# ---- alu_op_sequencer_flat ----
alu_op_sequencer_flat, floorplan with the power grid:
Drawn at 2 px/um. Pins as bars on the die edge.
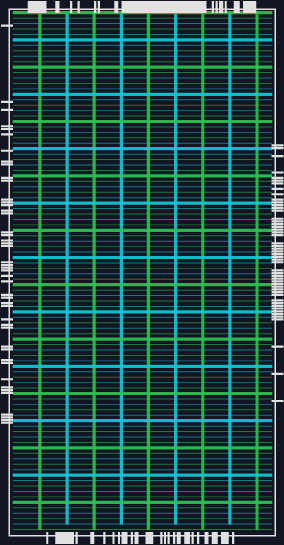

[src/rtl/alu_op_sequencer_if.sv]
// Request/result handshake bundle between execute control and the ALU sequencer.
// master drives requests and consumes results; slave is the sequencer.
interface alu_op_sequencer_if #(
   parameter int W = 64
);
   logic                in_valid;
   logic                in_ready;
   logic [3:0]          in_ifun;
   logic signed [W-1:0] in_a;
   logic signed [W-1:0] in_b;
   logic                in_set_cc;
   logic                out_valid;
   logic                out_ready;
   logic signed [W-1:0] out_result;
   logic                out_err;

   modport master (
      output in_valid, in_ifun, in_a, in_b, in_set_cc, out_ready,
      input  in_ready, out_valid, out_result, out_err
   );

   modport slave (
      input  in_valid, in_ifun, in_a, in_b, in_set_cc, out_ready,
      output in_ready, out_valid, out_result, out_err
   );
endinterface

[src/rtl/alu_op_sequencer.sv]
// Y86-64 OPq sequencer: accept one request, execute a cycle later, hold the
// result until taken, and maintain the ZF/SF/OF condition-code register.
module alu_op_sequencer #(
   parameter int W     = 64,
   parameter int CNT_W = 16
) (
   input  logic               clk,
   input  logic               rst,
   alu_op_sequencer_if.slave  bus,
   output logic               cc_zf,
   output logic               cc_sf,
   output logic               cc_of,
   output logic [CNT_W-1:0]   op_count
);

   typedef enum logic [1:0] {IDLE, EXEC, DONE} state_t;

   state_t              state;
   state_t              state_nxt;
   logic                accept;
   logic                handoff;

   logic [3:0]          ifun_p0;
   logic                set_cc_p0;
   logic signed [W-1:0] a_p0;
   logic signed [W-1:0] b_p0;

   logic signed [W-1:0] res_p1;
   logic                err_p1;
   logic                vld_p1;

   logic signed [W-1:0] alu_r;
   logic                alu_legal;
   logic                alu_ovf;

   // Result is B op A, matching "opq rA, rB" writing rB.
   function automatic logic signed [W-1:0] alu_result(
      input logic [3:0]          f,
      input logic signed [W-1:0] a,
      input logic signed [W-1:0] b
   );
      case (f)
         4'd0:    alu_result = b + a;
         4'd1:    alu_result = b - a;
         4'd2:    alu_result = b & a;
         4'd3:    alu_result = b ^ a;
         default: alu_result = '0;
      endcase
   endfunction

   function automatic logic alu_overflow(
      input logic [3:0]          f,
      input logic signed [W-1:0] a,
      input logic signed [W-1:0] b,
      input logic signed [W-1:0] r
   );
      case (f)
         4'd0:    alu_overflow = (a[W-1] == b[W-1]) && (r[W-1] != a[W-1]);
         4'd1:    alu_overflow = (a[W-1] != b[W-1]) && (r[W-1] != b[W-1]);
         default: alu_overflow = 1'b0;
      endcase
   endfunction

   always_ff @(posedge clk or posedge rst) begin
      if (rst) state <= IDLE;
      else     state <= state_nxt;
   end

   always_comb begin
      state_nxt    = state;
      accept       = 1'b0;
      handoff      = 1'b0;
      bus.in_ready = 1'b0;
      case (state)
         IDLE: begin
            bus.in_ready = !rst;
            if (bus.in_valid) begin
               accept    = 1'b1;
               state_nxt = EXEC;
            end
         end
         EXEC: state_nxt = DONE;
         DONE: begin
            if (bus.out_ready) begin
               handoff   = 1'b1;
               state_nxt = IDLE;
            end
         end
         default: state_nxt = IDLE;
      endcase
   end

   // ---- stage p0: operand capture on acceptance ----
   always_ff @(posedge clk) begin
      if (accept) begin
         ifun_p0   <= bus.in_ifun;
         set_cc_p0 <= bus.in_set_cc;
         a_p0      <= bus.in_a;
         b_p0      <= bus.in_b;
      end
   end

   always_comb begin
      alu_legal = (ifun_p0[3:2] == 2'b00);
      alu_r     = alu_result(ifun_p0, a_p0, b_p0);
      alu_ovf   = alu_overflow(ifun_p0, a_p0, b_p0, alu_r);
   end

   // ---- stage p1: execute, CC update, result hold ----
   always_ff @(posedge clk or posedge rst) begin
      if (rst) begin
         vld_p1   <= 1'b0;
         res_p1   <= '0;
         err_p1   <= 1'b0;
         cc_zf    <= 1'b1;
         cc_sf    <= 1'b0;
         cc_of    <= 1'b0;
         op_count <= '0;
      end else if (state == EXEC) begin
         vld_p1   <= 1'b1;
         res_p1   <= alu_r;
         err_p1   <= !alu_legal;
         op_count <= op_count + CNT_W'(1);
         if (set_cc_p0 && alu_legal) begin
            cc_zf <= (alu_r == '0);
            cc_sf <= alu_r[W-1];
            cc_of <= alu_ovf;
         end
      end else if (handoff) begin
         vld_p1 <= 1'b0;
      end
   end

   assign bus.out_valid  = vld_p1;
   assign bus.out_result = res_p1;
   assign bus.out_err    = err_p1;

endmodule
[src/flat_wrapper.sv]
// flat-port wrapper written by rule: the top's interface ports become plain ports
module alu_op_sequencer_flat 
#(
   parameter int W     = 64,
   parameter int CNT_W = 16
)
  (clk, rst, cc_zf, cc_sf, cc_of, op_count, bus_in_valid, bus_in_ifun, bus_in_a, bus_in_b, bus_in_set_cc, bus_out_ready, bus_in_ready, bus_out_valid, bus_out_result, bus_out_err);
  alu_op_sequencer_if #(.W(W)) bus_i ();
  input  logic clk;
  input  logic rst;
  output logic cc_zf;
  output logic cc_sf;
  output logic cc_of;
  output logic [CNT_W-1:0] op_count;
  input wire logic [$bits(bus_i.in_valid)-1:0] bus_in_valid;
  input wire logic [$bits(bus_i.in_ifun)-1:0] bus_in_ifun;
  input wire logic [$bits(bus_i.in_a)-1:0] bus_in_a;
  input wire logic [$bits(bus_i.in_b)-1:0] bus_in_b;
  input wire logic [$bits(bus_i.in_set_cc)-1:0] bus_in_set_cc;
  input wire logic [$bits(bus_i.out_ready)-1:0] bus_out_ready;
  output wire logic [$bits(bus_i.in_ready)-1:0] bus_in_ready;
  output wire logic [$bits(bus_i.out_valid)-1:0] bus_out_valid;
  output wire logic [$bits(bus_i.out_result)-1:0] bus_out_result;
  output wire logic [$bits(bus_i.out_err)-1:0] bus_out_err;
  assign bus_i.in_valid = bus_in_valid;
  assign bus_i.in_ifun = bus_in_ifun;
  assign bus_i.in_a = bus_in_a;
  assign bus_i.in_b = bus_in_b;
  assign bus_i.in_set_cc = bus_in_set_cc;
  assign bus_i.out_ready = bus_out_ready;
  assign bus_in_ready = bus_i.in_ready;
  assign bus_out_valid = bus_i.out_valid;
  assign bus_out_result = bus_i.out_result;
  assign bus_out_err = bus_i.out_err;
  alu_op_sequencer #(.W(W), .CNT_W(CNT_W)) u_core (.clk(clk), .rst(rst), .bus(bus_i), .cc_zf(cc_zf), .cc_sf(cc_sf), .cc_of(cc_of), .op_count(op_count));
endmodule
[config.mk]
export PLATFORM = sky130hd
export DESIGN_NAME = alu_op_sequencer_flat
export DESIGN_NICKNAME = d
export VERILOG_FILES = /design/src/rtl/alu_op_sequencer_if.sv /design/src/rtl/alu_op_sequencer.sv /design/src/flat_wrapper.sv
export SDC_FILE = /design/constraint.sdc
export NUM_CORES = 1
export LEC_CHECK = 0
export CORE_ASPECT_RATIO = 2
export CORE_UTILIZATION = 45
export DETAILED_ROUTE_END_ITERATION = 10
export DONT_BUFFER_PORTS = 1
export GPL_TIMING_DRIVEN = 0
export PLACE_DENSITY = 0.62
export SYNTH_ARGS = -nofsm -noshare
export SYNTH_HDL_FRONTEND = slang
export SYNTH_SLANG_ARGS = --single-unit
[constraint.sdc]
create_clock -name clk -period 10.1 [get_ports clk]
set_clock_uncertainty 0.05 [all_clocks]
set_input_delay 2.02 -clock clk [delete_from_list [all_inputs] [get_ports clk]]
set_output_delay 2.02 -clock clk [all_outputs]
set_load 0.02 [all_outputs]
# ---- bcd_scan_control_flat ----
===== src/rtl/bcd_scan_if.sv =====
// ---------------------------------------------------------------------------
// bcd_scan_if
// Bundle between a display controller (master) and bcd_scan_control (slave).
//   value_in    : packed digit codes, nibble i = position i (0 = rightmost)
//   dp_in       : decimal-point request per position, 1 = lit
//   load        : one-cycle strobe capturing value_in/dp_in
//   load_ack    : one-cycle pulse the cycle after load
//   blank_lz    : 1 = blank leading zero positions
//   enable      : 0 = display dark
//   digit       : 4-bit code of the active position, to the cathode decoder
//   anode       : active-low one-hot position select
//   dp          : active-low decimal point of the active position
//   frame_start : one-cycle pulse when the outputs switch to position 0
// ---------------------------------------------------------------------------
interface bcd_scan_if #(
  parameter int NUM_DIGITS = 8
);
  logic [4*NUM_DIGITS-1:0] value_in;
  logic [NUM_DIGITS-1:0]   dp_in;
  logic                    load;
  logic                    load_ack;
  logic                    blank_lz;
  logic                    enable;
  logic [3:0]              digit;
  logic [NUM_DIGITS-1:0]   anode;
  logic                    dp;
  logic                    frame_start;

  modport master (
    output value_in, dp_in, load, blank_lz, enable,
    input  load_ack, digit, anode, dp, frame_start
  );

  modport slave (
    input  value_in, dp_in, load, blank_lz, enable,
    output load_ack, digit, anode, dp, frame_start
  );
endinterface


===== src/rtl/bcd_scan_control.sv =====
// ---------------------------------------------------------------------------
// bcd_scan_control
// Time-multiplexes a packed hex/BCD value across an active-low anode bank.
// A free-running refresh counter divides clk into digit slots; each slot
// presents one digit code, a one-hot-low anode and an active-low decimal
// point. New values are loaded into a pending buffer and copied into the
// displayed (active) buffer only at a frame boundary, so a frame never tears.
//
// Ports
//   clk     : system clock
//   reset_n : asynchronous active-low reset
//   bus     : bcd_scan_if.slave (load/ack handshake, controls, display drive)
// ---------------------------------------------------------------------------
module bcd_scan_control #(
  parameter int NUM_DIGITS  = 8,
  parameter int REFRESH_DIV = 100000
) (
  input  logic       clk,
  input  logic       reset_n,
  bcd_scan_if.slave  bus
);

  localparam int CNT_W = $clog2(REFRESH_DIV);
  localparam int IDX_W = $clog2(NUM_DIGITS);
  localparam logic [CNT_W-1:0] CNT_LAST = CNT_W'(REFRESH_DIV - 1);
  localparam logic [IDX_W-1:0] IDX_LAST = IDX_W'(NUM_DIGITS - 1);

  // Scan state
  logic [CNT_W-1:0]        r_cnt;
  logic [IDX_W-1:0]        r_index;
  logic                    r_started;

  // Double buffer
  logic [4*NUM_DIGITS-1:0] r_pend_val;
  logic [NUM_DIGITS-1:0]   r_pend_dp;
  logic                    r_pend_valid;
  logic [4*NUM_DIGITS-1:0] r_act_val;
  logic [NUM_DIGITS-1:0]   r_act_dp;

  // Registered outputs
  logic [3:0]              r_digit;
  logic [NUM_DIGITS-1:0]   r_anode;
  logic                    r_dp;
  logic                    r_load_ack;
  logic                    r_frame_start;

  // Next-slot values, used only on a tick
  logic                    w_tick;
  logic [IDX_W-1:0]        w_next_index;
  logic                    w_boundary;
  logic [4*NUM_DIGITS-1:0] w_next_val;
  logic [NUM_DIGITS-1:0]   w_next_dp;
  logic [NUM_DIGITS-1:0]   w_zero_from;
  logic [3:0]              w_nib;
  logic                    w_sel_dp;
  logic                    w_lead_zero;
  logic                    w_blank;
  logic                    w_dark;
  logic [NUM_DIGITS-1:0]   w_anode_sel;

  assign w_tick = (r_cnt == CNT_LAST);

  // The first tick after reset opens a frame at position 0 rather than
  // stepping to position 1, so scanning always restarts at index 0.
  assign w_next_index = (!r_started || r_index == IDX_LAST) ? '0 : r_index + IDX_W'(1);
  assign w_boundary   = w_tick && (w_next_index == '0);

  // Active buffer as it stands after this tick's transfer; the slot being
  // opened must already show it.
  assign w_next_val = (w_boundary && r_pend_valid) ? r_pend_val : r_act_val;
  assign w_next_dp  = (w_boundary && r_pend_valid) ? r_pend_dp  : r_act_dp;

  always_comb begin
    logic zero_run;
    // NOTE: every always_comb variable gets a default before any branch or loop, so no latch can be inferred.
    w_zero_from = '0;
    w_nib       = 4'h0;
    w_sel_dp    = 1'b0;
    w_lead_zero = 1'b0;
    zero_run    = 1'b1;
    // w_zero_from[i] = 1 when nibbles i..NUM_DIGITS-1 are all zero.
    for (int i = NUM_DIGITS - 1; i >= 0; i--) begin
      zero_run       = zero_run & (w_next_val[4*i +: 4] == 4'h0);
      w_zero_from[i] = zero_run;
    end
    for (int i = 0; i < NUM_DIGITS; i++) begin
      if (w_next_index == IDX_W'(i)) begin
        w_nib       = w_next_val[4*i +: 4];
        w_sel_dp    = w_next_dp[i];
        w_lead_zero = (i > 0) && w_zero_from[i];
      end
    end
  end

  assign w_blank     = bus.blank_lz & w_lead_zero;
  assign w_dark      = w_blank | ~bus.enable;
  assign w_anode_sel = ~(NUM_DIGITS'(1) << w_next_index);

  always_ff @(posedge clk or negedge reset_n) begin
    if (!reset_n) begin
      // NOTE: the buffers are a handful of flops, not a RAM, so they are cleared here like any other state.
      r_cnt         <= '0;
      r_index       <= '0;
      r_started     <= 1'b0;
      r_pend_val    <= '0;
      r_pend_dp     <= '0;
      r_pend_valid  <= 1'b0;
      r_act_val     <= '0;
      r_act_dp      <= '0;
      r_digit       <= 4'h0;
      r_anode       <= '1;
      r_dp          <= 1'b1;
      r_load_ack    <= 1'b0;
      r_frame_start <= 1'b0;
    end else begin
      // NOTE: non-blocking assignments let every flop see the pre-edge values, independent of statement order.
      r_load_ack    <= bus.load;
      r_frame_start <= 1'b0;

      if (w_tick) begin
        r_cnt         <= '0;
        r_index       <= w_next_index;
        r_started     <= 1'b1;
        r_act_val     <= w_next_val;
        r_act_dp      <= w_next_dp;
        r_digit       <= w_blank ? 4'h0 : w_nib;
        r_anode       <= w_dark ? '1 : w_anode_sel;
        r_dp          <= w_dark ? 1'b1 : ~w_sel_dp;
        r_frame_start <= w_boundary;
      end else begin
        r_cnt <= r_cnt + CNT_W'(1);
      end

      // A load on the boundary lands after the transfer above has taken the
      // old pending contents, and keeps the flag set for the next frame.
      if (bus.load) begin
        r_pend_val   <= bus.value_in;
        r_pend_dp    <= bus.dp_in;
        r_pend_valid <= 1'b1;
      end else if (w_boundary) begin
        r_pend_valid <= 1'b0;
      end
    end
  end

  assign bus.digit       = r_digit;
  assign bus.anode       = r_anode;
  assign bus.dp          = r_dp;
  assign bus.load_ack    = r_load_ack;
  assign bus.frame_start = r_frame_start;

endmodule


===== src/flat_wrapper.sv =====
// flat-port wrapper written by rule: the top's interface ports become plain ports
module bcd_scan_control_flat 
#(
  parameter int NUM_DIGITS  = 8,
  parameter int REFRESH_DIV = 100000
)
  (clk, reset_n, bus_value_in, bus_dp_in, bus_load, bus_blank_lz, bus_enable, bus_load_ack, bus_digit, bus_anode, bus_dp, bus_frame_start);
  bcd_scan_if #(.NUM_DIGITS(NUM_DIGITS)) bus_i ();
  input  logic clk;
  input  logic reset_n;
  input wire logic [$bits(bus_i.value_in)-1:0] bus_value_in;
  input wire logic [$bits(bus_i.dp_in)-1:0] bus_dp_in;
  input wire logic [$bits(bus_i.load)-1:0] bus_load;
  input wire logic [$bits(bus_i.blank_lz)-1:0] bus_blank_lz;
  input wire logic [$bits(bus_i.enable)-1:0] bus_enable;
  output wire logic [$bits(bus_i.load_ack)-1:0] bus_load_ack;
  output wire logic [$bits(bus_i.digit)-1:0] bus_digit;
  output wire logic [$bits(bus_i.anode)-1:0] bus_anode;
  output wire logic [$bits(bus_i.dp)-1:0] bus_dp;
  output wire logic [$bits(bus_i.frame_start)-1:0] bus_frame_start;
  assign bus_i.value_in = bus_value_in;
  assign bus_i.dp_in = bus_dp_in;
  assign bus_i.load = bus_load;
  assign bus_i.blank_lz = bus_blank_lz;
  assign bus_i.enable = bus_enable;
  assign bus_load_ack = bus_i.load_ack;
  assign bus_digit = bus_i.digit;
  assign bus_anode = bus_i.anode;
  assign bus_dp = bus_i.dp;
  assign bus_frame_start = bus_i.frame_start;
  bcd_scan_control #(.NUM_DIGITS(NUM_DIGITS), .REFRESH_DIV(REFRESH_DIV)) u_core (.clk(clk), .reset_n(reset_n), .bus(bus_i));
endmodule

===== config.mk =====
export PLATFORM = sky130hd
export DESIGN_NAME = bcd_scan_control_flat
export DESIGN_NICKNAME = d
export VERILOG_FILES = /design/src/rtl/bcd_scan_if.sv /design/src/rtl/bcd_scan_control.sv /design/src/flat_wrapper.sv
export SDC_FILE = /design/constraint.sdc
export NUM_CORES = 1
export LEC_CHECK = 0
export CORE_ASPECT_RATIO = 1.1
export CORE_UTILIZATION = 56
export CTS_CLUSTER_DIAMETER = 100
export DETAILED_ROUTE_END_ITERATION = 12
export PLACE_DENSITY = 0.84
export SYNTH_ARGS = -nofsm -noshare
export SYNTH_HDL_FRONTEND = slang
export SYNTH_SLANG_ARGS = --single-unit

===== constraint.sdc =====
create_clock -name clk -period 3.55 [get_ports clk]
set_input_delay 0.5325 -clock clk [delete_from_list [all_inputs] [get_ports clk]]
set_output_delay 0.5325 -clock clk [all_outputs]
set_load 0.005 [all_outputs]

alu_op_sequencer_flat, placement view:
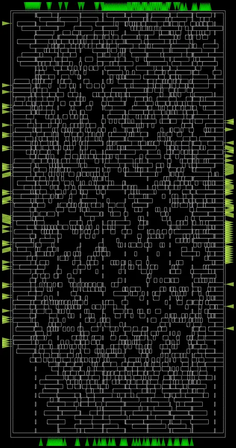
# fillers: 3258
Finished Layout Cells: 2080
flop share of the area: 36.90%
Tapcells: 436

alu_op_sequencer_flat, clock network drawn from the DEF:
Drawn at 3 px/um.
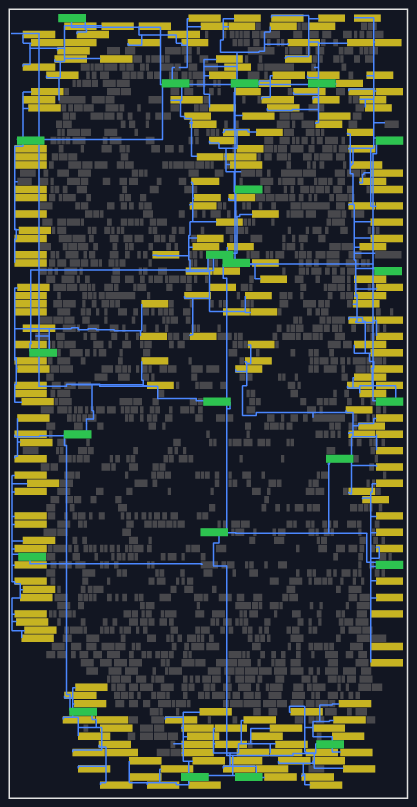
legend:
  flip-flops:
    colour: yellow
    count: 220
  clock-net drivers:
    colour: green
    count: 22
  clock wires:
    colour: blue
    length: 3100 um
flops lie: spread over the die

About 'floorplan with the power grid' of alu_op_sequencer_flat:
legend:
  VSS:
    colour: green
  VDD:
    colour: cyan
met1 rails: 96
met4 straps: 9
met5 straps: 19
rows: 95

==> results.json, alu_op_sequencer_flat <==
{
  "status": "completed",
  "crit_path_frequent_cell": "buf_2",
  "synth-edff-count": 133,
  "cts_max_level": 1,
  "place_ws_ns": 0.8238,
  "pg_comb_mw": 2.20,
  "nets": 1895,
  "inverters_excl_clock": 23,
  "common_cells": "nand2_1 (170), a21oi_1 (140), nor2_1 (136), edfxtp_1 (133), ha_1 (129)",
  "warning_count": 27,
  "p_sw_mw": 2.286,
  "busiest_layer": "met2",
  "period_minus_slack_ns": 9.565,
  "yosys-stat-area_sq_um": 15270,
  "hold_buffers": 0,
  "path_depth": 24,
  "maxUsedRoutingLayer": "met4",
  "layout_top_cells_excl_fill_tap": "nand2_1 (170), a21oi_1 (140), nor2_1 (136)",
  "powerSeq_mw": 1.70,
  "via_per_inst": 6.250,
  "critPathMaxStageDelay_ns": 0.81,
  "setup_viol": 0,
  "worst-path-buf-inv": 9,
  "synth_top_area_share_pct": 26.16,
  "powerDensity_nw_per_um2": 286.2,
  "cts-resized-gates": 0,
  "r2r_slack_ns": 0.54,
  "maxCapViolations": 0,
  "comb_power_share_pct": 46.0
}
==> alu_op_sequencer_flat: per-stage QoR <==
| step | util (%) | instances | hold WS [ns] |
|---|---|---|---|
| CTS | 49.91 | 2080 | 0.5579 |
| global route | 49.91 | 2080 | 0.5874 |
| finish | 49.91 | 2080 | 0.5662 |
| floorplan | - | 1597 | 0.4638 |
| detailed placement | 47.56 | 2040 | 0.5455 |
| global placement | 47.19 | 2033 | 0.4998 |
==> alu_op_sequencer_flat: cell families after synthesis <==
kind of cell	synth area share (%)
XOR/XNOR	7.114
multiplexers	4.811
AND/OR/NAND/NOR	16.12
AND-OR/OR-AND	18.21
flip-flops	40.43
buffers and inverters	2.606
adder cells (fa/ha/maj)	10.70
==> alu_op_sequencer_flat: state kept, by name, indices dropped and copies added, names as in the netlist <==
signal                 flops
u_core.bus.out_err         1
u_core.bus.out_result     64
u_core.cc_sf               1
u_core.cc_zf               1
u_core.a_p0               64
u_core.state               2
u_core.set_cc_p0           1
u_core.b_p0               64
u_core.bus.out_valid       1
u_core.cc_of               1
u_core.ifun_p0             4
u_core.op_count           16
bcd_scan_control_flat, clock network drawn from the DEF:
Drawn at 6 px/um.
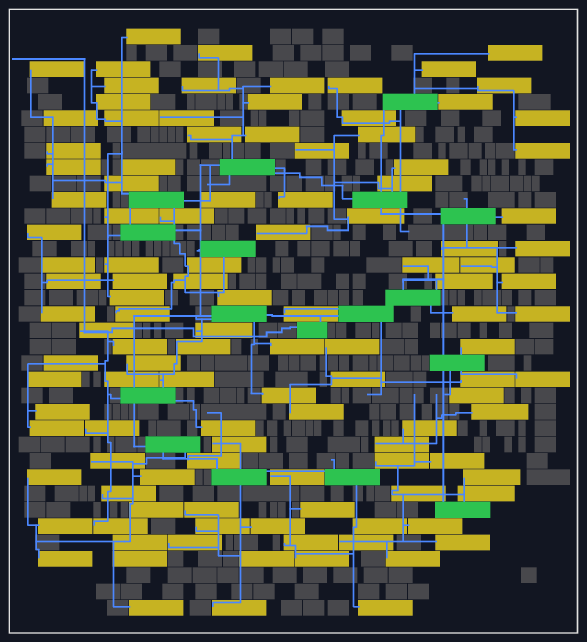
legend:
  flip-flops:
    colour: yellow
    count: 117
  clock-net drivers:
    colour: green
    count: 17
  clock wires:
    colour: blue
    length: 1510 um
flops lie: spread over the die
routed clock nets: 18
Late-Pin Clk Latency: 0.52 ns
P_clk: 1.81 mW
clock share of power: 53.2%
Layout Skew: 0.006553 ns

bcd_scan_control_flat, placement view:
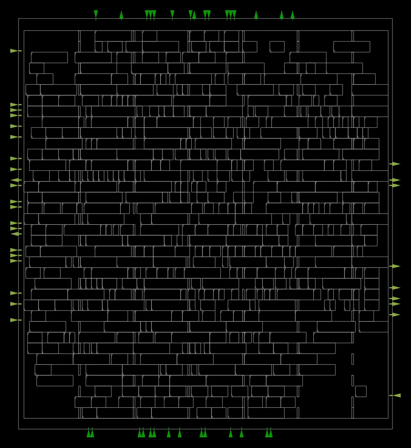
core area: 9009 sq um
row count: 36
Tapcells: 114
Final Util: 73.35%

==> results.json, bcd_scan_control_flat <==
{
  "status": "completed",
  "met1_usage_pct": 36.19,
  "yosys_warnings": 0,
  "r2r_slack_ns": 0.18,
  "fmax_mhz": 297.1,
  "maxUsedRoutingLayer": "met4",
  "warning_count": 26,
  "setup_viol": 0,
  "numCtsBuffers": 17,
  "final_area_sq_um": 6608,
  "cts-resized-gates": 0,
  "reg2reg_to": "u_core.bus.dp",
  "route.detailed.drc": 0,
  "relSlewSlack_pct": 37.64,
  "logic_area_sq_um": 2183,
  "clock_sinks": 117
}
bcd_scan_control_flat: state kept, by name, indices dropped and copies added (netlist names):
signal,count
u_core.bus.load_ack,1
u_core.r_act_val,32
u_core.bus.dp,1
u_core.r_pend_dp,8
u_core.r_pend_val,32
u_core.r_index,3
u_core.r_pend_valid,1
u_core.bus.digit,4
u_core.bus.frame_start,1
u_core.r_cnt,17
u_core.r_started,1
u_core.r_act_dp,8
u_core.bus.anode,8
bcd_scan_control_flat: report_power, final:
| part | internal, mW | total (mW) | switching (mW) |
|---|---|---|---|
| Clock | 1.16 | 1.81 | 0.641 |
| Combinational | 0.0988 | 0.160 | 0.0617 |
| Sequential | 1.39 | 1.43 | 0.0402 |
| Total | 2.65 | 3.39 | 0.743 |
bcd_scan_control_flat: synthesized netlist by cell type, drive strengths merged, types with 3 or more instances:
library cell	number
nor3	8
nand3	10
ha	3
xor2	7
and4	3
dfstp	9
nand2	83
a31oi	7
dfrtp	108
nor2b	5
mux2	56
and3	4
or4	7
o211ai	4
xnor2	8
nor2	28
buf	5
nand4	7
and2	4
o21ai	10
mux2i	7
nor4	7
a21oi	8
inv	9
o22ai	5
clkbuf	18

==> notes/layouts.md <==
Pictures saved along the way, in no particular order.

Metal layers overlaid.
panel A
Drawn at 4 px/um. Only two layers are drawn.
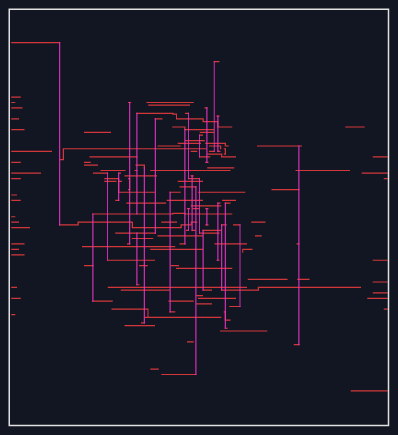
panel B
Drawn at 2 px/um. Only two layers are drawn.
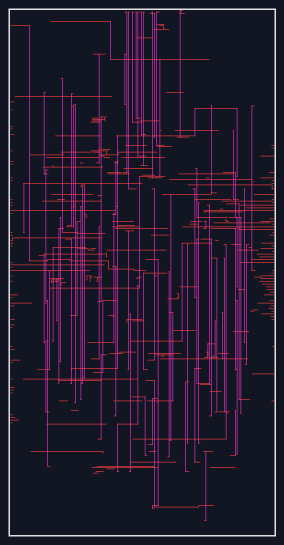
Of these, most wire: panel B
Of these, largest die: panel B
| picture | from |
|---|---|
| panel A | bcd_scan_control_flat |
| panel B | alu_op_sequencer_flat |

Key to panel B:
legend:
  M3:
    colour: red
    wire_length: 2730 um
  M4:
    colour: magenta
    wire_length: 5600 um


# ---- axi_line_master_flat ----
axi_line_master_flat, metal layers overlaid:
Drawn at 3 px/um. Only two layers are drawn.
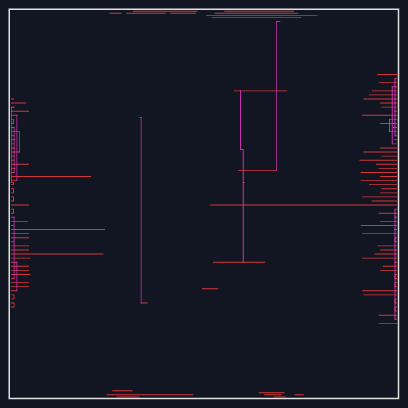

[config.mk]
export PLATFORM = sky130hd
export DESIGN_NAME = axi_line_master_flat
export DESIGN_NICKNAME = d
export VERILOG_FILES = /design/src/rtl/axi_line_master_if.sv /design/src/rtl/axi_line_master.sv /design/src/flat_wrapper.sv
export SDC_FILE = /design/constraint.sdc
export NUM_CORES = 1
export LEC_CHECK = 0
export CAP_MARGIN = 5
export CELL_PAD_IN_SITES_DETAIL_PLACEMENT = 0
export CELL_PAD_IN_SITES_GLOBAL_PLACEMENT = 1
export CORE_MARGIN = 5
export CORE_UTILIZATION = 18
export CTS_BUF_LIST = sky130_fd_sc_hd__clkbuf_4
export DETAILED_ROUTE_END_ITERATION = 7
export HOLD_SLACK_MARGIN = 0.08
export PLACE_DENSITY = 0.86
export SLEW_MARGIN = 20
export SYNTH_ARGS = -nofsm -noshare
export SYNTH_HDL_FRONTEND = slang
export SYNTH_SLANG_ARGS = --single-unit
[constraint.sdc]
create_clock -name clk -period 1.7 [get_ports clk]
set_input_delay 0.17 -clock clk [delete_from_list [all_inputs] [get_ports clk]]
set_output_delay 0.17 -clock clk [all_outputs]
set_load 0.05 [all_outputs]
[src/rtl/axi_line_master_if.sv]
`default_nettype none
// ============================================================================
// Module      : axi_line_master_if
// Description : AXI4 write (AW/W/B) and read (AR/R) channel bundle between the
//               cache line master and the external memory port.
//               master modport : drives aw*, w*, ar*, bready, rready
//               slave modport  : drives awready, wready, b*, arready, r*
// Revision    : 1.0 - initial release
// ============================================================================
interface axi_line_master_if #(
    parameter int ADDR_SIZE  = 32,
    parameter int DATA_WIDTH = 32
);
    // write address channel
    logic [ADDR_SIZE-1:0]    awaddr;
    logic [7:0]              awlen;
    logic [2:0]              awsize;
    logic [1:0]              awburst;
    logic                    awvalid;
    logic                    awready;
    // write data channel
    logic [DATA_WIDTH-1:0]   wdata;
    logic [DATA_WIDTH/8-1:0] wstrb;
    logic                    wlast;
    logic                    wvalid;
    logic                    wready;
    // write response channel
    logic [1:0]              bresp;
    logic                    bvalid;
    logic                    bready;
    // read address channel
    logic [ADDR_SIZE-1:0]    araddr;
    logic [7:0]              arlen;
    logic [2:0]              arsize;
    logic [1:0]              arburst;
    logic                    arvalid;
    logic                    arready;
    // read data channel
    logic [DATA_WIDTH-1:0]   rdata;
    logic [1:0]              rresp;
    logic                    rlast;
    logic                    rvalid;
    logic                    rready;

    modport master (
        output awaddr, awlen, awsize, awburst, awvalid,
        input  awready,
        output wdata, wstrb, wlast, wvalid,
        input  wready,
        input  bresp, bvalid,
        output bready,
        output araddr, arlen, arsize, arburst, arvalid,
        input  arready,
        input  rdata, rresp, rlast, rvalid,
        output rready
    );

    modport slave (
        input  awaddr, awlen, awsize, awburst, awvalid,
        output awready,
        input  wdata, wstrb, wlast, wvalid,
        output wready,
        output bresp, bvalid,
        input  bready,
        input  araddr, arlen, arsize, arburst, arvalid,
        output arready,
        output rdata, rresp, rlast, rvalid,
        input  rready
    );
endinterface
`default_nettype wire

[src/rtl/axi_line_master.sv]
`default_nettype none
// ============================================================================
// Module      : axi_line_master
// Description : Moves one cache line between the cache data array and memory
//               as a single AXI4 INCR burst: AW/W/B for a write-back, AR/R for
//               a fill. Pulses done (with err) when the burst completes.
// Ports       : clk, rst          - clock, synchronous active-high reset
//               req_valid/ready   - request handshake from cache controller
//               req_write         - 1 = write-back, 0 = fill
//               req_addr          - line address (offset bits ignored)
//               done, err         - completion pulse and sticky error status
//               line_beat         - data-array word index for current beat
//               line_rdata        - data-array word for write-back beats
//               fill_we/line_wdata- data-array write for fill beats
//               bus               - AXI4 master channels
// Revision    : 1.0 - initial release
// ============================================================================
module axi_line_master #(
    parameter int ADDR_SIZE  = 32,
    parameter int BLOCK_SIZE = 6,
    parameter int DATA_WIDTH = 32
) (
    input  wire                                                     clk,
    input  wire                                                     rst,
    input  wire                                                     req_valid,
    output logic                                                    req_ready,
    input  wire                                                     req_write,
    input  wire  [ADDR_SIZE-1:0]                                    req_addr,
    output logic                                                    done,
    output logic                                                    err,
    output logic [$clog2((2**BLOCK_SIZE)/(DATA_WIDTH/8))-1:0]       line_beat,
    input  wire  [DATA_WIDTH-1:0]                                   line_rdata,
    output logic                                                    fill_we,
    output logic [DATA_WIDTH-1:0]                                   line_wdata,
    axi_line_master_if.master                                       bus
);

    localparam int c_BEATS = (2**BLOCK_SIZE) / (DATA_WIDTH/8);
    localparam int c_CNT_W = $clog2(c_BEATS);

    localparam logic [c_CNT_W-1:0] c_LAST_BEAT  = c_CNT_W'(c_BEATS-1);
    localparam logic [7:0]         c_LEN        = 8'(c_BEATS-1);
    localparam logic [2:0]         c_SIZE       = 3'($clog2(DATA_WIDTH/8));
    localparam logic [1:0]         c_BURST_INCR = 2'b01;

    typedef logic [2:0] state_t;
    localparam state_t c_S_IDLE = 3'd0;
    localparam state_t c_S_AW   = 3'd1;
    localparam state_t c_S_W    = 3'd2;
    localparam state_t c_S_B    = 3'd3;
    localparam state_t c_S_AR   = 3'd4;
    localparam state_t c_S_R    = 3'd5;

    state_t                 r_state;
    state_t                 w_state_nxt;
    logic [c_CNT_W-1:0]     r_cnt;
    logic [c_CNT_W-1:0]     w_cnt_nxt;
    logic [ADDR_SIZE-1:0]   r_addr;
    logic [ADDR_SIZE-1:0]   w_addr_nxt;
    logic                   r_err;
    logic                   w_err_nxt;
    logic                   r_done;
    logic                   w_done_nxt;
    logic                   w_last_beat;

    // Line-offset address bits and the low response bits carry no information here.
    logic w_unused;
    assign w_unused = ^{req_addr[BLOCK_SIZE-1:0], bus.bresp[0], bus.rresp[0]};

    // ------------------------------------------------------------------------
    // State register
    // ------------------------------------------------------------------------
    always_ff @(posedge clk) begin
        if (rst) begin
            r_state <= c_S_IDLE;
            r_cnt   <= '0;
            r_addr  <= '0;
            r_err   <= 1'b0;
            r_done  <= 1'b0;
        end else begin
            r_state <= w_state_nxt;
            r_cnt   <= w_cnt_nxt;
            r_addr  <= w_addr_nxt;
            r_err   <= w_err_nxt;
            r_done  <= w_done_nxt;
        end
    end

    // ------------------------------------------------------------------------
    // Next-state and handshake outputs
    // ------------------------------------------------------------------------
    always_comb begin
        w_state_nxt = r_state;
        w_cnt_nxt   = r_cnt;
        w_addr_nxt  = r_addr;
        w_err_nxt   = r_err;
        w_done_nxt  = 1'b0;
        w_last_beat = (r_cnt == c_LAST_BEAT);

        req_ready   = 1'b0;
        bus.awvalid = 1'b0;
        bus.wvalid  = 1'b0;
        bus.wlast   = 1'b0;
        bus.bready  = 1'b0;
        bus.arvalid = 1'b0;
        bus.rready  = 1'b0;
        fill_we     = 1'b0;

        case (r_state)
            c_S_IDLE: begin
                req_ready = 1'b1;
                if (req_valid) begin
                    w_addr_nxt  = {req_addr[ADDR_SIZE-1:BLOCK_SIZE], {BLOCK_SIZE{1'b0}}};
                    w_cnt_nxt   = '0;
                    w_err_nxt   = 1'b0;
                    w_state_nxt = req_write ? c_S_AW : c_S_AR;
                end
            end

            c_S_AW: begin
                bus.awvalid = 1'b1;
                if (bus.awready) begin
                    w_state_nxt = c_S_W;
                end
            end

            c_S_W: begin
                // wdata comes straight from the data array at line_beat=r_cnt,
                // so it stays stable for as long as r_cnt is held.
                bus.wvalid = 1'b1;
                bus.wlast  = w_last_beat;
                if (bus.wready) begin
                    w_cnt_nxt = r_cnt + 1'b1;
                    if (w_last_beat) begin
                        w_state_nxt = c_S_B;
                    end
                end
            end

            c_S_B: begin
                bus.bready = 1'b1;
                if (bus.bvalid) begin
                    w_err_nxt   = r_err | bus.bresp[1];
                    w_done_nxt  = 1'b1;
                    w_state_nxt = c_S_IDLE;
                end
            end

            c_S_AR: begin
                bus.arvalid = 1'b1;
                if (bus.arready) begin
                    w_state_nxt = c_S_R;
                end
            end

            c_S_R: begin
                bus.rready = 1'b1;
                if (bus.rvalid) begin
                    fill_we = 1'b1;
                    // rlast must coincide with the final counted beat; early or
                    // missing rlast both flag an error, the beat count is authoritative.
                    w_err_nxt = r_err | bus.rresp[1] | (bus.rlast ^ w_last_beat);
                    w_cnt_nxt = r_cnt + 1'b1;
                    if (w_last_beat) begin
                        w_done_nxt  = 1'b1;
                        w_state_nxt = c_S_IDLE;
                    end
                end
            end

            default: begin
                w_state_nxt = c_S_IDLE;
            end
        endcase
    end

    // ------------------------------------------------------------------------
    // Static burst fields and datapath
    // ------------------------------------------------------------------------
    assign bus.awaddr  = r_addr;
    assign bus.awlen   = c_LEN;
    assign bus.awsize  = c_SIZE;
    assign bus.awburst = c_BURST_INCR;
    assign bus.wdata   = line_rdata;
    assign bus.wstrb   = '1;
    assign bus.araddr  = r_addr;
    assign bus.arlen   = c_LEN;
    assign bus.arsize  = c_SIZE;
    assign bus.arburst = c_BURST_INCR;

    assign line_beat   = r_cnt;
    assign line_wdata  = bus.rdata;
    assign done        = r_done;
    assign err         = r_err;

endmodule
`default_nettype wire

[src/flat_wrapper.sv]
// flat-port wrapper written by rule: the top's interface ports become plain ports
module axi_line_master_flat 
#(
    parameter int ADDR_SIZE  = 32,
    parameter int BLOCK_SIZE = 6,
    parameter int DATA_WIDTH = 32
)
  (clk, rst, req_valid, req_ready, req_write, req_addr, done, err, line_beat, line_rdata, fill_we, line_wdata, bus_awaddr, bus_awlen, bus_awsize, bus_awburst, bus_awvalid, bus_awready, bus_wdata, bus_wstrb, bus_wlast, bus_wvalid, bus_wready, bus_bresp, bus_bvalid, bus_bready, bus_araddr, bus_arlen, bus_arsize, bus_arburst, bus_arvalid, bus_arready, bus_rdata, bus_rresp, bus_rlast, bus_rvalid, bus_rready);
  axi_line_master_if #(.ADDR_SIZE(ADDR_SIZE), .DATA_WIDTH(DATA_WIDTH)) bus_i ();
  input  wire clk;
  input  wire rst;
  input  wire req_valid;
  output logic req_ready;
  input  wire req_write;
  input  wire  [ADDR_SIZE-1:0] req_addr;
  output logic done;
  output logic err;
  output logic [$clog2((2**BLOCK_SIZE)/(DATA_WIDTH/8))-1:0] line_beat;
  input  wire  [DATA_WIDTH-1:0] line_rdata;
  output logic fill_we;
  output logic [DATA_WIDTH-1:0] line_wdata;
  output wire logic [$bits(bus_i.awaddr)-1:0] bus_awaddr;
  output wire logic [$bits(bus_i.awlen)-1:0] bus_awlen;
  output wire logic [$bits(bus_i.awsize)-1:0] bus_awsize;
  output wire logic [$bits(bus_i.awburst)-1:0] bus_awburst;
  output wire logic [$bits(bus_i.awvalid)-1:0] bus_awvalid;
  input wire logic [$bits(bus_i.awready)-1:0] bus_awready;
  output wire logic [$bits(bus_i.wdata)-1:0] bus_wdata;
  output wire logic [$bits(bus_i.wstrb)-1:0] bus_wstrb;
  output wire logic [$bits(bus_i.wlast)-1:0] bus_wlast;
  output wire logic [$bits(bus_i.wvalid)-1:0] bus_wvalid;
  input wire logic [$bits(bus_i.wready)-1:0] bus_wready;
  input wire logic [$bits(bus_i.bresp)-1:0] bus_bresp;
  input wire logic [$bits(bus_i.bvalid)-1:0] bus_bvalid;
  output wire logic [$bits(bus_i.bready)-1:0] bus_bready;
  output wire logic [$bits(bus_i.araddr)-1:0] bus_araddr;
  output wire logic [$bits(bus_i.arlen)-1:0] bus_arlen;
  output wire logic [$bits(bus_i.arsize)-1:0] bus_arsize;
  output wire logic [$bits(bus_i.arburst)-1:0] bus_arburst;
  output wire logic [$bits(bus_i.arvalid)-1:0] bus_arvalid;
  input wire logic [$bits(bus_i.arready)-1:0] bus_arready;
  input wire logic [$bits(bus_i.rdata)-1:0] bus_rdata;
  input wire logic [$bits(bus_i.rresp)-1:0] bus_rresp;
  input wire logic [$bits(bus_i.rlast)-1:0] bus_rlast;
  input wire logic [$bits(bus_i.rvalid)-1:0] bus_rvalid;
  output wire logic [$bits(bus_i.rready)-1:0] bus_rready;
  assign bus_awaddr = bus_i.awaddr;
  assign bus_awlen = bus_i.awlen;
  assign bus_awsize = bus_i.awsize;
  assign bus_awburst = bus_i.awburst;
  assign bus_awvalid = bus_i.awvalid;
  assign bus_i.awready = bus_awready;
  assign bus_wdata = bus_i.wdata;
  assign bus_wstrb = bus_i.wstrb;
  assign bus_wlast = bus_i.wlast;
  assign bus_wvalid = bus_i.wvalid;
  assign bus_i.wready = bus_wready;
  assign bus_i.bresp = bus_bresp;
  assign bus_i.bvalid = bus_bvalid;
  assign bus_bready = bus_i.bready;
  assign bus_araddr = bus_i.araddr;
  assign bus_arlen = bus_i.arlen;
  assign bus_arsize = bus_i.arsize;
  assign bus_arburst = bus_i.arburst;
  assign bus_arvalid = bus_i.arvalid;
  assign bus_i.arready = bus_arready;
  assign bus_i.rdata = bus_rdata;
  assign bus_i.rresp = bus_rresp;
  assign bus_i.rlast = bus_rlast;
  assign bus_i.rvalid = bus_rvalid;
  assign bus_rready = bus_i.rready;
  axi_line_master #(.ADDR_SIZE(ADDR_SIZE), .BLOCK_SIZE(BLOCK_SIZE), .DATA_WIDTH(DATA_WIDTH)) u_core (.clk(clk), .rst(rst), .req_valid(req_valid), .req_ready(req_ready), .req_write(req_write), .req_addr(req_addr), .done(done), .err(err), .line_beat(line_beat), .line_rdata(line_rdata), .fill_we(fill_we), .line_wdata(line_wdata), .bus(bus_i));
endmodule
# ---- pico_ctrl_fsm ----
--- src/rtl/pico_pkg.sv ---
// Shared opcode/ALU encodings, controller state type and control-signal bundle.
// Latency: n/a (types and constants only).
// Backpressure: n/a.
package pico_pkg;

    localparam int PKG_OPCODE_W = 6;
    localparam int PKG_ALU_W    = 3;

    // Instruction opcodes understood by the controller
    localparam logic [PKG_OPCODE_W-1:0] OP_ADD  = 6'h00;
    localparam logic [PKG_OPCODE_W-1:0] OP_SUB  = 6'h01;
    localparam logic [PKG_OPCODE_W-1:0] OP_ADDI = 6'h02;
    localparam logic [PKG_OPCODE_W-1:0] OP_SUBI = 6'h03;
    localparam logic [PKG_OPCODE_W-1:0] OP_BEQ  = 6'h04;
    localparam logic [PKG_OPCODE_W-1:0] OP_BNQ  = 6'h05;
    localparam logic [PKG_OPCODE_W-1:0] OP_JMP  = 6'h06;
    localparam logic [PKG_OPCODE_W-1:0] OP_MULT = 6'h07;
    localparam logic [PKG_OPCODE_W-1:0] OP_STIN = 6'h08;
    localparam logic [PKG_OPCODE_W-1:0] OP_LOUT = 6'h09;

    // ALU function codes; zero means "ALU not used" so both codes are non-zero
    localparam logic [PKG_ALU_W-1:0] RADD = 3'b001;
    localparam logic [PKG_ALU_W-1:0] RSUB = 3'b010;

    typedef enum logic [2:0] {
        ST_START     = 3'd0,
        ST_DECODE    = 3'd1,
        ST_MULT_WAIT = 3'd2,
        ST_IN_WAIT   = 3'd3,
        ST_OUT_WAIT  = 3'd4,
        ST_HALT      = 3'd5
    } ctrl_state_t;

    typedef struct packed {
        logic [PKG_ALU_W-1:0] alu_func;
        logic                 reg_write;
        logic                 immediate;
        logic                 mult;
        logic                 pc_rel_branch;
        logic                 read_in;
        logic                 write_out;
        logic                 pc_en;
    } ctrl_sig_t;

    // All control outputs inactive
    function automatic ctrl_sig_t ctrl_idle();
        ctrl_sig_t s;
        s = '0;
        return s;
    endfunction

endpackage

--- src/rtl/pico_mult_timer.sv ---
// Loadable down-counter that times the remaining cycles of a multi-cycle MULT.
// Latency: load/decrement take effect on the next clock; o_last is combinational from the count.
// Backpressure: none; saturates at zero if decremented while empty.
module pico_mult_timer #(
    parameter int WIDTH = 3
) (
    input  logic             clk,
    input  logic             n_reset,
    input  logic             i_load,
    input  logic [WIDTH-1:0] i_load_val,
    input  logic             i_dec,
    output logic             o_last
);

    logic [WIDTH-1:0] r_count;

    // Load on MULT decode, count down while the multiplier is running
    always_ff @(posedge clk or negedge n_reset) begin
        if (!n_reset) begin
            r_count <= '0;
        end else if (i_load) begin
            r_count <= i_load_val;
        end else if (i_dec && (r_count != '0)) begin
            r_count <= r_count - WIDTH'(1);
        end
    end

    assign o_last = (r_count == WIDTH'(1));

endmodule

--- src/rtl/pico_ctrl_fsm.sv ---
// Multi-cycle pico control unit: decodes opcode, sequences MULT/STIN/LOUT, gates PC via pc_en.
// Latency: single-cycle ops complete in DECODE; MULT takes MULT_CYCLES; STIN/LOUT wait on handshakes.
// Backpressure: pc_en held low while waiting on in_valid/out_ready; PICO_ILLEGAL_TRAP_EN enables illegal-op trap.
module pico_ctrl_fsm
    import pico_pkg::*;
#(
    parameter int OPCODE_W    = 6,
    parameter int ALU_FUNC_W  = 3,
    parameter int MULT_CYCLES = 4
) (
    input  logic                  clk,
    input  logic                  n_reset,
    input  logic [OPCODE_W-1:0]   opcode,
    input  logic                  ZF,
    input  logic                  in_valid,
    input  logic                  out_ready,
    output logic [ALU_FUNC_W-1:0] alu_func,
    output logic                  reg_write,
    output logic                  immediate,
    output logic                  mult,
    output logic                  pc_rel_branch,
    output logic                  read_in,
    output logic                  write_out,
    output logic                  pc_en,
    output logic                  illegal_op
);

    localparam int                CNT_W     = $clog2(MULT_CYCLES + 1);
    localparam logic [CNT_W-1:0]  MULT_LOAD = CNT_W'(MULT_CYCLES - 1);
    localparam bit                MULT_ONE  = (MULT_CYCLES == 1);

    ctrl_state_t             r_state;
    ctrl_sig_t               w_sig;
    logic [PKG_OPCODE_W-1:0] w_op;
    logic                    w_load;
    logic                    w_dec;
    logic                    w_last;

    assign w_op = PKG_OPCODE_W'(opcode);

    // Control outputs for an instruction seen in DECODE
    function automatic ctrl_sig_t decode(input logic [PKG_OPCODE_W-1:0] op,
                                         input logic zf,
                                         input logic iv,
                                         input logic ordy);
        ctrl_sig_t s;
        s = ctrl_idle();
        case (op)
            OP_ADD:  begin s.alu_func = RADD; s.reg_write = 1'b1; s.pc_en = 1'b1; end
            OP_SUB:  begin s.alu_func = RSUB; s.reg_write = 1'b1; s.pc_en = 1'b1; end
            OP_ADDI: begin s.alu_func = RADD; s.reg_write = 1'b1; s.immediate = 1'b1; s.pc_en = 1'b1; end
            OP_SUBI: begin s.alu_func = RSUB; s.reg_write = 1'b1; s.immediate = 1'b1; s.pc_en = 1'b1; end
            OP_BEQ:  begin s.pc_rel_branch = zf;   s.pc_en = 1'b1; end
            OP_BNQ:  begin s.pc_rel_branch = !zf;  s.pc_en = 1'b1; end
            OP_JMP:  begin s.pc_rel_branch = 1'b1; s.pc_en = 1'b1; end
            OP_MULT: begin
                s.mult = 1'b1;
                // A one-cycle multiplier writes back in the decode cycle itself
                s.reg_write = MULT_ONE;
                s.pc_en     = MULT_ONE;
            end
            OP_STIN: begin s.read_in = 1'b1; s.reg_write = iv; s.pc_en = iv; end
            OP_LOUT: begin s.write_out = 1'b1; s.pc_en = ordy; end
            default: begin
`ifdef PICO_ILLEGAL_TRAP_EN
                s = ctrl_idle();
`else
                s.pc_en = 1'b1;
`endif
            end
        endcase
        return s;
    endfunction

    assign w_load = (r_state == ST_DECODE) && (w_op == OP_MULT) && !MULT_ONE;
    assign w_dec  = (r_state == ST_MULT_WAIT);

    pico_mult_timer #(
        .WIDTH(CNT_W)
    ) u_mult_timer (
        .clk        (clk),
        .n_reset    (n_reset),
        .i_load     (w_load),
        .i_load_val (MULT_LOAD),
        .i_dec      (w_dec),
        .o_last     (w_last)
    );

    // Output decode from current state and live handshake inputs
    always_comb begin
        w_sig = ctrl_idle();
        case (r_state)
            ST_DECODE: w_sig = decode(w_op, ZF, in_valid, out_ready);
            ST_MULT_WAIT: begin
                w_sig.mult      = 1'b1;
                w_sig.reg_write = w_last;
                w_sig.pc_en     = w_last;
            end
            ST_IN_WAIT: begin
                w_sig.read_in   = 1'b1;
                w_sig.reg_write = in_valid;
                w_sig.pc_en     = in_valid;
            end
            ST_OUT_WAIT: begin
                w_sig.write_out = 1'b1;
                w_sig.pc_en     = out_ready;
            end
            default: w_sig = ctrl_idle();
        endcase
    end

    assign alu_func      = ALU_FUNC_W'(w_sig.alu_func);
    assign reg_write     = w_sig.reg_write;
    assign immediate     = w_sig.immediate;
    assign mult          = w_sig.mult;
    assign pc_rel_branch = w_sig.pc_rel_branch;
    assign read_in       = w_sig.read_in;
    assign write_out     = w_sig.write_out;
    assign pc_en         = w_sig.pc_en;

`ifdef PICO_ILLEGAL_TRAP_EN
    logic r_illegal;
    assign illegal_op = r_illegal;
`else
    assign illegal_op = 1'b0;
`endif

    // Sequencer: enters wait states only when the op cannot finish in DECODE
    always_ff @(posedge clk or negedge n_reset) begin
        if (!n_reset) begin
            r_state   <= ST_START;
`ifdef PICO_ILLEGAL_TRAP_EN
            r_illegal <= 1'b0;
`endif
        end else begin
            case (r_state)
                ST_START: r_state <= ST_DECODE;
                ST_DECODE: begin
                    case (w_op)
                        OP_MULT: r_state <= MULT_ONE ? ST_DECODE : ST_MULT_WAIT;
                        OP_STIN: r_state <= in_valid  ? ST_DECODE : ST_IN_WAIT;
                        OP_LOUT: r_state <= out_ready ? ST_DECODE : ST_OUT_WAIT;
                        OP_ADD, OP_SUB, OP_ADDI, OP_SUBI,
                        OP_BEQ, OP_BNQ, OP_JMP: r_state <= ST_DECODE;
                        default: begin
`ifdef PICO_ILLEGAL_TRAP_EN
                            r_state   <= ST_HALT;
                            r_illegal <= 1'b1;
`else
                            r_state   <= ST_DECODE;
`endif
                        end
                    endcase
                end
                ST_MULT_WAIT: if (w_last)    r_state <= ST_DECODE;
                ST_IN_WAIT:   if (in_valid)  r_state <= ST_DECODE;
                ST_OUT_WAIT:  if (out_ready) r_state <= ST_DECODE;
                ST_HALT:      r_state <= ST_HALT;
                default:      r_state <= ST_START;
            endcase
        end
    end

endmodule

--- config.mk ---
export PLATFORM = sky130hd
export DESIGN_NAME = pico_ctrl_fsm
export DESIGN_NICKNAME = d
export VERILOG_FILES = /design/src/rtl/pico_pkg.sv /design/src/rtl/pico_mult_timer.sv /design/src/rtl/pico_ctrl_fsm.sv
export SDC_FILE = /design/constraint.sdc
export NUM_CORES = 1
export LEC_CHECK = 0
export CORE_ASPECT_RATIO = 0.75
export CORE_UTILIZATION = 30
export DETAILED_ROUTE_END_ITERATION = 6
export PLACE_DENSITY = 0.6
export SYNTH_ARGS = -nofsm -noshare
export SYNTH_HDL_FRONTEND = slang
export SYNTH_HIERARCHICAL = 1
export SYNTH_SLANG_ARGS = --single-unit
export TNS_END_PERCENT = 10
--- constraint.sdc ---
create_clock -name clk -period 4.7 [get_ports clk]
set_clock_uncertainty 0.1 [all_clocks]
set_input_delay 0.47 -clock clk [delete_from_list [all_inputs] [get_ports clk]]
set_output_delay 0.47 -clock clk [all_outputs]
set_load 0.05 [all_outputs]

## Gallery

Floorplan with the power grid.
image #1
Drawn at 6 px/um. Pins as bars on the die edge.
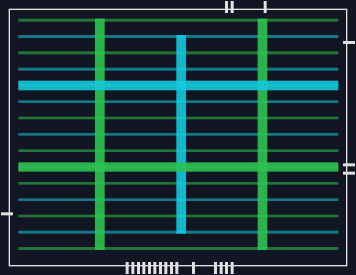
image #2
Drawn at 3 px/um. Pins as bars on the die edge.
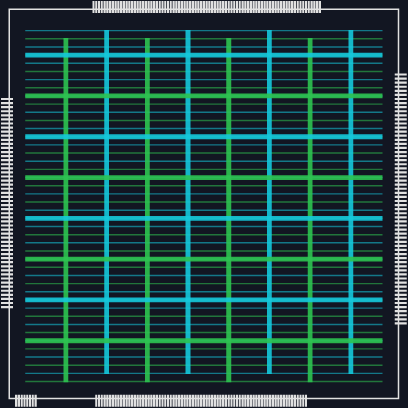
Image #1 is pico_ctrl_fsm.
Image #2 is axi_line_master_flat.
Of these, most pins: image #2

Key to image #1:
legend:
  VDD:
    colour: cyan
  VSS:
    colour: green
met5 straps: 2
rows: 14
met4 straps: 3
signal pins: 22
met1 rails: 15

pico_ctrl_fsm, placed cells, one colour a class:
Drawn at 4 px/um. Fill, decap, tap and diode cells in grey.
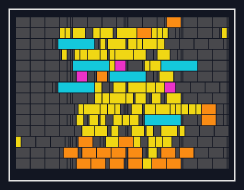
legend:
  registers:
    colour: cyan
    cells: 6
    share_of_their_area: 18%
  clock-net drivers:
    colour: magenta
    cells: 3
    share_of_their_area: 2.7%
  remaining buffers and delay cells:
    colour: orange
    cells: 20
    share_of_their_area: 23%
  remaining logic cells:
    colour: yellow
    cells: 75
    share_of_their_area: 56%

==> results.json, pico_ctrl_fsm <==
{
  "grt_pass1_wl_um": 2635,
  "powerSeq_mw": 0.0962,
  "critPathMaxStageDelay_ns": 0.82,
  "cts_max_level": 1,
  "clk-power_mw": 0.0488,
  "post_cts_buffers": 0,
  "synthCells": 82,
  "met1Wirelength_um": 804,
  "cpMaxStageDelayCell": "clkdlybuf4s50_1",
  "clock_path_buffers": 2,
  "status": "completed",
  "die_y_um": 42.49,
  "dr_wl_met2_um": 718,
  "yosys.area.top_type": "dfrtp_1",
  "cts_tree": "done",
  "top_power_group": "combinational cells",
  "drt_iter0_markers": 12,
  "lay_top_count": "clkdlybuf4s50_1"
}
==> pico_ctrl_fsm: final cells by class <==
cell class | count | area [sq um]
Clock buffer | 3 | 22.52
Timing Repair Buffer | 20 | 197.7
Tap cell | 24 | 30.03
Sequential cell | 6 | 150.1
Fill cell | 201 | 1152
Inverter | 3 | 11.26
Multi-Input combinational cell | 72 | 467.9
==> pico_ctrl_fsm: stage by stage <==
step | hold slack, ns | utilization, % | setup slack, ns
2_1_floorplan | 0.07441 | - | 1.370
3_3_place_gp | 0.4251 | 42.18 | 1.288
3_5_place_dp | 0.4289 | 42.18 | 1.271
4_1_cts | 0.3781 | 43.29 | 1.277
5_1_grt | 0.3822 | 43.29 | 1.209
6_report | 0.3730 | 43.29 | 1.284
==> pico_ctrl_fsm: cells by family (layout without fill, tap and decap cells) <==
group                    Yosys count  after routing
buffers and inverters              7             26
other                              2              5
flip-flops                         6              6
AND-OR/OR-AND                     19             19
adder cells (fa/ha/maj)            3              3
AND/OR/NAND/NOR                   43             43
multiplexers                       2              2
==> pico_ctrl_fsm: sequential cells by signal, summed over array words and instances (netlist names) <==
register,flops
r_state,3
u_mult_timer/r_count,3
axi_line_master_flat, clock network drawn from the DEF:
Drawn at 4 px/um.
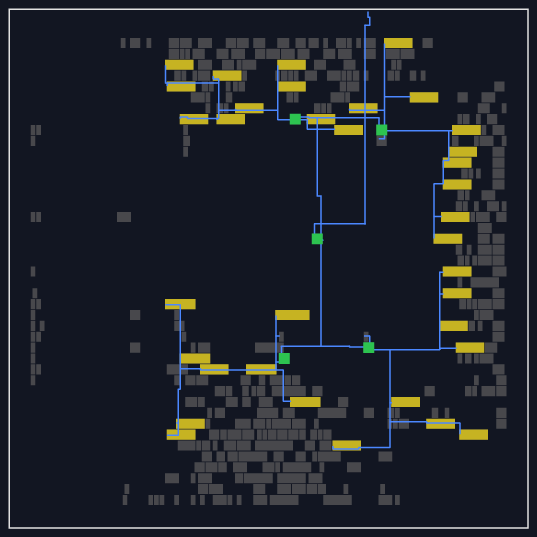
legend:
  clock-net drivers:
    colour: green
    count: 5
  clock wires:
    colour: blue
    length: 554 um
  flip-flops:
    colour: yellow
    count: 35
routed clock nets: 6

About 'metal layers overlaid' of axi_line_master_flat:
legend:
  M3:
    colour: red
    wire_length: 880 um
  M4:
    colour: magenta
    wire_length: 348 um
wire per inst: 12.44 um
Via Count: 1906
wirelength, routed: 6506 um
Tot GR Track Use: 7.113%

==> results.json, axi_line_master_flat <==
{
  "antenna_cells": 0,
  "status": "completed",
  "cp_top_family": "buffers and inverters",
  "power_frac_seq_pct": 31.4,
  "nets": 453,
  "io_buffers": 103,
  "crit_required_ns": 1.53,
  "r2r_cells": 5,
  "final_area_sq_um": 3070,
  "fin_hold_ws_ns": 0.3400,
  "hold_buffers": 0,
  "switching_share_pct": 49.90,
  "ys_ff": 35,
  "regArea_sq_um": 709.4,
  "grt_max_degree": 36,
  "inverters_excl_clock": 4,
  "fmax_mhz": 614.6
}
==> axi_line_master_flat: power by group through the flow <==
stage                     registers (mW)  clock network, mW  logic (mW)
after CTS                           1.03              0.489        1.82
after global routing                1.05              0.526        1.92
final                               1.03              0.440        1.82
after floorplan                     1.29                  0        1.60
after global placement              1.04                  0        1.86
after detailed placement            1.05                  0        1.88
==> axi_line_master_flat: flip-flops by register name (all words and copies together) (netlist names) <==
signal             count
u_core.err             1
u_core.bus.araddr     26
u_core.r_state         3
u_core.line_beat       4
u_core.done            1
==> axi_line_master_flat: layer usage <==
layer / wire length (um) / part of all wire, % / vias up
met5: 0 / 0 / -
met2: 3137 / 48 / 113
met1: 2141 / 33 / 849
li1: - / - / 917
met4: 347 / 5.3 / 0
met3: 879 / 14 / 27
==> axi_line_master_flat: cell families (layout without fill, tap and decap cells) <==
group | count (synthesis) | count (layout) | synth area share [%]
AOI/OAI and AO/OA | 48 | 48 | 11.82
adders and majority gates | 1 | 1 | 0.4884
buffers and inverters | 151 | 127 | 42.84
DFF | 35 | 35 | 27.36
muxes | 2 | 2 | 0.9769
other | 2 | 42 | 0.2932
and+or+nand+nor | 88 | 88 | 16.22

# ---- cmos_capture_win ----
cmos_capture_win, clock network drawn from the DEF:
Drawn at 4 px/um.
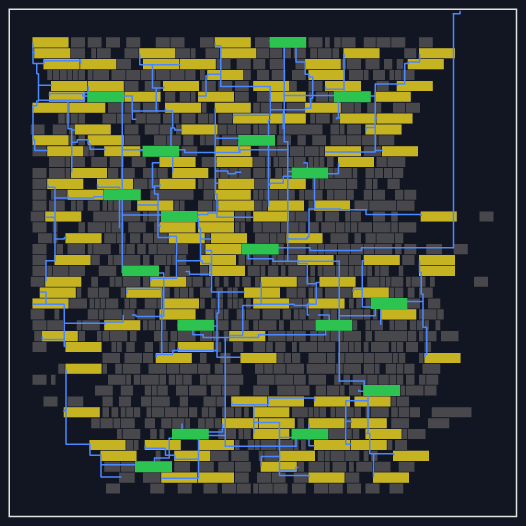

$ cat src/rtl/cmos_capture_win.sv
// DVP capture front-end on the sensor pixel clock: pairs bytes into pixels, crops a
// programmable window, skips start-up frames and flags short lines / short frames.
module cmos_capture_win #(
   parameter int unsigned DATA_W      = 8,
   parameter int unsigned X_W         = 12,
   parameter int unsigned Y_W         = 12,
   parameter int unsigned SKIP_FRAMES = 12,
   parameter bit          VSYNC_POL   = 1'b1
) (
   input  logic                CMOS_PCLK,
   input  logic                iRST_N,
   input  logic                init_done,
   input  logic                cmos_vsync,
   input  logic                cmos_href,
   input  logic [DATA_W-1:0]   cmos_data,
   input  logic                cfg_enable,
   input  logic                cfg_mode,
   input  logic                cfg_swap,
   input  logic [X_W-1:0]      cfg_x_start,
   input  logic [X_W-1:0]      cfg_width,
   input  logic [Y_W-1:0]      cfg_y_start,
   input  logic [Y_W-1:0]      cfg_height,
   input  logic                err_clr,
   output logic [2*DATA_W-1:0] pix_data,
   output logic                pix_valid,
   output logic                pix_sof,
   output logic                pix_eol,
   output logic                frame_valid,
   output logic [15:0]         frame_cnt,
   output logic [1:0]          err_flags
);

   localparam int unsigned SkipW = (SKIP_FRAMES < 2) ? 1 : $clog2(SKIP_FRAMES + 1);
   localparam logic [SkipW-1:0] SkipMax = SkipW'(SKIP_FRAMES);

   logic                vact_q, href_q, phase_q, run_q;
   logic [DATA_W-1:0]   b0_q;
   logic [X_W-1:0]      x_q, xs_q, width_q;
   logic [Y_W-1:0]      y_q, ys_q, height_q;
   logic                mode_q, swap_q;
   logic [SkipW-1:0]    skip_q, skip_d;

   logic                active_v, line_act, sof, eof, eol, pix_done, run_eff, emit;
   logic [X_W:0]        x_end;
   logic [Y_W:0]        y_end;
   logic                x_in, y_in, x_last;
   logic [1:0]          err_set;
   logic [2*DATA_W-1:0] pix_next;

   assign active_v = (cmos_vsync != VSYNC_POL);
   assign line_act = active_v & cmos_href;
   assign sof      = active_v & ~vact_q;
   assign eof      = ~active_v & vact_q;
   assign eol      = active_v & href_q & ~cmos_href;
   assign pix_done = line_act & phase_q;

   // init_done dropping kills the frame in the same cycle, before run_q clears
   assign run_eff  = run_q & init_done;

   // One extra bit on the window ends so xs+w / ys+h never wrap
   assign x_end  = {1'b0, xs_q} + {1'b0, width_q};
   assign y_end  = {1'b0, ys_q} + {1'b0, height_q};
   assign x_in   = (x_q >= xs_q) && ({1'b0, x_q} < x_end);
   assign y_in   = (y_q >= ys_q) && ({1'b0, y_q} < y_end);
   assign x_last = (({1'b0, x_q} + (X_W+1)'(1)) == x_end);
   assign emit   = pix_done & run_eff & x_in & y_in;

   assign err_set[0] = eol & y_in & ({1'b0, x_q} < x_end);
   assign err_set[1] = eof & run_eff & ({1'b0, y_q} < y_end);

   always_comb begin
      if (mode_q) begin
         pix_next = {{DATA_W{1'b0}}, (swap_q ? cmos_data : b0_q)};
      end else begin
         pix_next = swap_q ? {cmos_data, b0_q} : {b0_q, cmos_data};
      end
   end

   // Skip counter saturates at SKIP_FRAMES; frame_valid follows it while init_done holds
   always_comb begin
      skip_d = skip_q;
      if (!init_done) begin
         skip_d = '0;
      end else if (eof && (skip_q != SkipMax)) begin
         skip_d = skip_q + SkipW'(1);
      end
   end

   always_ff @(posedge CMOS_PCLK or negedge iRST_N) begin
      if (!iRST_N) begin
         vact_q      <= 1'b0;
         href_q      <= 1'b0;
         phase_q     <= 1'b0;
         b0_q        <= '0;
         x_q         <= '0;
         y_q         <= '0;
         xs_q        <= '0;
         width_q     <= '0;
         ys_q        <= '0;
         height_q    <= '0;
         mode_q      <= 1'b0;
         swap_q      <= 1'b0;
         run_q       <= 1'b0;
         skip_q      <= '0;
         frame_valid <= 1'b0;
         frame_cnt   <= '0;
         err_flags   <= '0;
         pix_data    <= '0;
         pix_valid   <= 1'b0;
         pix_sof     <= 1'b0;
         pix_eol     <= 1'b0;
      end else begin
         vact_q  <= active_v;
         href_q  <= cmos_href;
         phase_q <= line_act & ~phase_q;
         if (line_act && !phase_q) begin
            b0_q <= cmos_data;
         end

         if (!line_act) begin
            x_q <= '0;
         end else if (pix_done) begin
            x_q <= x_q + X_W'(1);
         end

         if (sof) begin
            y_q <= '0;
         end else if (eol) begin
            y_q <= y_q + Y_W'(1);
         end

         if (sof) begin
            xs_q     <= cfg_x_start;
            width_q  <= cfg_width;
            ys_q     <= cfg_y_start;
            height_q <= cfg_height;
            mode_q   <= cfg_mode;
            swap_q   <= cfg_swap;
            run_q    <= cfg_enable & frame_valid & init_done;
         end else if (!init_done) begin
            run_q <= 1'b0;
         end

         skip_q      <= skip_d;
         frame_valid <= init_done & (skip_d == SkipMax);

         if (eof && run_eff) begin
            frame_cnt <= frame_cnt + 16'd1;
         end

         if (err_clr) begin
            err_flags <= '0;
         end else begin
            err_flags <= err_flags | err_set;
         end

         pix_valid <= emit;
         pix_sof   <= emit & (x_q == xs_q) & (y_q == ys_q);
         pix_eol   <= emit & x_last;
         if (emit) begin
            pix_data <= pix_next;
         end
      end
   end

endmodule

$ cat config.mk
export PLATFORM = sky130hd
export DESIGN_NAME = cmos_capture_win
export DESIGN_NICKNAME = d
export VERILOG_FILES = /design/src/rtl/cmos_capture_win.sv
export SDC_FILE = /design/constraint.sdc
export NUM_CORES = 1
export LEC_CHECK = 0
export CAP_MARGIN = 20
export CORE_MARGIN = 5
export CORE_UTILIZATION = 56
export CTS_CLUSTER_SIZE = 40
export DETAILED_ROUTE_END_ITERATION = 7
export GPL_ROUTABILITY_DRIVEN = 0
export GPL_TIMING_DRIVEN = 0
export PLACE_DENSITY = 0.9
export SLEW_MARGIN = 20
export SYNTH_ARGS = -nofsm -noshare
export SYNTH_HDL_FRONTEND = slang
export SYNTH_SLANG_ARGS = --single-unit
$ cat constraint.sdc
create_clock -name CMOS_PCLK -period 4.9 [get_ports CMOS_PCLK]
set_clock_uncertainty 0.2 [all_clocks]
set_input_delay 0.98 -clock CMOS_PCLK [delete_from_list [all_inputs] [get_ports CMOS_PCLK]]
set_output_delay 0.98 -clock CMOS_PCLK [all_outputs]
set_load 0.03 [all_outputs]
# ---- rf_dump_unit ----
==> config.mk <==
export PLATFORM = sky130hd
export DESIGN_NAME = rf_dump_unit
export DESIGN_NICKNAME = d
export VERILOG_FILES = /design/src/rtl/rf_dump_unit.sv
export SDC_FILE = /design/constraint.sdc
export NUM_CORES = 1
export LEC_CHECK = 0
export CAP_MARGIN = 15
export CELL_PAD_IN_SITES_DETAIL_PLACEMENT = 0
export CELL_PAD_IN_SITES_GLOBAL_PLACEMENT = 2
export CORE_ASPECT_RATIO = 0.6
export CORE_UTILIZATION = 29
export DETAILED_ROUTE_END_ITERATION = 10
export PLACE_DENSITY = 0.89
export RECOVER_POWER = 50
export SYNTH_ARGS = -nofsm -noshare
export SYNTH_HDL_FRONTEND = slang
export SYNTH_SLANG_ARGS = --single-unit
==> constraint.sdc <==
create_clock -name clk -period 5.1 [get_ports clk]
set_input_delay 0.51 -clock clk [delete_from_list [all_inputs] [get_ports clk]]
set_output_delay 0.51 -clock clk [all_outputs]
set_load 0.1 [all_outputs]
==> src/rtl/rf_dump_unit.sv <==
// rf_dump_unit: debug reader that sweeps the register file through one read
// port and streams each register value out over a valid/ready interface.
// Optional feature macro: RF_DUMP_CHECKSUM_EN adds a trailing checksum beat
// carrying the modulo-2**D_WIDTH sum of every emitted register word.
//
// state | meaning
// ------+-----------------------------------------------------------------
// IDLE  | waiting for start; outputs quiet
// READ  | rd_addr is on the read port; capture rd_data into the beat
// SEND  | beat presented; held until handshake, then advance or finish
// CSUM  | (checksum build only) present the checksum beat
// DONE  | one-cycle done pulse, busy already low
module rf_dump_unit #(
    parameter int A_WIDTH = 5,
    parameter int D_WIDTH = 32,
    parameter bit SKIP_X0 = 1'b1
) (
    input  logic               clk,
    input  logic               rst_n,
    input  logic               start,
    input  logic               abort,
    output logic [A_WIDTH-1:0] rd_addr,
    input  logic [D_WIDTH-1:0] rd_data,
    output logic               out_valid,
    input  logic               out_ready,
    output logic [D_WIDTH-1:0] out_data,
    output logic [A_WIDTH-1:0] out_idx,
    output logic               out_is_csum,
    output logic               busy,
    output logic               done
);

    localparam logic [A_WIDTH-1:0] FIRST = SKIP_X0 ? A_WIDTH'(1) : '0;
    localparam logic [A_WIDTH-1:0] LAST  = '1;

`ifdef RF_DUMP_CHECKSUM_EN
    typedef enum logic [2:0] {IDLE, READ, SEND, CSUM, DONE} state_t;
    logic [D_WIDTH-1:0] csum;
`else
    typedef enum logic [2:0] {IDLE, READ, SEND, DONE} state_t;
    assign out_is_csum = 1'b0;
`endif

    state_t state;

    // Sweep sequencer; every output is a register so the sink sees clean beats.
    always_ff @(posedge clk or negedge rst_n) begin
        if (!rst_n) begin
            state     <= IDLE;
            rd_addr   <= '0;
            out_valid <= 1'b0;
            out_data  <= '0;
            out_idx   <= '0;
            busy      <= 1'b0;
            done      <= 1'b0;
`ifdef RF_DUMP_CHECKSUM_EN
            out_is_csum <= 1'b0;
            csum        <= '0;
`endif
        end else begin
            done <= 1'b0;
            case (state)
                IDLE: begin
                    if (start) begin
                        rd_addr <= FIRST;
                        busy    <= 1'b1;
                        state   <= READ;
`ifdef RF_DUMP_CHECKSUM_EN
                        csum    <= '0;
`endif
                    end
                end
                READ: begin
                    if (abort) begin
                        out_valid <= 1'b0;
                        busy      <= 1'b0;
                        state     <= IDLE;
                    end else begin
                        out_data  <= rd_data;
                        out_idx   <= rd_addr;
                        out_valid <= 1'b1;
                        state     <= SEND;
                    end
                end
                SEND: begin
                    // abort wins over a handshake landing on the same edge
                    if (abort) begin
                        out_valid <= 1'b0;
                        busy      <= 1'b0;
                        state     <= IDLE;
                    end else if (out_ready) begin
                        out_valid <= 1'b0;
`ifdef RF_DUMP_CHECKSUM_EN
                        csum <= csum + out_data;
`endif
                        if (rd_addr == LAST) begin
`ifdef RF_DUMP_CHECKSUM_EN
                            state <= CSUM;
`else
                            busy  <= 1'b0;
                            done  <= 1'b1;
                            state <= DONE;
`endif
                        end else begin
                            rd_addr <= rd_addr + A_WIDTH'(1);
                            state   <= READ;
                        end
                    end
                end
`ifdef RF_DUMP_CHECKSUM_EN
                CSUM: begin
                    // first cycle loads the beat, like READ; then hold until handshake
                    if (abort) begin
                        out_valid   <= 1'b0;
                        out_is_csum <= 1'b0;
                        busy        <= 1'b0;
                        state       <= IDLE;
                    end else if (!out_valid) begin
                        out_data    <= csum;
                        out_idx     <= '0;
                        out_is_csum <= 1'b1;
                        out_valid   <= 1'b1;
                    end else if (out_ready) begin
                        out_valid   <= 1'b0;
                        out_is_csum <= 1'b0;
                        busy        <= 1'b0;
                        done        <= 1'b1;
                        state       <= DONE;
                    end
                end
`endif
                DONE: begin
                    state <= IDLE;
                end
                default: begin
                    out_valid <= 1'b0;
                    busy      <= 1'b0;
                    state     <= IDLE;
                end
            endcase
        end
    end

endmodule


## Gallery

Metal layers overlaid.
(a)
Drawn at 4 px/um. Only two layers are drawn.
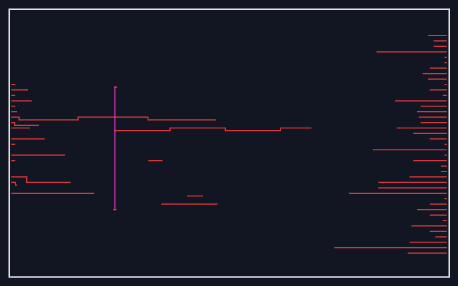
(b)
Drawn at 3 px/um. Only two layers are drawn.
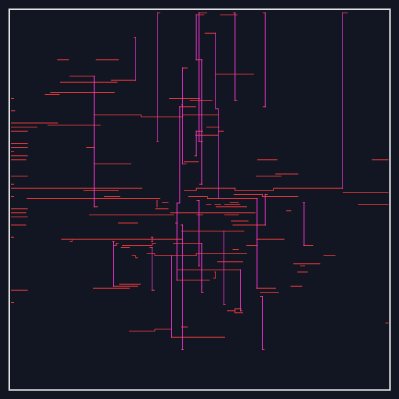
(a): rf_dump_unit
(b): cmos_capture_win
The one with the most wire is (b).
The one with the largest die is (b).

Key to (a):
legend:
  M4:
    colour: magenta
    wire_length: 30.6 um
  M3:
    colour: red
    wire_length: 492 um

cmos_capture_win, placed cells, one colour a class:
Drawn at 2 px/um. Fill, decap, tap and diode cells in grey.
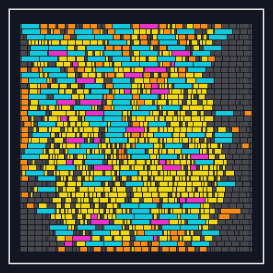
legend:
  clock drivers and dummy loads:
    colour: magenta
    cells: 32
    share_of_their_area: 6.4%
  registers:
    colour: cyan
    cells: 128
    share_of_their_area: 35%
  remaining logic cells:
    colour: yellow
    cells: 609
    share_of_their_area: 47%
  remaining buffers and delay cells:
    colour: orange
    cells: 120
    share_of_their_area: 12%

## Picture notes: 'clock network drawn from the DEF' of cmos_capture_win
legend:
  flip-flops:
    colour: yellow
    count: 128
  clock wires:
    colour: blue
    length: 1730 um
  clock-net drivers:
    colour: green
    count: 17
routed clock nets: 18
flops lie: spread over the die
Late-Pin Clk Latency: 0.43 ns

==> results.json, cmos_capture_win <==
{
  "top_cells_by_area": "dfrtp_1 (42%), ha_1 (13%), mux2_2 (5.2%)",
  "post_cts_buffers": 0,
  "drt_iter0_markers": 480,
  "busiest_layer": "met2",
  "num_vias": 6183,
  "hold_viol": 0,
  "ys_types": 54,
  "dpl.cell_count": 1033,
  "grtUsageMet2_pct": 39.94,
  "die-area_sq_um": 15980,
  "period_minus_slack_ns": 4.680,
  "grt_pass1_wl_um": 31300,
  "dr_wl_met3_um": 982,
  "r2r_slack_ns": 0.22,
  "drive_gt1_share_pct": 9.674,
  "status": "completed",
  "yosys.stat.seqShare_pct": 42.20,
  "r2r_start": "xs_q[0]",
  "via_per_inst": 5.806,
  "ys_sh_adder_pct": 13.06,
  "synthXorXnorAreaFrac_pct": 8.259
}
cmos_capture_win: layout make-up:
cell class,count,area [sq um],area share (%)
Multi-Input combinational cell,569,4202,44.25
Sequential cell,128,3203,33.74
Timing Repair Buffer,103,1054,11.10
Clock buffer,17,425.4,4.481
Tap cell,176,220.2,2.319
Clock inverter,15,167.7,1.766
Inverter,40,150.1,1.581
Buffer,17,72.57,0.7644
cmos_capture_win: worst max-delay path: cells and delay by family (launching register included):
kind / cells / cell delay [ns]
adders and majority gates: 3 / 0.78
buffers and inverters: 2 / 0.25
and+or+nand+nor: 6 / 1.56
AOI/OAI and AO/OA: 7 / 1.38
DFF: 1 / 0.42
cmos_capture_win: sequential cells by signal, indices dropped and copies added, names as in the netlist, 2 cells and up:
signal     flops
xs_q          12
b0_q           8
pix_data      16
ys_q          12
frame_cnt     16
x_q           12
width_q       12
skip_q         4
y_q           12
err_flags      2
height_q      12
rf_dump_unit, floorplan with the power grid:
Drawn at 4 px/um. Pins as bars on the die edge.
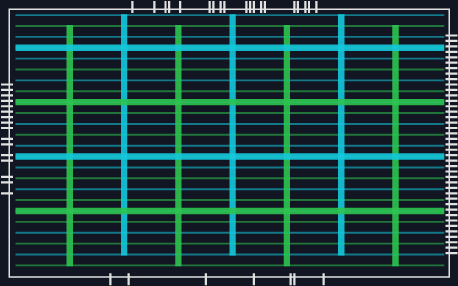
legend:
  VSS:
    colour: green
  VDD:
    colour: cyan
rows: 23
met4 straps: 7
met5 straps: 4

==> results.json, rf_dump_unit <==
{
  "status": "complete, but fails checks",
  "failed_checks": "capacitance limit, slew limit",
  "root_buffer": "clkbuf_16",
  "relSlewSlack_pct": -38.15,
  "grt_pass1_wl_um": 7003,
  "fp_nets": 182,
  "crit_path_end": "out_data[17]",
  "drv_slew": 40,
  "antenna_left": 0,
  "maxCapViolations": 1,
  "synth.mux.area_fraction_pct": 23.35,
  "cp_max_fo": 39,
  "dr_wl_met3_um": 492,
  "clk_latency_ns": 0.29,
  "hold_buffers": 0,
  "maxUsedRoutingLayer": "met4",
  "cp_top_family": "buffers and inverters",
  "reg2reg_to": "out_data[20]",
  "cp_cell_sequence": "clkbuf_1 -> clkbuf_1",
  "r2r_start": "state[1]",
  "use_met3_pct": 6.262,
  "lay_top_count": "clkdlybuf4s50_1"
}
[rf_dump_unit: area by class of cell]
cell class,instances,area (sq um),area share [%]
clock inverter,2,38.79,1.261
inverter,5,18.77,0.6103
tap,87,108.9,3.539
timing repair buffer,82,808.3,26.28
multi-input combinational,81,785.8,25.55
sequential,47,1176,38.24
clock buffer,6,138.9,4.516
[rf_dump_unit: per-stage QoR]
step | util [%] | hold WS, ns | std cells
2_1_floorplan | - | 0.2144 | 138
4_1_cts | 45.83 | 0.4522 | 309
3_3_place_gp | 43.18 | 0.4883 | 301
3_5_place_dp | 43.18 | 0.4939 | 301
6_report | 45.87 | 0.1446 | 310
5_1_grt | 45.87 | 0.1792 | 310

# ---- hazard_ctrl ----
hazard_ctrl, clock network drawn from the DEF:
Drawn at 12 px/um.
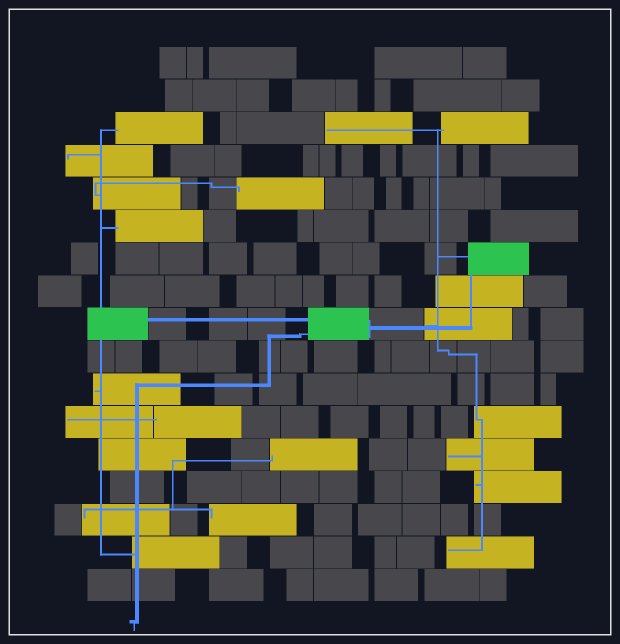

[src/rtl/hazard_ctrl.sv]
// Issue/stall sequencer for the 16-bit core: RAW scoreboard, branch squash
// window and multiplier busy tracking, decided combinationally in ID.
module hazard_ctrl #(
    parameter int PIPE_DEPTH = 3,
    parameter int BR_PENALTY = 2,
    parameter int MULT_LAT   = 4
) (
    input  logic       Clock,
    input  logic       Reset,
    input  logic       IdValid,
    input  logic [3:0] OpA,
    input  logic [3:0] OpB,
    input  logic [3:0] OpC,
    input  logic       IsImm,
    input  logic       HasWB,
    input  logic       HasStall,
    input  logic       IsJump,
    input  logic       IsMult,
    input  logic       StoreHiLo,
    output logic       Issue,
    output logic       StallIF,
    output logic       Bubble,
    output logic       Flush,
    output logic       MultStart,
    output logic       MultBusy
);

    localparam int BW = (BR_PENALTY > 0) ? $clog2(BR_PENALTY + 1) : 1;
    localparam int MW = (MULT_LAT > 0) ? $clog2(MULT_LAT + 1) : 1;

    typedef enum logic {
        S_RUN,
        S_BRANCH
    } state_t;

    state_t                       state_q, state_d;
    logic [BW-1:0]                br_ctr_q, br_ctr_d;
    logic [MW-1:0]                mult_ctr_q, mult_ctr_d;
    logic [PIPE_DEPTH-1:0]        sb_vld_q, sb_vld_d;
    logic [PIPE_DEPTH-1:0][3:0]   sb_dst_q, sb_dst_d;

    logic use_a;
    logic use_b;
    logic raw_haz;
    logic mult_haz;
    logic busy;

    always_comb begin
        use_a   = !IsJump && !StoreHiLo;
        use_b   = use_a && !IsImm;
        raw_haz = 1'b0;
        for (int i = 0; i < PIPE_DEPTH; i++) begin
            if (sb_vld_q[i] &&
                ((use_a && sb_dst_q[i] == OpA) ||
                 (use_b && sb_dst_q[i] == OpB)))
                raw_haz = 1'b1;
        end
        busy     = (mult_ctr_q != '0);
        mult_haz = busy && (IsMult || StoreHiLo);
    end

    always_comb begin
        state_d  = state_q;
        br_ctr_d = br_ctr_q;
        Issue    = 1'b0;
        StallIF  = 1'b0;
        Flush    = 1'b0;
        unique case (state_q)
            S_RUN: begin
                Issue   = IdValid && !raw_haz && !mult_haz;
                StallIF = IdValid && !Issue;
                if (Issue && HasStall && (BR_PENALTY > 0)) begin
                    state_d  = S_BRANCH;
                    br_ctr_d = BW'(BR_PENALTY);
                end
            end
            S_BRANCH: begin
                Flush    = 1'b1;
                br_ctr_d = br_ctr_q - BW'(1);
                if (br_ctr_q <= BW'(1))
                    state_d = S_RUN;
            end
            default: state_d = S_RUN;
        endcase

        // Reset quiets every output so nothing issues while state is cleared
        if (Reset) begin
            Issue   = 1'b0;
            StallIF = 1'b0;
            Flush   = 1'b0;
        end
        Bubble    = !Issue;
        MultStart = Issue && IsMult;
        MultBusy  = busy && !Reset;

        if (MultStart)
            mult_ctr_d = MW'(MULT_LAT);
        else if (busy)
            mult_ctr_d = mult_ctr_q - MW'(1);
        else
            mult_ctr_d = '0;

        sb_vld_d    = '0;
        sb_dst_d    = '0;
        sb_vld_d[0] = Issue && HasWB;
        sb_dst_d[0] = OpC;
        for (int i = 1; i < PIPE_DEPTH; i++) begin
            sb_vld_d[i] = sb_vld_q[i-1];
            sb_dst_d[i] = sb_dst_q[i-1];
        end
    end

    always_ff @(posedge Clock) begin
        if (Reset) begin
            state_q    <= S_RUN;
            br_ctr_q   <= '0;
            mult_ctr_q <= '0;
            sb_vld_q   <= '0;
            sb_dst_q   <= '0;
        end else begin
            state_q    <= state_d;
            br_ctr_q   <= br_ctr_d;
            mult_ctr_q <= mult_ctr_d;
            sb_vld_q   <= sb_vld_d;
            sb_dst_q   <= sb_dst_d;
        end
    end

endmodule

[config.mk]
export PLATFORM = sky130hd
export DESIGN_NAME = hazard_ctrl
export DESIGN_NICKNAME = d
export VERILOG_FILES = /design/src/rtl/hazard_ctrl.sv
export SDC_FILE = /design/constraint.sdc
export NUM_CORES = 1
export LEC_CHECK = 0
export CAP_MARGIN = 10
export CORE_AREA = 2 2 48 50
export CTS_BUF_LIST = sky130_fd_sc_hd__clkbuf_8
export DETAILED_ROUTE_END_ITERATION = 10
export DIE_AREA = 0 0 50 52
export PLACE_DENSITY = 0.83
export SYNTH_ARGS = -nofsm -noshare
export SYNTH_HDL_FRONTEND = slang
export SYNTH_SLANG_ARGS = --single-unit
[constraint.sdc]
create_clock -name Clock -period 3.2 [get_ports Clock]
set_input_delay 0.64 -clock Clock [delete_from_list [all_inputs] [get_ports Clock]]
set_output_delay 0.64 -clock Clock [all_outputs]
set_load 0.1 [all_outputs]
# ---- rv_burst_src ----
--- config.mk ---
export PLATFORM = sky130hd
export DESIGN_NAME = rv_burst_src
export DESIGN_NICKNAME = d
export VERILOG_FILES = /design/src/rtl/rv_burst_src.sv
export SDC_FILE = /design/constraint.sdc
export NUM_CORES = 1
export LEC_CHECK = 0
export CAP_MARGIN = 10
export CORE_MARGIN = 5
export CORE_UTILIZATION = 50
export DETAILED_ROUTE_END_ITERATION = 16
export HOLD_SLACK_MARGIN = 0.03
export PLACE_DENSITY = 0.93
export SLEW_MARGIN = 15
export SYNTH_ARGS = -nofsm -noshare
export SYNTH_HDL_FRONTEND = slang
export SYNTH_SLANG_ARGS = --single-unit
--- constraint.sdc ---
create_clock -name clk -period 2.85 [get_ports clk]
set_input_delay 0.57 -clock clk [delete_from_list [all_inputs] [get_ports clk]]
set_output_delay 0.57 -clock clk [all_outputs]
set_load 0.05 [all_outputs]
--- src/rtl/rv_burst_src.sv ---
// Valid/ready burst transmitter: emits len words base, base+step, ... under
// downstream backpressure and pulses done once the final word is accepted.
module rv_burst_src #(
    parameter int wd = 4,
    parameter int cw = 4
) (
    input  logic          clk,
    input  logic          rst,
    input  logic          start,
    input  logic [wd-1:0] base,
    input  logic [wd-1:0] step,
    input  logic [cw-1:0] len,
    output logic          busy,
    output logic          done,
    output logic [wd-1:0] dataout,
    output logic          dataout_val,
    input  logic          dataout_rdy
);

    typedef enum logic {
        IDLE = 1'b0,
        SEND = 1'b1
    } state_t;

    state_t          state, state_n;
    logic [cw-1:0]   remaining, remaining_n;
    logic [wd-1:0]   step_q, step_n;
    logic [wd-1:0]   dataout_n;
    logic            dataout_val_n;
    logic            busy_n;
    logic            done_n;
    logic            xfer;
    logic            last_word;

    // Data advance wraps modulo 2^wd; no saturation by design.
    function automatic logic [wd-1:0] next_word(input logic [wd-1:0] w,
                                                input logic [wd-1:0] s);
        return w + s;
    endfunction

    function automatic logic [cw-1:0] dec_count(input logic [cw-1:0] c);
        return (c == '0) ? '0 : c - cw'(1);
    endfunction

    assign xfer      = dataout_val && dataout_rdy;
    assign last_word = (remaining == cw'(1));

    always_comb begin
        state_n       = state;
        remaining_n   = remaining;
        step_n        = step_q;
        dataout_n     = dataout;
        dataout_val_n = dataout_val;
        busy_n        = busy;
        done_n        = 1'b0;

        case (state)
            IDLE: begin
                if (start) begin
                    step_n = step;
                    if (len != '0) begin
                        dataout_n     = base;
                        dataout_val_n = 1'b1;
                        busy_n        = 1'b1;
                        remaining_n   = len;
                        state_n       = SEND;
                    end else begin
                        done_n = 1'b1;
                    end
                end
            end
            SEND: begin
                // Without a transfer every output holds, so valid cannot drop early.
                if (xfer) begin
                    if (last_word) begin
                        dataout_val_n = 1'b0;
                        busy_n        = 1'b0;
                        done_n        = 1'b1;
                        remaining_n   = '0;
                        state_n       = IDLE;
                    end else begin
                        remaining_n = dec_count(remaining);
                        dataout_n   = next_word(dataout, step_q);
                    end
                end
            end
            default: begin
                state_n       = IDLE;
                dataout_val_n = 1'b0;
                busy_n        = 1'b0;
            end
        endcase
    end

    always_ff @(posedge clk or posedge rst) begin
        if (rst) begin
            state       <= IDLE;
            remaining   <= '0;
            step_q      <= '0;
            dataout     <= '0;
            dataout_val <= 1'b0;
            busy        <= 1'b0;
            done        <= 1'b0;
        end else begin
            state       <= state_n;
            remaining   <= remaining_n;
            step_q      <= step_n;
            dataout     <= dataout_n;
            dataout_val <= dataout_val_n;
            busy        <= busy_n;
            done        <= done_n;
        end
    end

endmodule

# ---- rr_grant_responder ----
===== config.mk =====
export PLATFORM = sky130hd
export DESIGN_NAME = rr_grant_responder
export DESIGN_NICKNAME = d
export VERILOG_FILES = /design/src/rtl/rr_grant_responder.sv
export SDC_FILE = /design/constraint.sdc
export NUM_CORES = 1
export LEC_CHECK = 0
export ABC_AREA = 1
export CAP_MARGIN = 40
export CORE_UTILIZATION = 56
export CTS_CLUSTER_DIAMETER = 200
export DETAILED_ROUTE_END_ITERATION = 8
export GPL_TIMING_DRIVEN = 0
export PLACE_DENSITY = 0.86
export SLEW_MARGIN = 20
export SYNTH_ARGS = -nofsm -noshare
export SYNTH_HDL_FRONTEND = slang
export SYNTH_SLANG_ARGS = --single-unit

===== constraint.sdc =====
create_clock -name clk -period 3.9 [get_ports clk]
set_input_delay 0.585 -clock clk [delete_from_list [all_inputs] [get_ports clk]]
set_output_delay 0.585 -clock clk [all_outputs]
set_load 0.1 [all_outputs]

===== src/rtl/rr_grant_responder.sv =====
// rr_grant_responder: target end of a 4-client round-robin handshake; acks one-hot grants,
// queues the granted payload in a FIFO, drains it over valid/ready, counts accepts per client.
module rr_grant_responder #(
    parameter int DW    = 8,
    parameter int DEPTH = 4,
    parameter int CW    = 8
) (
    input  logic                       clk,
    input  logic                       rst_an,
    input  logic [3:0]                 grant,
    input  logic [4*DW-1:0]            req_data,
    output logic [3:0]                 ack,
    output logic                       out_valid,
    output logic [DW-1:0]              out_data,
    output logic [1:0]                 out_id,
    input  logic                       out_ready,
    input  logic                       clr,
    output logic [4*CW-1:0]            acc_cnt,
    output logic                       grant_err,
    output logic [$clog2(DEPTH):0]     level
);
    localparam int AW = $clog2(DEPTH);
    localparam int LW = AW + 1;
    localparam logic [LW-1:0] FULL = LW'(DEPTH);

    logic [DW-1:0] data_mem [DEPTH];
    logic [1:0]    id_mem   [DEPTH];
    logic [AW-1:0] wr_ptr, rd_ptr;
    logic [CW-1:0] cnt [4];
    logic          multi, onehot, pop, accept;
    logic [1:0]    id;
    logic [DW-1:0] sel;

    // A full FIFO still accepts when the head leaves on the same edge.
    always_comb begin
        out_valid = level != '0;
        out_data  = data_mem[rd_ptr];
        out_id    = id_mem[rd_ptr];
        multi     = (grant & (grant - 4'd1)) != 4'd0;
        onehot    = (grant != 4'd0) && !multi;
        pop       = out_valid & out_ready;
        accept    = onehot & ((level != FULL) | pop);
        ack       = accept ? grant : 4'd0;
        id        = {grant[3] | grant[2], grant[3] | grant[1]};
        sel       = req_data[id*DW +: DW];
        for (int i = 0; i < 4; i++) acc_cnt[i*CW +: CW] = cnt[i];
    end

    always_ff @(posedge clk or negedge rst_an) begin
        if (!rst_an) begin
            for (int i = 0; i < DEPTH; i++) begin
                data_mem[i] <= '0;
                id_mem[i]   <= '0;
            end
            wr_ptr <= '0;
            rd_ptr <= '0;
            level  <= '0;
        end else begin
            if (accept) begin
                data_mem[wr_ptr] <= sel;
                id_mem[wr_ptr]   <= id;
                wr_ptr           <= wr_ptr + 1'b1;
            end
            if (pop) rd_ptr <= rd_ptr + 1'b1;
            if (accept != pop) level <= accept ? level + 1'b1 : level - 1'b1;
        end
    end

    // clr wins over a same-edge increment or error set.
    always_ff @(posedge clk or negedge rst_an) begin
        if (!rst_an) begin
            for (int i = 0; i < 4; i++) cnt[i] <= '0;
            grant_err <= 1'b0;
        end else if (clr) begin
            for (int i = 0; i < 4; i++) cnt[i] <= '0;
            grant_err <= 1'b0;
        end else begin
            if (accept && cnt[id] != '1) cnt[id] <= cnt[id] + 1'b1;
            if (multi) grant_err <= 1'b1;
        end
    end
endmodule


# ---- srcnt_share_sched_flat ----
**src/rtl/srcnt_share_sched_if.sv**
```systemverilog
// Scheduler <-> agents/counter bundle for srcnt_share_sched.
// master: requesting side (drives req, cnt_value); slave: the scheduler.
// SRCNT_SCHED_WDOG_EN adds the sticky wdog_err output.
interface srcnt_share_sched_if #(
   parameter int NREQ  = 4,
   parameter int CNT_W = 4
);
   logic [NREQ-1:0]  req;
   logic [CNT_W-1:0] cnt_value;
   logic             cnt_start;
   logic             cnt_stop;
   logic [NREQ-1:0]  gnt;
   logic             busy;
   logic             done;
   logic [2:0]       done_id;
   logic             aborted;
`ifdef SRCNT_SCHED_WDOG_EN
   logic             wdog_err;

   modport master (output req, cnt_value,
                   input  cnt_start, cnt_stop, gnt, busy, done, done_id, aborted, wdog_err);
   modport slave  (input  req, cnt_value,
                   output cnt_start, cnt_stop, gnt, busy, done, done_id, aborted, wdog_err);
`else
   modport master (output req, cnt_value,
                   input  cnt_start, cnt_stop, gnt, busy, done, done_id, aborted);
   modport slave  (input  req, cnt_value,
                   output cnt_start, cnt_stop, gnt, busy, done, done_id, aborted);
`endif
endinterface

```
**src/rtl/srcnt_share_sched.sv**
```systemverilog
// Round-robin scheduler sharing one start/stop wrap counter among NREQ agents.
// Flow per grant: IDLE (arbitrate) -> START (start pulse) -> RUN (count
// RUN_WRAPS wraps) -> STOP (stop pulse + done) -> DRAIN (STOP_LAT quiet cycles).
// Optional watchdog: define SRCNT_SCHED_WDOG_EN to abort a RUN whose counter
// value has not moved for WDOG_CYC cycles and raise sticky wdog_err.
module srcnt_share_sched #(
   parameter int NREQ      = 4,
   parameter int CNT_W     = 4,
   parameter int CNT_MAX   = 13,
   parameter int RUN_WRAPS = 2,
   parameter int STOP_LAT  = 2,
   parameter int WDOG_CYC  = 8
) (
   input  logic                clk,
   input  logic                reset_n,
   srcnt_share_sched_if.slave  bus
);

   // Elaboration-time range guard for the parameters.
   if (NREQ < 2 || NREQ > 8 || RUN_WRAPS < 1 || RUN_WRAPS > 15 ||
       STOP_LAT < 1 || STOP_LAT > 255 || WDOG_CYC < 1 || WDOG_CYC > 255 ||
       CNT_MAX < 0) begin : g_param_chk
      $error("srcnt_share_sched: parameter out of range");
   end

   typedef enum logic [2:0] {
      ST_IDLE  = 3'd0,
      ST_START = 3'd1,
      ST_RUN   = 3'd2,
      ST_STOP  = 3'd3,
      ST_DRAIN = 3'd4
   } state_e;

   state_e          state_q, state_d;
   logic [NREQ-1:0] gnt_q, gnt_d;
   logic [2:0]      idx_q, idx_d;      // granted requester
   logic [2:0]      ptr_q, ptr_d;      // round-robin start point
   logic [3:0]      wrap_q, wrap_d;    // wraps seen in this grant, saturating
   logic [7:0]      drain_q, drain_d;
   logic            aborted_q, aborted_d;

`ifdef SRCNT_SCHED_WDOG_EN
   logic [CNT_W-1:0] prev_q, prev_d;   // counter value one cycle ago
   logic [7:0]       stall_q, stall_d; // cycles without counter movement
   logic             wdog_q, wdog_d;
`endif

   // Request vector widened to 8 so any 3-bit index is in range.
   logic [7:0] req8;
   logic       pick_vld;
   logic [2:0] pick_idx;
   logic [3:0] cand;
   logic       wrap_hit, wrap_done, withdrawn;
   logic [3:0] wrap_inc;

   assign req8 = 8'(bus.req);

   // Cyclic priority search: first set request at or after ptr_q.
   always_comb begin
      pick_vld = 1'b0;
      pick_idx = ptr_q;
      cand     = '0;
      for (int i = 0; i < NREQ; i++) begin
         cand = {1'b0, ptr_q} + 4'(i);
         if (cand >= 4'(NREQ)) cand = cand - 4'(NREQ);
         if (!pick_vld && req8[cand[2:0]]) begin
            pick_vld = 1'b1;
            pick_idx = cand[2:0];
         end
      end
   end

   assign wrap_hit  = (bus.cnt_value == CNT_W'(CNT_MAX));
   assign wrap_inc  = (wrap_q == 4'hF) ? wrap_q : wrap_q + 4'd1;
   assign wrap_done = wrap_hit && (wrap_inc >= 4'(RUN_WRAPS));
   assign withdrawn = !req8[idx_q];

   // Next-state logic; withdrawal outranks a coincident final wrap.
   always_comb begin
      state_d   = state_q;
      gnt_d     = gnt_q;
      idx_d     = idx_q;
      ptr_d     = ptr_q;
      wrap_d    = wrap_q;
      drain_d   = drain_q;
      aborted_d = aborted_q;
`ifdef SRCNT_SCHED_WDOG_EN
      prev_d    = bus.cnt_value;
      stall_d   = stall_q;
      wdog_d    = wdog_q;
`endif
      unique case (state_q)
         ST_IDLE: begin
            if (pick_vld) begin
               gnt_d     = NREQ'(8'd1 << pick_idx);
               idx_d     = pick_idx;
               aborted_d = 1'b0;
               state_d   = ST_START;
            end
         end
         ST_START: begin
            wrap_d  = '0;
`ifdef SRCNT_SCHED_WDOG_EN
            stall_d = '0;
`endif
            state_d = ST_RUN;
         end
         ST_RUN: begin
            if (wrap_hit) wrap_d = wrap_inc;
`ifdef SRCNT_SCHED_WDOG_EN
            stall_d = (bus.cnt_value != prev_q) ? 8'd0 : stall_q + 8'd1;
`endif
            if (withdrawn) begin
               aborted_d = 1'b1;
               gnt_d     = '0;
               state_d   = ST_STOP;
            end else if (wrap_done) begin
               aborted_d = 1'b0;
               gnt_d     = '0;
               state_d   = ST_STOP;
            end
`ifdef SRCNT_SCHED_WDOG_EN
            else if (stall_d >= 8'(WDOG_CYC)) begin
               aborted_d = 1'b1;
               wdog_d    = 1'b1;
               gnt_d     = '0;
               state_d   = ST_STOP;
            end
`endif
         end
         ST_STOP: begin
            ptr_d   = (idx_q == 3'(NREQ - 1)) ? 3'd0 : idx_q + 3'd1;
            drain_d = '0;
            state_d = ST_DRAIN;
         end
         ST_DRAIN: begin
            if (drain_q >= 8'(STOP_LAT - 1)) state_d = ST_IDLE;
            else                             drain_d = drain_q + 8'd1;
         end
         default: state_d = ST_IDLE;
      endcase
   end

   // State registers; reset drops the grant at once with no stop pulse.
   always_ff @(posedge clk or negedge reset_n) begin
      if (!reset_n) begin
         state_q   <= ST_IDLE;
         gnt_q     <= '0;
         idx_q     <= '0;
         ptr_q     <= '0;
         wrap_q    <= '0;
         drain_q   <= '0;
         aborted_q <= 1'b0;
`ifdef SRCNT_SCHED_WDOG_EN
         prev_q    <= '0;
         stall_q   <= '0;
         wdog_q    <= 1'b0;
`endif
      end else begin
         state_q   <= state_d;
         gnt_q     <= gnt_d;
         idx_q     <= idx_d;
         ptr_q     <= ptr_d;
         wrap_q    <= wrap_d;
         drain_q   <= drain_d;
         aborted_q <= aborted_d;
`ifdef SRCNT_SCHED_WDOG_EN
         prev_q    <= prev_d;
         stall_q   <= stall_d;
         wdog_q    <= wdog_d;
`endif
      end
   end

   assign bus.cnt_start = (state_q == ST_START);
   assign bus.cnt_stop  = (state_q == ST_STOP);
   assign bus.done      = (state_q == ST_STOP);
   assign bus.done_id   = (state_q == ST_STOP) ? idx_q : 3'd0;
   assign bus.aborted   = (state_q == ST_STOP) && aborted_q;
   assign bus.gnt       = gnt_q;
   assign bus.busy      = (state_q != ST_IDLE);
`ifdef SRCNT_SCHED_WDOG_EN
   assign bus.wdog_err  = wdog_q;
`endif

endmodule
```
**src/flat_wrapper.sv**
```systemverilog
// flat-port wrapper written by rule: the top's interface ports become plain ports
module srcnt_share_sched_flat 
#(
   parameter int NREQ      = 4,
   parameter int CNT_W     = 4,
   parameter int CNT_MAX   = 13,
   parameter int RUN_WRAPS = 2,
   parameter int STOP_LAT  = 2,
   parameter int WDOG_CYC  = 8
)
  (clk, reset_n, bus_req, bus_cnt_value, bus_cnt_start, bus_cnt_stop, bus_gnt, bus_busy, bus_done, bus_done_id, bus_aborted);
  srcnt_share_sched_if #(.NREQ(NREQ), .CNT_W(CNT_W)) bus_i ();
  input  logic clk;
  input  logic reset_n;
  input wire logic [$bits(bus_i.req)-1:0] bus_req;
  input wire logic [$bits(bus_i.cnt_value)-1:0] bus_cnt_value;
  output wire logic [$bits(bus_i.cnt_start)-1:0] bus_cnt_start;
  output wire logic [$bits(bus_i.cnt_stop)-1:0] bus_cnt_stop;
  output wire logic [$bits(bus_i.gnt)-1:0] bus_gnt;
  output wire logic [$bits(bus_i.busy)-1:0] bus_busy;
  output wire logic [$bits(bus_i.done)-1:0] bus_done;
  output wire logic [$bits(bus_i.done_id)-1:0] bus_done_id;
  output wire logic [$bits(bus_i.aborted)-1:0] bus_aborted;
  assign bus_i.req = bus_req;
  assign bus_i.cnt_value = bus_cnt_value;
  assign bus_cnt_start = bus_i.cnt_start;
  assign bus_cnt_stop = bus_i.cnt_stop;
  assign bus_gnt = bus_i.gnt;
  assign bus_busy = bus_i.busy;
  assign bus_done = bus_i.done;
  assign bus_done_id = bus_i.done_id;
  assign bus_aborted = bus_i.aborted;
  srcnt_share_sched #(.NREQ(NREQ), .CNT_W(CNT_W), .CNT_MAX(CNT_MAX), .RUN_WRAPS(RUN_WRAPS), .STOP_LAT(STOP_LAT), .WDOG_CYC(WDOG_CYC)) u_core (.clk(clk), .reset_n(reset_n), .bus(bus_i));
endmodule
```
**config.mk**
```make
export PLATFORM = sky130hd
export DESIGN_NAME = srcnt_share_sched_flat
export DESIGN_NICKNAME = d
export VERILOG_FILES = /design/src/rtl/srcnt_share_sched_if.sv /design/src/rtl/srcnt_share_sched.sv /design/src/flat_wrapper.sv
export SDC_FILE = /design/constraint.sdc
export NUM_CORES = 1
export LEC_CHECK = 0
export CORE_MARGIN = 2
export CORE_UTILIZATION = 30
export CTS_BUF_LIST = sky130_fd_sc_hd__clkbuf_16
export CTS_CLUSTER_DIAMETER = 200
export DETAILED_ROUTE_END_ITERATION = 8
export SLEW_MARGIN = 25
export SYNTH_ARGS = -nofsm -noshare
export SYNTH_HDL_FRONTEND = slang
export SYNTH_SLANG_ARGS = --single-unit
```
**constraint.sdc**
```tcl
create_clock -name clk -period 3.9 [get_ports clk]
set_input_delay 1.17 -clock clk [delete_from_list [all_inputs] [get_ports clk]]
set_output_delay 1.17 -clock clk [all_outputs]
set_load 0.01 [all_outputs]
```

==> gallery <==
Placed cells, one colour a class.
Plate I
Drawn at 6 px/um. Fill, decap, tap and diode cells in grey.
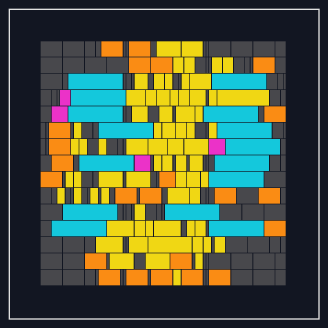
Plate II
Drawn at 3 px/um. Fill, decap, tap and diode cells in grey.
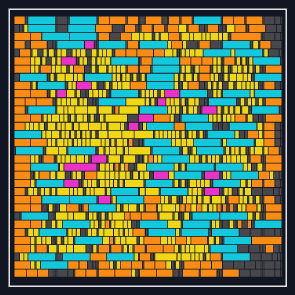
Plate III
Drawn at 4 px/um. Fill, decap, tap and diode cells in grey.
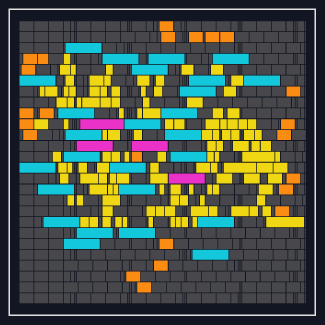
Plate IV
Drawn at 6 px/um. Fill, decap, tap and diode cells in grey.
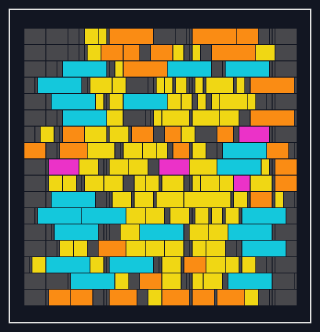
hazard_ctrl: Plate IV
srcnt_share_sched_flat: Plate III
rv_burst_src: Plate I
rr_grant_responder: Plate II
The one with the fewest cells is Plate I.

Key to Plate II:
legend:
  remaining buffers and delay cells:
    colour: orange
    cells: 163
    share_of_their_area: 28%
  registers:
    colour: cyan
    cells: 80
    share_of_their_area: 31%
  remaining logic cells:
    colour: yellow
    cells: 484
    share_of_their_area: 37%
  clock drivers and dummy loads:
    colour: magenta
    cells: 16
    share_of_their_area: 3.3%

rv_burst_src, floorplan with the power grid:
Drawn at 8 px/um. Pins as bars on the die edge.
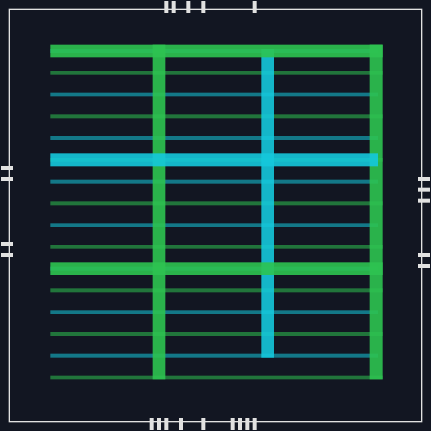
legend:
  VSS:
    colour: green
  VDD:
    colour: cyan
rows: 15
signal pins: 23
met1 rails: 16
met5 straps: 3
met4 straps: 3

==> results.json, rv_burst_src <==
{
  "status": "completed",
  "pwr-share-clk_pct": 8.9,
  "layout.non_clock_buffers": 23,
  "layout_top_cells_excl_fill_tap": "clkdlybuf4s50_1 (22), nand2_1 (17), dfrtp_1 (15)",
  "yosys_warnings": 0,
  "cp_max_fo": 6,
  "clk_latency_ns": 0.29,
  "place_area_sq_um": 1087,
  "switching_share_pct": 46.34,
  "inverters_excl_clock": 6,
  "cp_top_family": "buffers and inverters",
  "crit_required_ns": 2.28,
  "worstHoldStart": "step_q[2]",
  "lay_top_count": "clkdlybuf4s50_1",
  "bufAreaShareNonClock_pct": 20.43,
  "top_power_group": "combinational cells",
  "antenna_cells": 0,
  "grt_pass1_vias": 676,
  "period_minus_slack_ns": 2.108,
  "maxUsedRoutingLayer": "met4",
  "area.growth.synth_to_final_pct": 30.26,
  "final_area_sq_um": 1115,
  "wirelength_um": 1831,
  "drive_gt1_share_pct": 10.71,
  "largest_class": "logic gates",
  "ys_ff": 15
}
## rv_burst_src: how the worst max path moves through the flow
stage	startpoint	slack, ns	depth (start not counted)	end
3_3_place_gp	len[2]	0.54	5	remaining[2]
3_5_place_dp	len[1]	0.51	5	remaining[2]
4_1_cts	dataout_val	0.73	1	busy
2_1_floorplan	dataout[0]	0.83	6	dataout[2]
6_report	dataout_val	0.74	1	dataout_val
5_1_grt	dataout_val	0.67	1	dataout_val
## rv_burst_src: metal layers
metal  vias to the layer above  track usage [%]
met5                         -                0
met4                         0            6.114
met3                         4            3.790
met2                        32            25.00
met1                       325            19.04
li1                        362                -
## rv_burst_src: stage by stage
step | setup WS [ns] | power, mW | std cells
after floorplan | 0.8310 | 0.9990 | 88
after global placement | 0.5442 | 1.173 | 125
after detailed placement | 0.5102 | 1.208 | 125
after CTS | 0.7260 | 1.326 | 129
after global routing | 0.6669 | 1.432 | 129
final | 0.7424 | 1.322 | 129
## rv_burst_src: sequential cells by signal, indices dropped and copies added, names as in the netlist
| signal | flops |
|---|---|
| done | 1 |
| dataout_val | 1 |
| step_q | 4 |
| remaining | 4 |
| dataout | 4 |
| state | 1 |
srcnt_share_sched_flat, metal layers overlaid:
Drawn at 4 px/um. Only two layers are drawn.
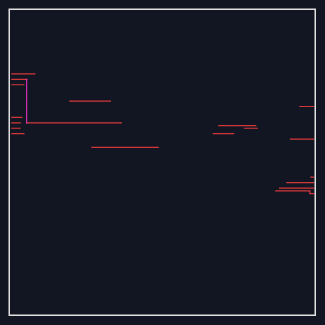
legend:
  M3:
    colour: red
    wire_length: 125 um
  M4:
    colour: magenta
    wire_length: 10.9 um
wirelength, routed: 3284 um
wire per inst: 13.40 um
Via Count: 1235
Tot GR Track Use: 12.23%

==> results.json, srcnt_share_sched_flat <==
{
  "hold_path.class": "register to register",
  "cp_max_fo": 6,
  "finalCritPeriodShare_pct": 81.33,
  "powerDensity_nw_per_um2": 709.8,
  "cts_tree": "done",
  "largest_reg_flops": 8,
  "io_buffers": 21,
  "status": "completed",
  "layout_top_cells_excl_fill_tap": "dfrtp_1 (26), clkdlybuf4s50_1 (21), nand2_1 (9)",
  "antenna_found_initial": 0,
  "ys_sh_adder_pct": 5.609,
  "die_y_um": 76.15,
  "r2r_start": "u_core.ptr_q[0]",
  "worst-path-buf-inv": 1,
  "arrival_ns": 3.33,
  "regArea_sq_um": 650.6,
  "dpl.cell_count": 241,
  "criticalPathCategory": "input pin to register",
  "antenna_left": 0,
  "path_clk_slew_ns": 0.07,
  "root_buffer": "clkbuf_16",
  "synth-cells-yosys": 154,
  "dr.pass1.iters": 4,
  "hold_buffers": 0,
  "met1_usage_pct": 16.50,
  "lay_top_count": "dfrtp_1"
}
[srcnt_share_sched_flat: stage by stage]
stage | power, mW | setup WS [ns] | area [sq um] | util [%]
after floorplan | 0.8885 | 1.151 | 1562 | -
after global placement | 1.079 | 0.4884 | 1838 | 36.22
after detailed placement | 1.087 | 0.4562 | 1838 | 36.22
after CTS | 1.393 | 0.7430 | 1943 | 38.29
after global routing | 1.484 | 0.5660 | 1943 | 38.29
final | 1.379 | 0.7280 | 1943 | 38.29
[srcnt_share_sched_flat: worst max path at each step]
stage	to	slack, ns	cells past startpoint	start
2_1_floorplan	u_core.bus.gnt[1]	1.15	6	bus_req[2]
3_3_place_gp	u_core.idx_q[1]	0.49	7	bus_req[3]
3_5_place_dp	u_core.idx_q[1]	0.46	7	bus_req[3]
4_1_cts	u_core.idx_q[1]	0.74	7	bus_req[3]
5_1_grt	u_core.idx_q[1]	0.57	7	bus_req[3]
6_report	u_core.bus.gnt[1]	0.73	7	bus_req[2]
[srcnt_share_sched_flat: power by group]
part / switching, mW / total (mW) / internal, mW
clock: 0.0941 / 0.298 / 0.204
combinational: 0.318 / 0.638 / 0.320
sequential: 0.106 / 0.443 / 0.337
rr_grant_responder, clock network drawn from the DEF:
Drawn at 6 px/um.
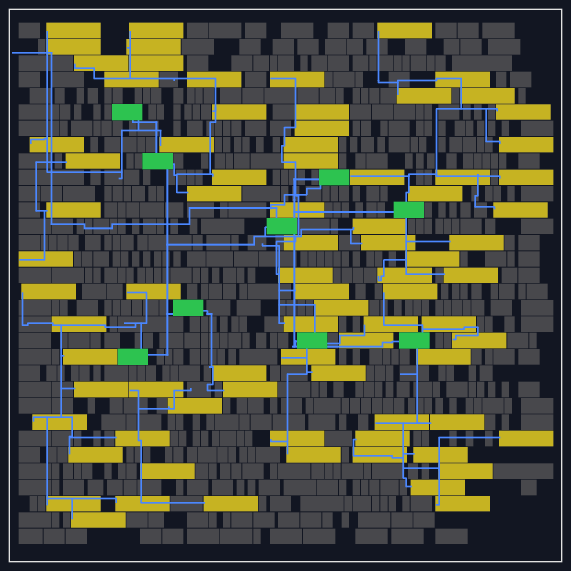
legend:
  clock wires:
    colour: blue
    length: 977 um
  clock-net drivers:
    colour: green
    count: 9
  flip-flops:
    colour: yellow
    count: 80
flops lie: spread over the die
clock share of power: 14.2%
Late-Pin Clk Latency: 0.37 ns
Layout Skew: 0.01322 ns
P_clk: 0.659 mW

rr_grant_responder, placement view:
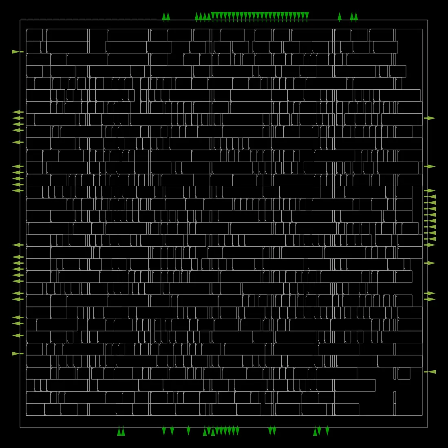
Finished Layout Cells: 845
Final Util: 84.34%

==> results.json, rr_grant_responder <==
{
  "synth_top_area_share_pct": 44.32,
  "worst-path-buf-inv": 7,
  "fin_hold_ws_ns": 0.1739,
  "hold_buffers": 0,
  "endpoint_kind": "output pin",
  "cts-resized-gates": 0,
  "powerDensity_nw_per_um2": 706.6,
  "yosys-stat-area_sq_um": 4517,
  "cp-start-kind": "input pin",
  "crit_path_frequent_cell": "clkdlybuf4s50_1",
  "fp.dieW_um": 91.81,
  "logic_area_sq_um": 2236,
  "clock_sinks": 80,
  "antenna_left": 0,
  "cp_cell_sequence": "clkdlybuf4s50_1 -> inv_2 -> nand2_2 -> o21ai_2 -> nand3_2 -> inv_4 -> buf_6 -> nand2_1 -> inv_1 -> clkdlybuf4s50_1 -> buf_8",
  "finalCritPeriodShare_pct": 96.58,
  "area.growth.synth_to_final_pct": 45.04,
  "grtUsageMet2_pct": 65.10,
  "route.detailed.drc": 0,
  "seq_share_pct": 30.56,
  "synth_area_sq_um": 4517,
  "status": "completed",
  "grt_pass1_wl_um": 24080,
  "r2r_slack_ns": 2.04,
  "final.setup.tns_ns": 0,
  "nets": 784
}
[rr_grant_responder: through the flow]
step | setup WS [ns] | area (sq um)
final | 0.1335 | 6551
after global routing | 0.05385 | 6551
after CTS | 0.1560 | 6551
after detailed placement | 0.1737 | 6339
after global placement | -0.5548 | 5535
after floorplan | 0.6441 | 4517
[rr_grant_responder: where the power goes]
| group | leakage, nW | switching (mW) | internal (mW) |
|---|---|---|---|
| Clock | 0.105 | 0.336 | 0.322 |
| Sequential | 1.04 | 0.158 | 1.07 |
| Combinational | 2.07 | 1.79 | 0.944 |
[rr_grant_responder: cell usage in the layout, fill, tap and decap left out, drive strengths merged]
cell / n
clkinv: 2
ha: 5
nand3: 54
xor2: 7
bufinv: 1
fa: 1
nor2: 49
o22ai: 10
dfrtp: 80
a21oi: 2
nand4: 4
clkdlybuf4s50: 88
clkbuf: 17
buf: 68
a22oi: 12
o21ai: 35
clkinvlp: 1
inv: 42
nand3b: 18
nand2: 247
[rr_grant_responder: sequential cells by signal, summed over array words and instances, names as in the netlist]
| name | count |
|---|---|
| data_mem | 32 |
| acc_cnt | 32 |
| wr_ptr | 2 |
| rd_ptr | 2 |
| grant_err | 1 |
| level | 3 |
| id_mem | 8 |
hazard_ctrl, placement view:
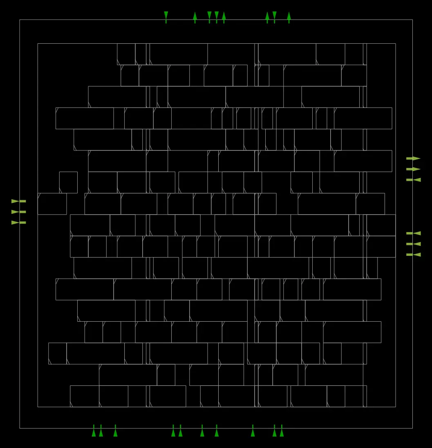
Finished Layout Cells: 170
Final Util: 71.48%

hazard_ctrl, floorplan with the power grid:
Drawn at 8 px/um. Pins as bars on the die edge.
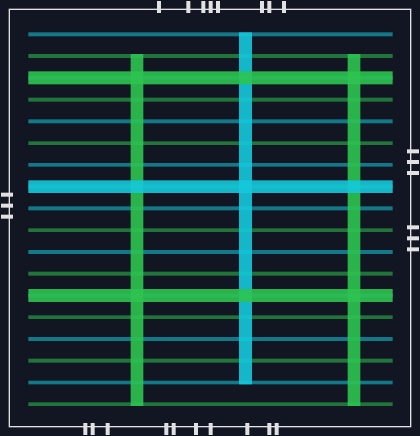
legend:
  VSS:
    colour: green
  VDD:
    colour: cyan
met4 straps: 3
met5 straps: 3
met1 rails: 18

About 'clock network drawn from the DEF' of hazard_ctrl:
legend:
  flip-flops:
    colour: yellow
    count: 21
  clock-net drivers:
    colour: green
    count: 3
  clock wires:
    colour: blue
    length: 236 um
routed clock nets: 4

==> results.json, hazard_ctrl <==
{
  "clk-power_mw": 0.174,
  "criticalPathCategory": "input pin to output pin",
  "busiest_layer": "met2",
  "grt_pass1_vias": 888,
  "maxCapViolations": 0,
  "grt_use_total_pct": 20.28,
  "place_area_sq_um": 1438,
  "status": "completed",
  "path_clk_slew_ns": 0.08,
  "flop_cell": "dfxtp_1",
  "drive_gt1_share_pct": 15.49,
  "cp-start-kind": "input pin",
  "hold_viol": 0,
  "synth-edff-count": 0,
  "lay_top_count": "dfxtp_1",
  "pg_comb_mw": 0.385
}
==> hazard_ctrl: layout make-up <==
type	count	area, sq um
multi-input combinational	80	611.8
sequential	21	420.4
timing repair buffer	30	362.8
tap	28	35.03
clock inverter	1	7.507
clock buffer	3	41.29
inverter	7	26.28
fill	152	600.6
==> hazard_ctrl: metal layers <==
layer	part of all wire [%]	up-vias
li1	-	429
met1	42	396
met2	51	24
met3	4.4	6
met4	2.0	0
met5	0	-
==> hazard_ctrl: state kept, by name, indices dropped and copies added, names as in the netlist <==
name and flops:
state_q 1, sb_vld_q 3, sb_dst_q 4, mult_ctr_q 3
br_ctr_q 2, sb_dst_d 8
==> hazard_ctrl: cells by family (layout without fill, tap and decap cells) <==
family                     Yosys count  in the layout  synth area share (%)
and+or+nand+nor                     46             46                 27.25
buffers and inverters                9             41                 3.200
adders and majority gates            4              4                 4.740
AOI/OAI and AO/OA                    6              6                 5.096
DFF                                 21             21                 39.81
xor gates and xnor gates            24             24                 19.91
==> hazard_ctrl: repair_timing <==
action	in CTS	in global routing
endpoints found under the setup margin	1	3
resized	0	7
endpoints found under the hold margin	0	0
pin swaps	1	3

# ---- sram_16byte_1r1w ----
### src/rtl/sram_16byte_1r1w.sv
`default_nettype none
// ============================================================================
// Module   : sram_16byte_1r1w
// Brief    : 16x8 1R1W SRAM model, active-low selects, read-before-write.
// Revision : 1.0 - initial release
// ============================================================================
module sram_16byte_1r1w #(
    parameter int ADDR_WIDTH = 4,
    parameter int DATA_WIDTH = 8,
    parameter int DEPTH      = 16
) (
    input  logic                  pclk,
    input  logic                  rst_n,
    input  logic                  csb0,
    input  logic [ADDR_WIDTH-1:0] addr0,
    input  logic [DATA_WIDTH-1:0] din0,
    input  logic                  csb1,
    input  logic [ADDR_WIDTH-1:0] addr1,
    output logic [DATA_WIDTH-1:0] dout1
);

    logic [DATA_WIDTH-1:0] mem_q [DEPTH];
    logic [DATA_WIDTH-1:0] mem_d [DEPTH];
    logic [DATA_WIDTH-1:0] dout1_q;
    logic [DATA_WIDTH-1:0] dout1_d;

    // The read samples mem_q, so a same-address write lands after the read.
    always_comb begin
        mem_d = mem_q;
        if (!csb0) begin
            mem_d[addr0] = din0;
        end
    end

    always_comb begin
        dout1_d = dout1_q;
        if (!csb1) begin
            dout1_d = mem_q[addr1];
        end
    end

    always_ff @(posedge pclk or negedge rst_n) begin
        if (!rst_n) begin
            for (int i = 0; i < DEPTH; i++) begin
                mem_q[i] <= '0;
            end
            dout1_q <= '0;
        end else begin
            mem_q   <= mem_d;
            dout1_q <= dout1_d;
        end
    end

    assign dout1 = dout1_q;

endmodule
`default_nettype wire

### config.mk
export PLATFORM = sky130hd
export DESIGN_NAME = sram_16byte_1r1w
export DESIGN_NICKNAME = d
export VERILOG_FILES = /design/src/rtl/sram_16byte_1r1w.sv
export SDC_FILE = /design/constraint.sdc
export NUM_CORES = 1
export LEC_CHECK = 0
export CAP_MARGIN = 20
export CORE_MARGIN = 5
export CORE_UTILIZATION = 60
export CTS_CLUSTER_SIZE = 30
export DETAILED_ROUTE_END_ITERATION = 12
export GPL_TIMING_DRIVEN = 0
export MAX_ROUTING_LAYER = met4
export PLACE_DENSITY = 0.79
export SYNTH_ARGS = -nofsm -noshare
export SYNTH_HDL_FRONTEND = slang
export SYNTH_SLANG_ARGS = --single-unit
### constraint.sdc
create_clock -name pclk -period 1.3 [get_ports pclk]
set_input_delay 0.26 -clock pclk [delete_from_list [all_inputs] [get_ports pclk]]
set_output_delay 0.26 -clock pclk [all_outputs]
set_load 0.03 [all_outputs]
sram_16byte_1r1w, floorplan with the power grid:
Drawn at 3 px/um. Pins as bars on the die edge.
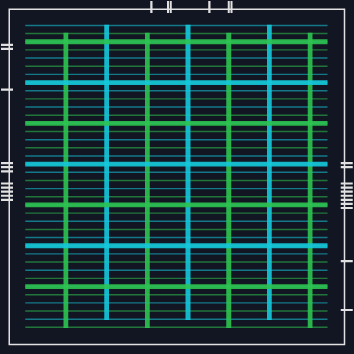
legend:
  VDD:
    colour: cyan
  VSS:
    colour: green
met4 straps: 7
signal pins: 28
met1 rails: 38
Die Ht: 111.2 um
core area: 10140 sq um
worst vdd ir: 0.0009391 V
die span in x: 111.2 um

sram_16byte_1r1w, placed cells, one colour a class:
Drawn at 2 px/um. Fill, decap, tap and diode cells in grey.
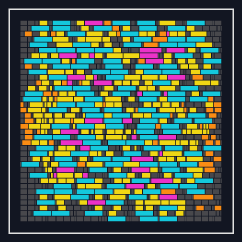
legend:
  remaining logic cells:
    colour: yellow
    cells: 220
    share_of_their_area: 37%
  clock drivers and dummy loads:
    colour: magenta
    cells: 32
    share_of_their_area: 8.4%
  registers:
    colour: cyan
    cells: 136
    share_of_their_area: 47%
  remaining buffers and delay cells:
    colour: orange
    cells: 56
    share_of_their_area: 7.5%
final instance area: 7430 sq um
flop share of the area: 45.81%

sram_16byte_1r1w, clock network drawn from the DEF:
Drawn at 4 px/um.
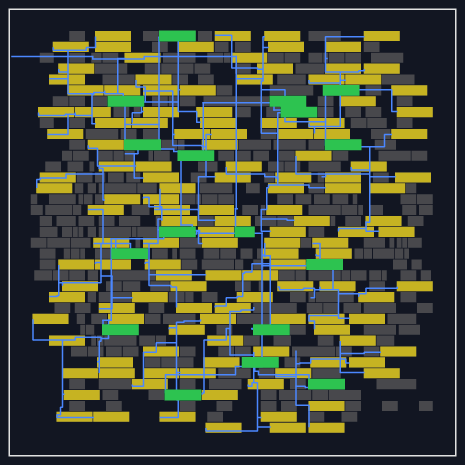
legend:
  flip-flops:
    colour: yellow
    count: 136
  clock-net drivers:
    colour: green
    count: 17
  clock wires:
    colour: blue
    length: 1620 um
flops lie: spread over the die

==> results.json <==
{
  "hold_buffers": 1,
  "skew_ns": 0.005883,
  "setup_viol": 14,
  "clk-power_mw": 4.95,
  "setup_ws_ns": -0.06807,
  "switching_share_pct": 24.86,
  "status": "complete, but fails checks",
  "failed_checks": "setup timing",
  "path_clk_slew_ns": 0.06,
  "route.detailed.drc": 0,
  "io_buffers": 24,
  "place_ws_ns": -0.7667,
  "clock_sinks": 136,
  "dp_hpwl_um": 8610,
  "grt_use_total_pct": 23.78,
  "dr.pass1.iters": 4,
  "comb_power_share_pct": 18.3,
  "cts_max_level": 4
}
==> worst register-to-register path, delay by kind of cell, from the launching register on <==
kind	cells	cell delay (ns)
mux	2	0.70
flops	1	0.40
compound gates	1	0.10
==> layer usage <==
metal,vias up,global-route usage (%),part of all wire (%)
met4,0,7.705,1.2
met1,1897,31.43,44
met3,17,5.295,2.8
met2,61,37.11,52
met5,-,-,0
li1,1541,-,-
==> per-stage QoR <==
step	TNS (ns)	cells	cell area, sq um	hold WS [ns]	util [%]
3_3_place_gp	-783.81	543	6579	0.4631	64.89
2_1_floorplan	-0.3490	383	6168	-0.03559	-
5_1_grt	-1.123	580	7430	0.2148	73.28
3_5_place_dp	-89.62	544	6608	0.1610	65.17
6_report	-0.4000	580	7430	0.1843	73.28
4_1_cts	-4.259	578	7342	0.1903	72.42
==> sequential cells by signal, summed over array words and instances, names as in the netlist <==
name,count
mem_q,128
dout1,8
==> layout make-up <==
type	count	share of cell area [%]
sequential	136	45.81
multi-input combinational	219	36.34
inverter	1	0.05052
clock buffer	19	5.810
timing repair buffer	32	4.463
tap	136	2.290
clock inverter	13	2.391
buffer	24	2.846


==> layout pictures side by side <==
Floorplan with the power grid.
picture 1
Drawn at 4 px/um. Pins as bars on the die edge.
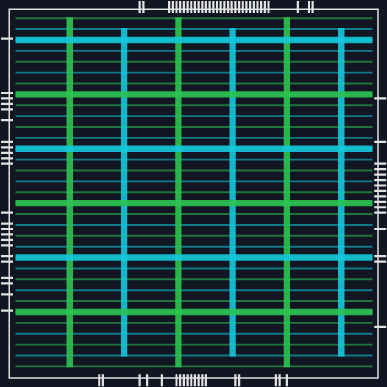
picture 2
Drawn at 4 px/um. Pins as bars on the die edge.
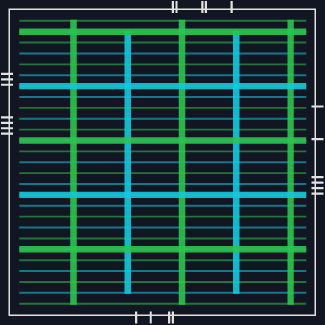
picture 3
Drawn at 3 px/um. Pins as bars on the die edge.
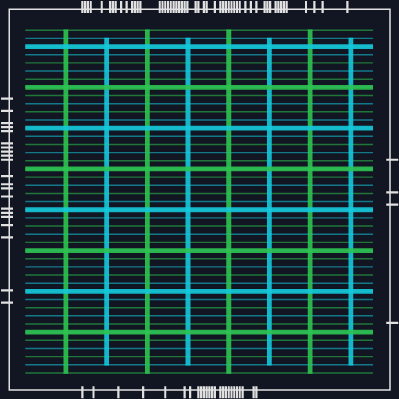
picture 4
Drawn at 4 px/um. Pins as bars on the die edge.
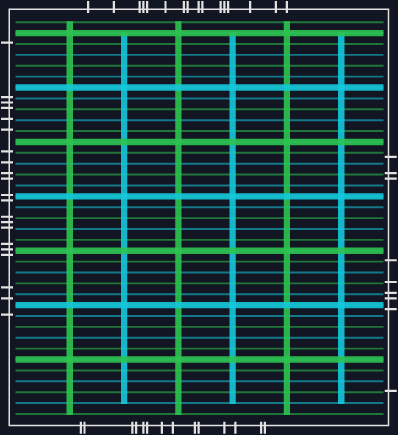
The one with the smallest die is picture 2.
cmos_capture_win -> picture 3
bcd_scan_control_flat -> picture 4
rr_grant_responder -> picture 1
srcnt_share_sched_flat -> picture 2


## Gallery

Metal layers overlaid.
shot_01.png
Drawn at 8 px/um. Only two layers are drawn.
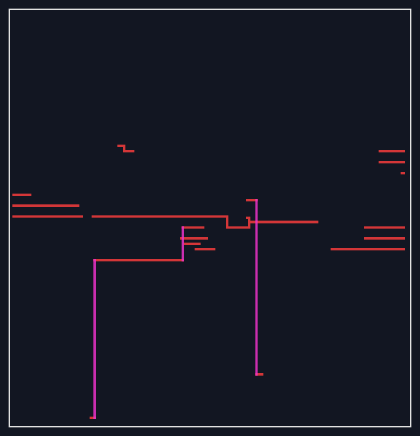
shot_02.png
Drawn at 3 px/um. Only two layers are drawn.
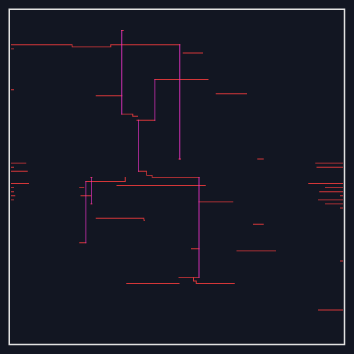
shot_03.png
Drawn at 4 px/um. Only two layers are drawn.
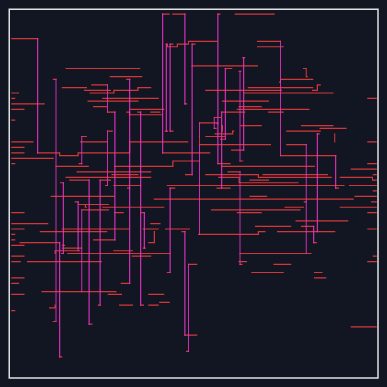
shot_04.png
Drawn at 8 px/um. Only two layers are drawn.
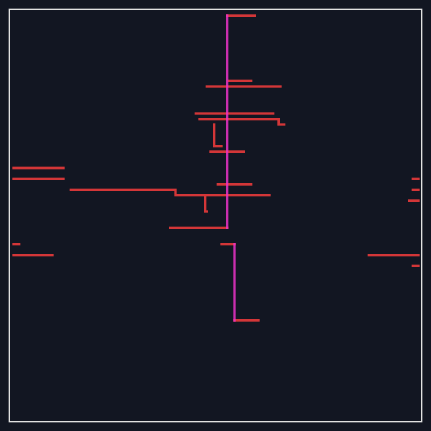
shot_05.png
Drawn at 6 px/um. Only two layers are drawn.
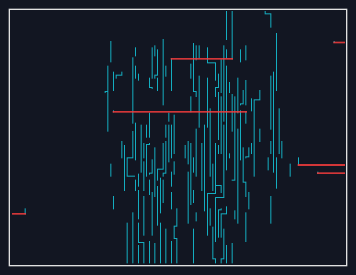
- hazard_ctrl = shot_01.png
- rv_burst_src = shot_04.png
- rr_grant_responder = shot_03.png
- pico_ctrl_fsm = shot_05.png
- sram_16byte_1r1w = shot_02.png
- least wire: shot_05.png
- largest die: shot_02.png

Key to shot_03.png:
legend:
  M3:
    colour: red
    wire_length: 1230 um
  M4:
    colour: magenta
    wire_length: 868 um

Power figures rest on the tool's default switching activity, not on a simulated workload.
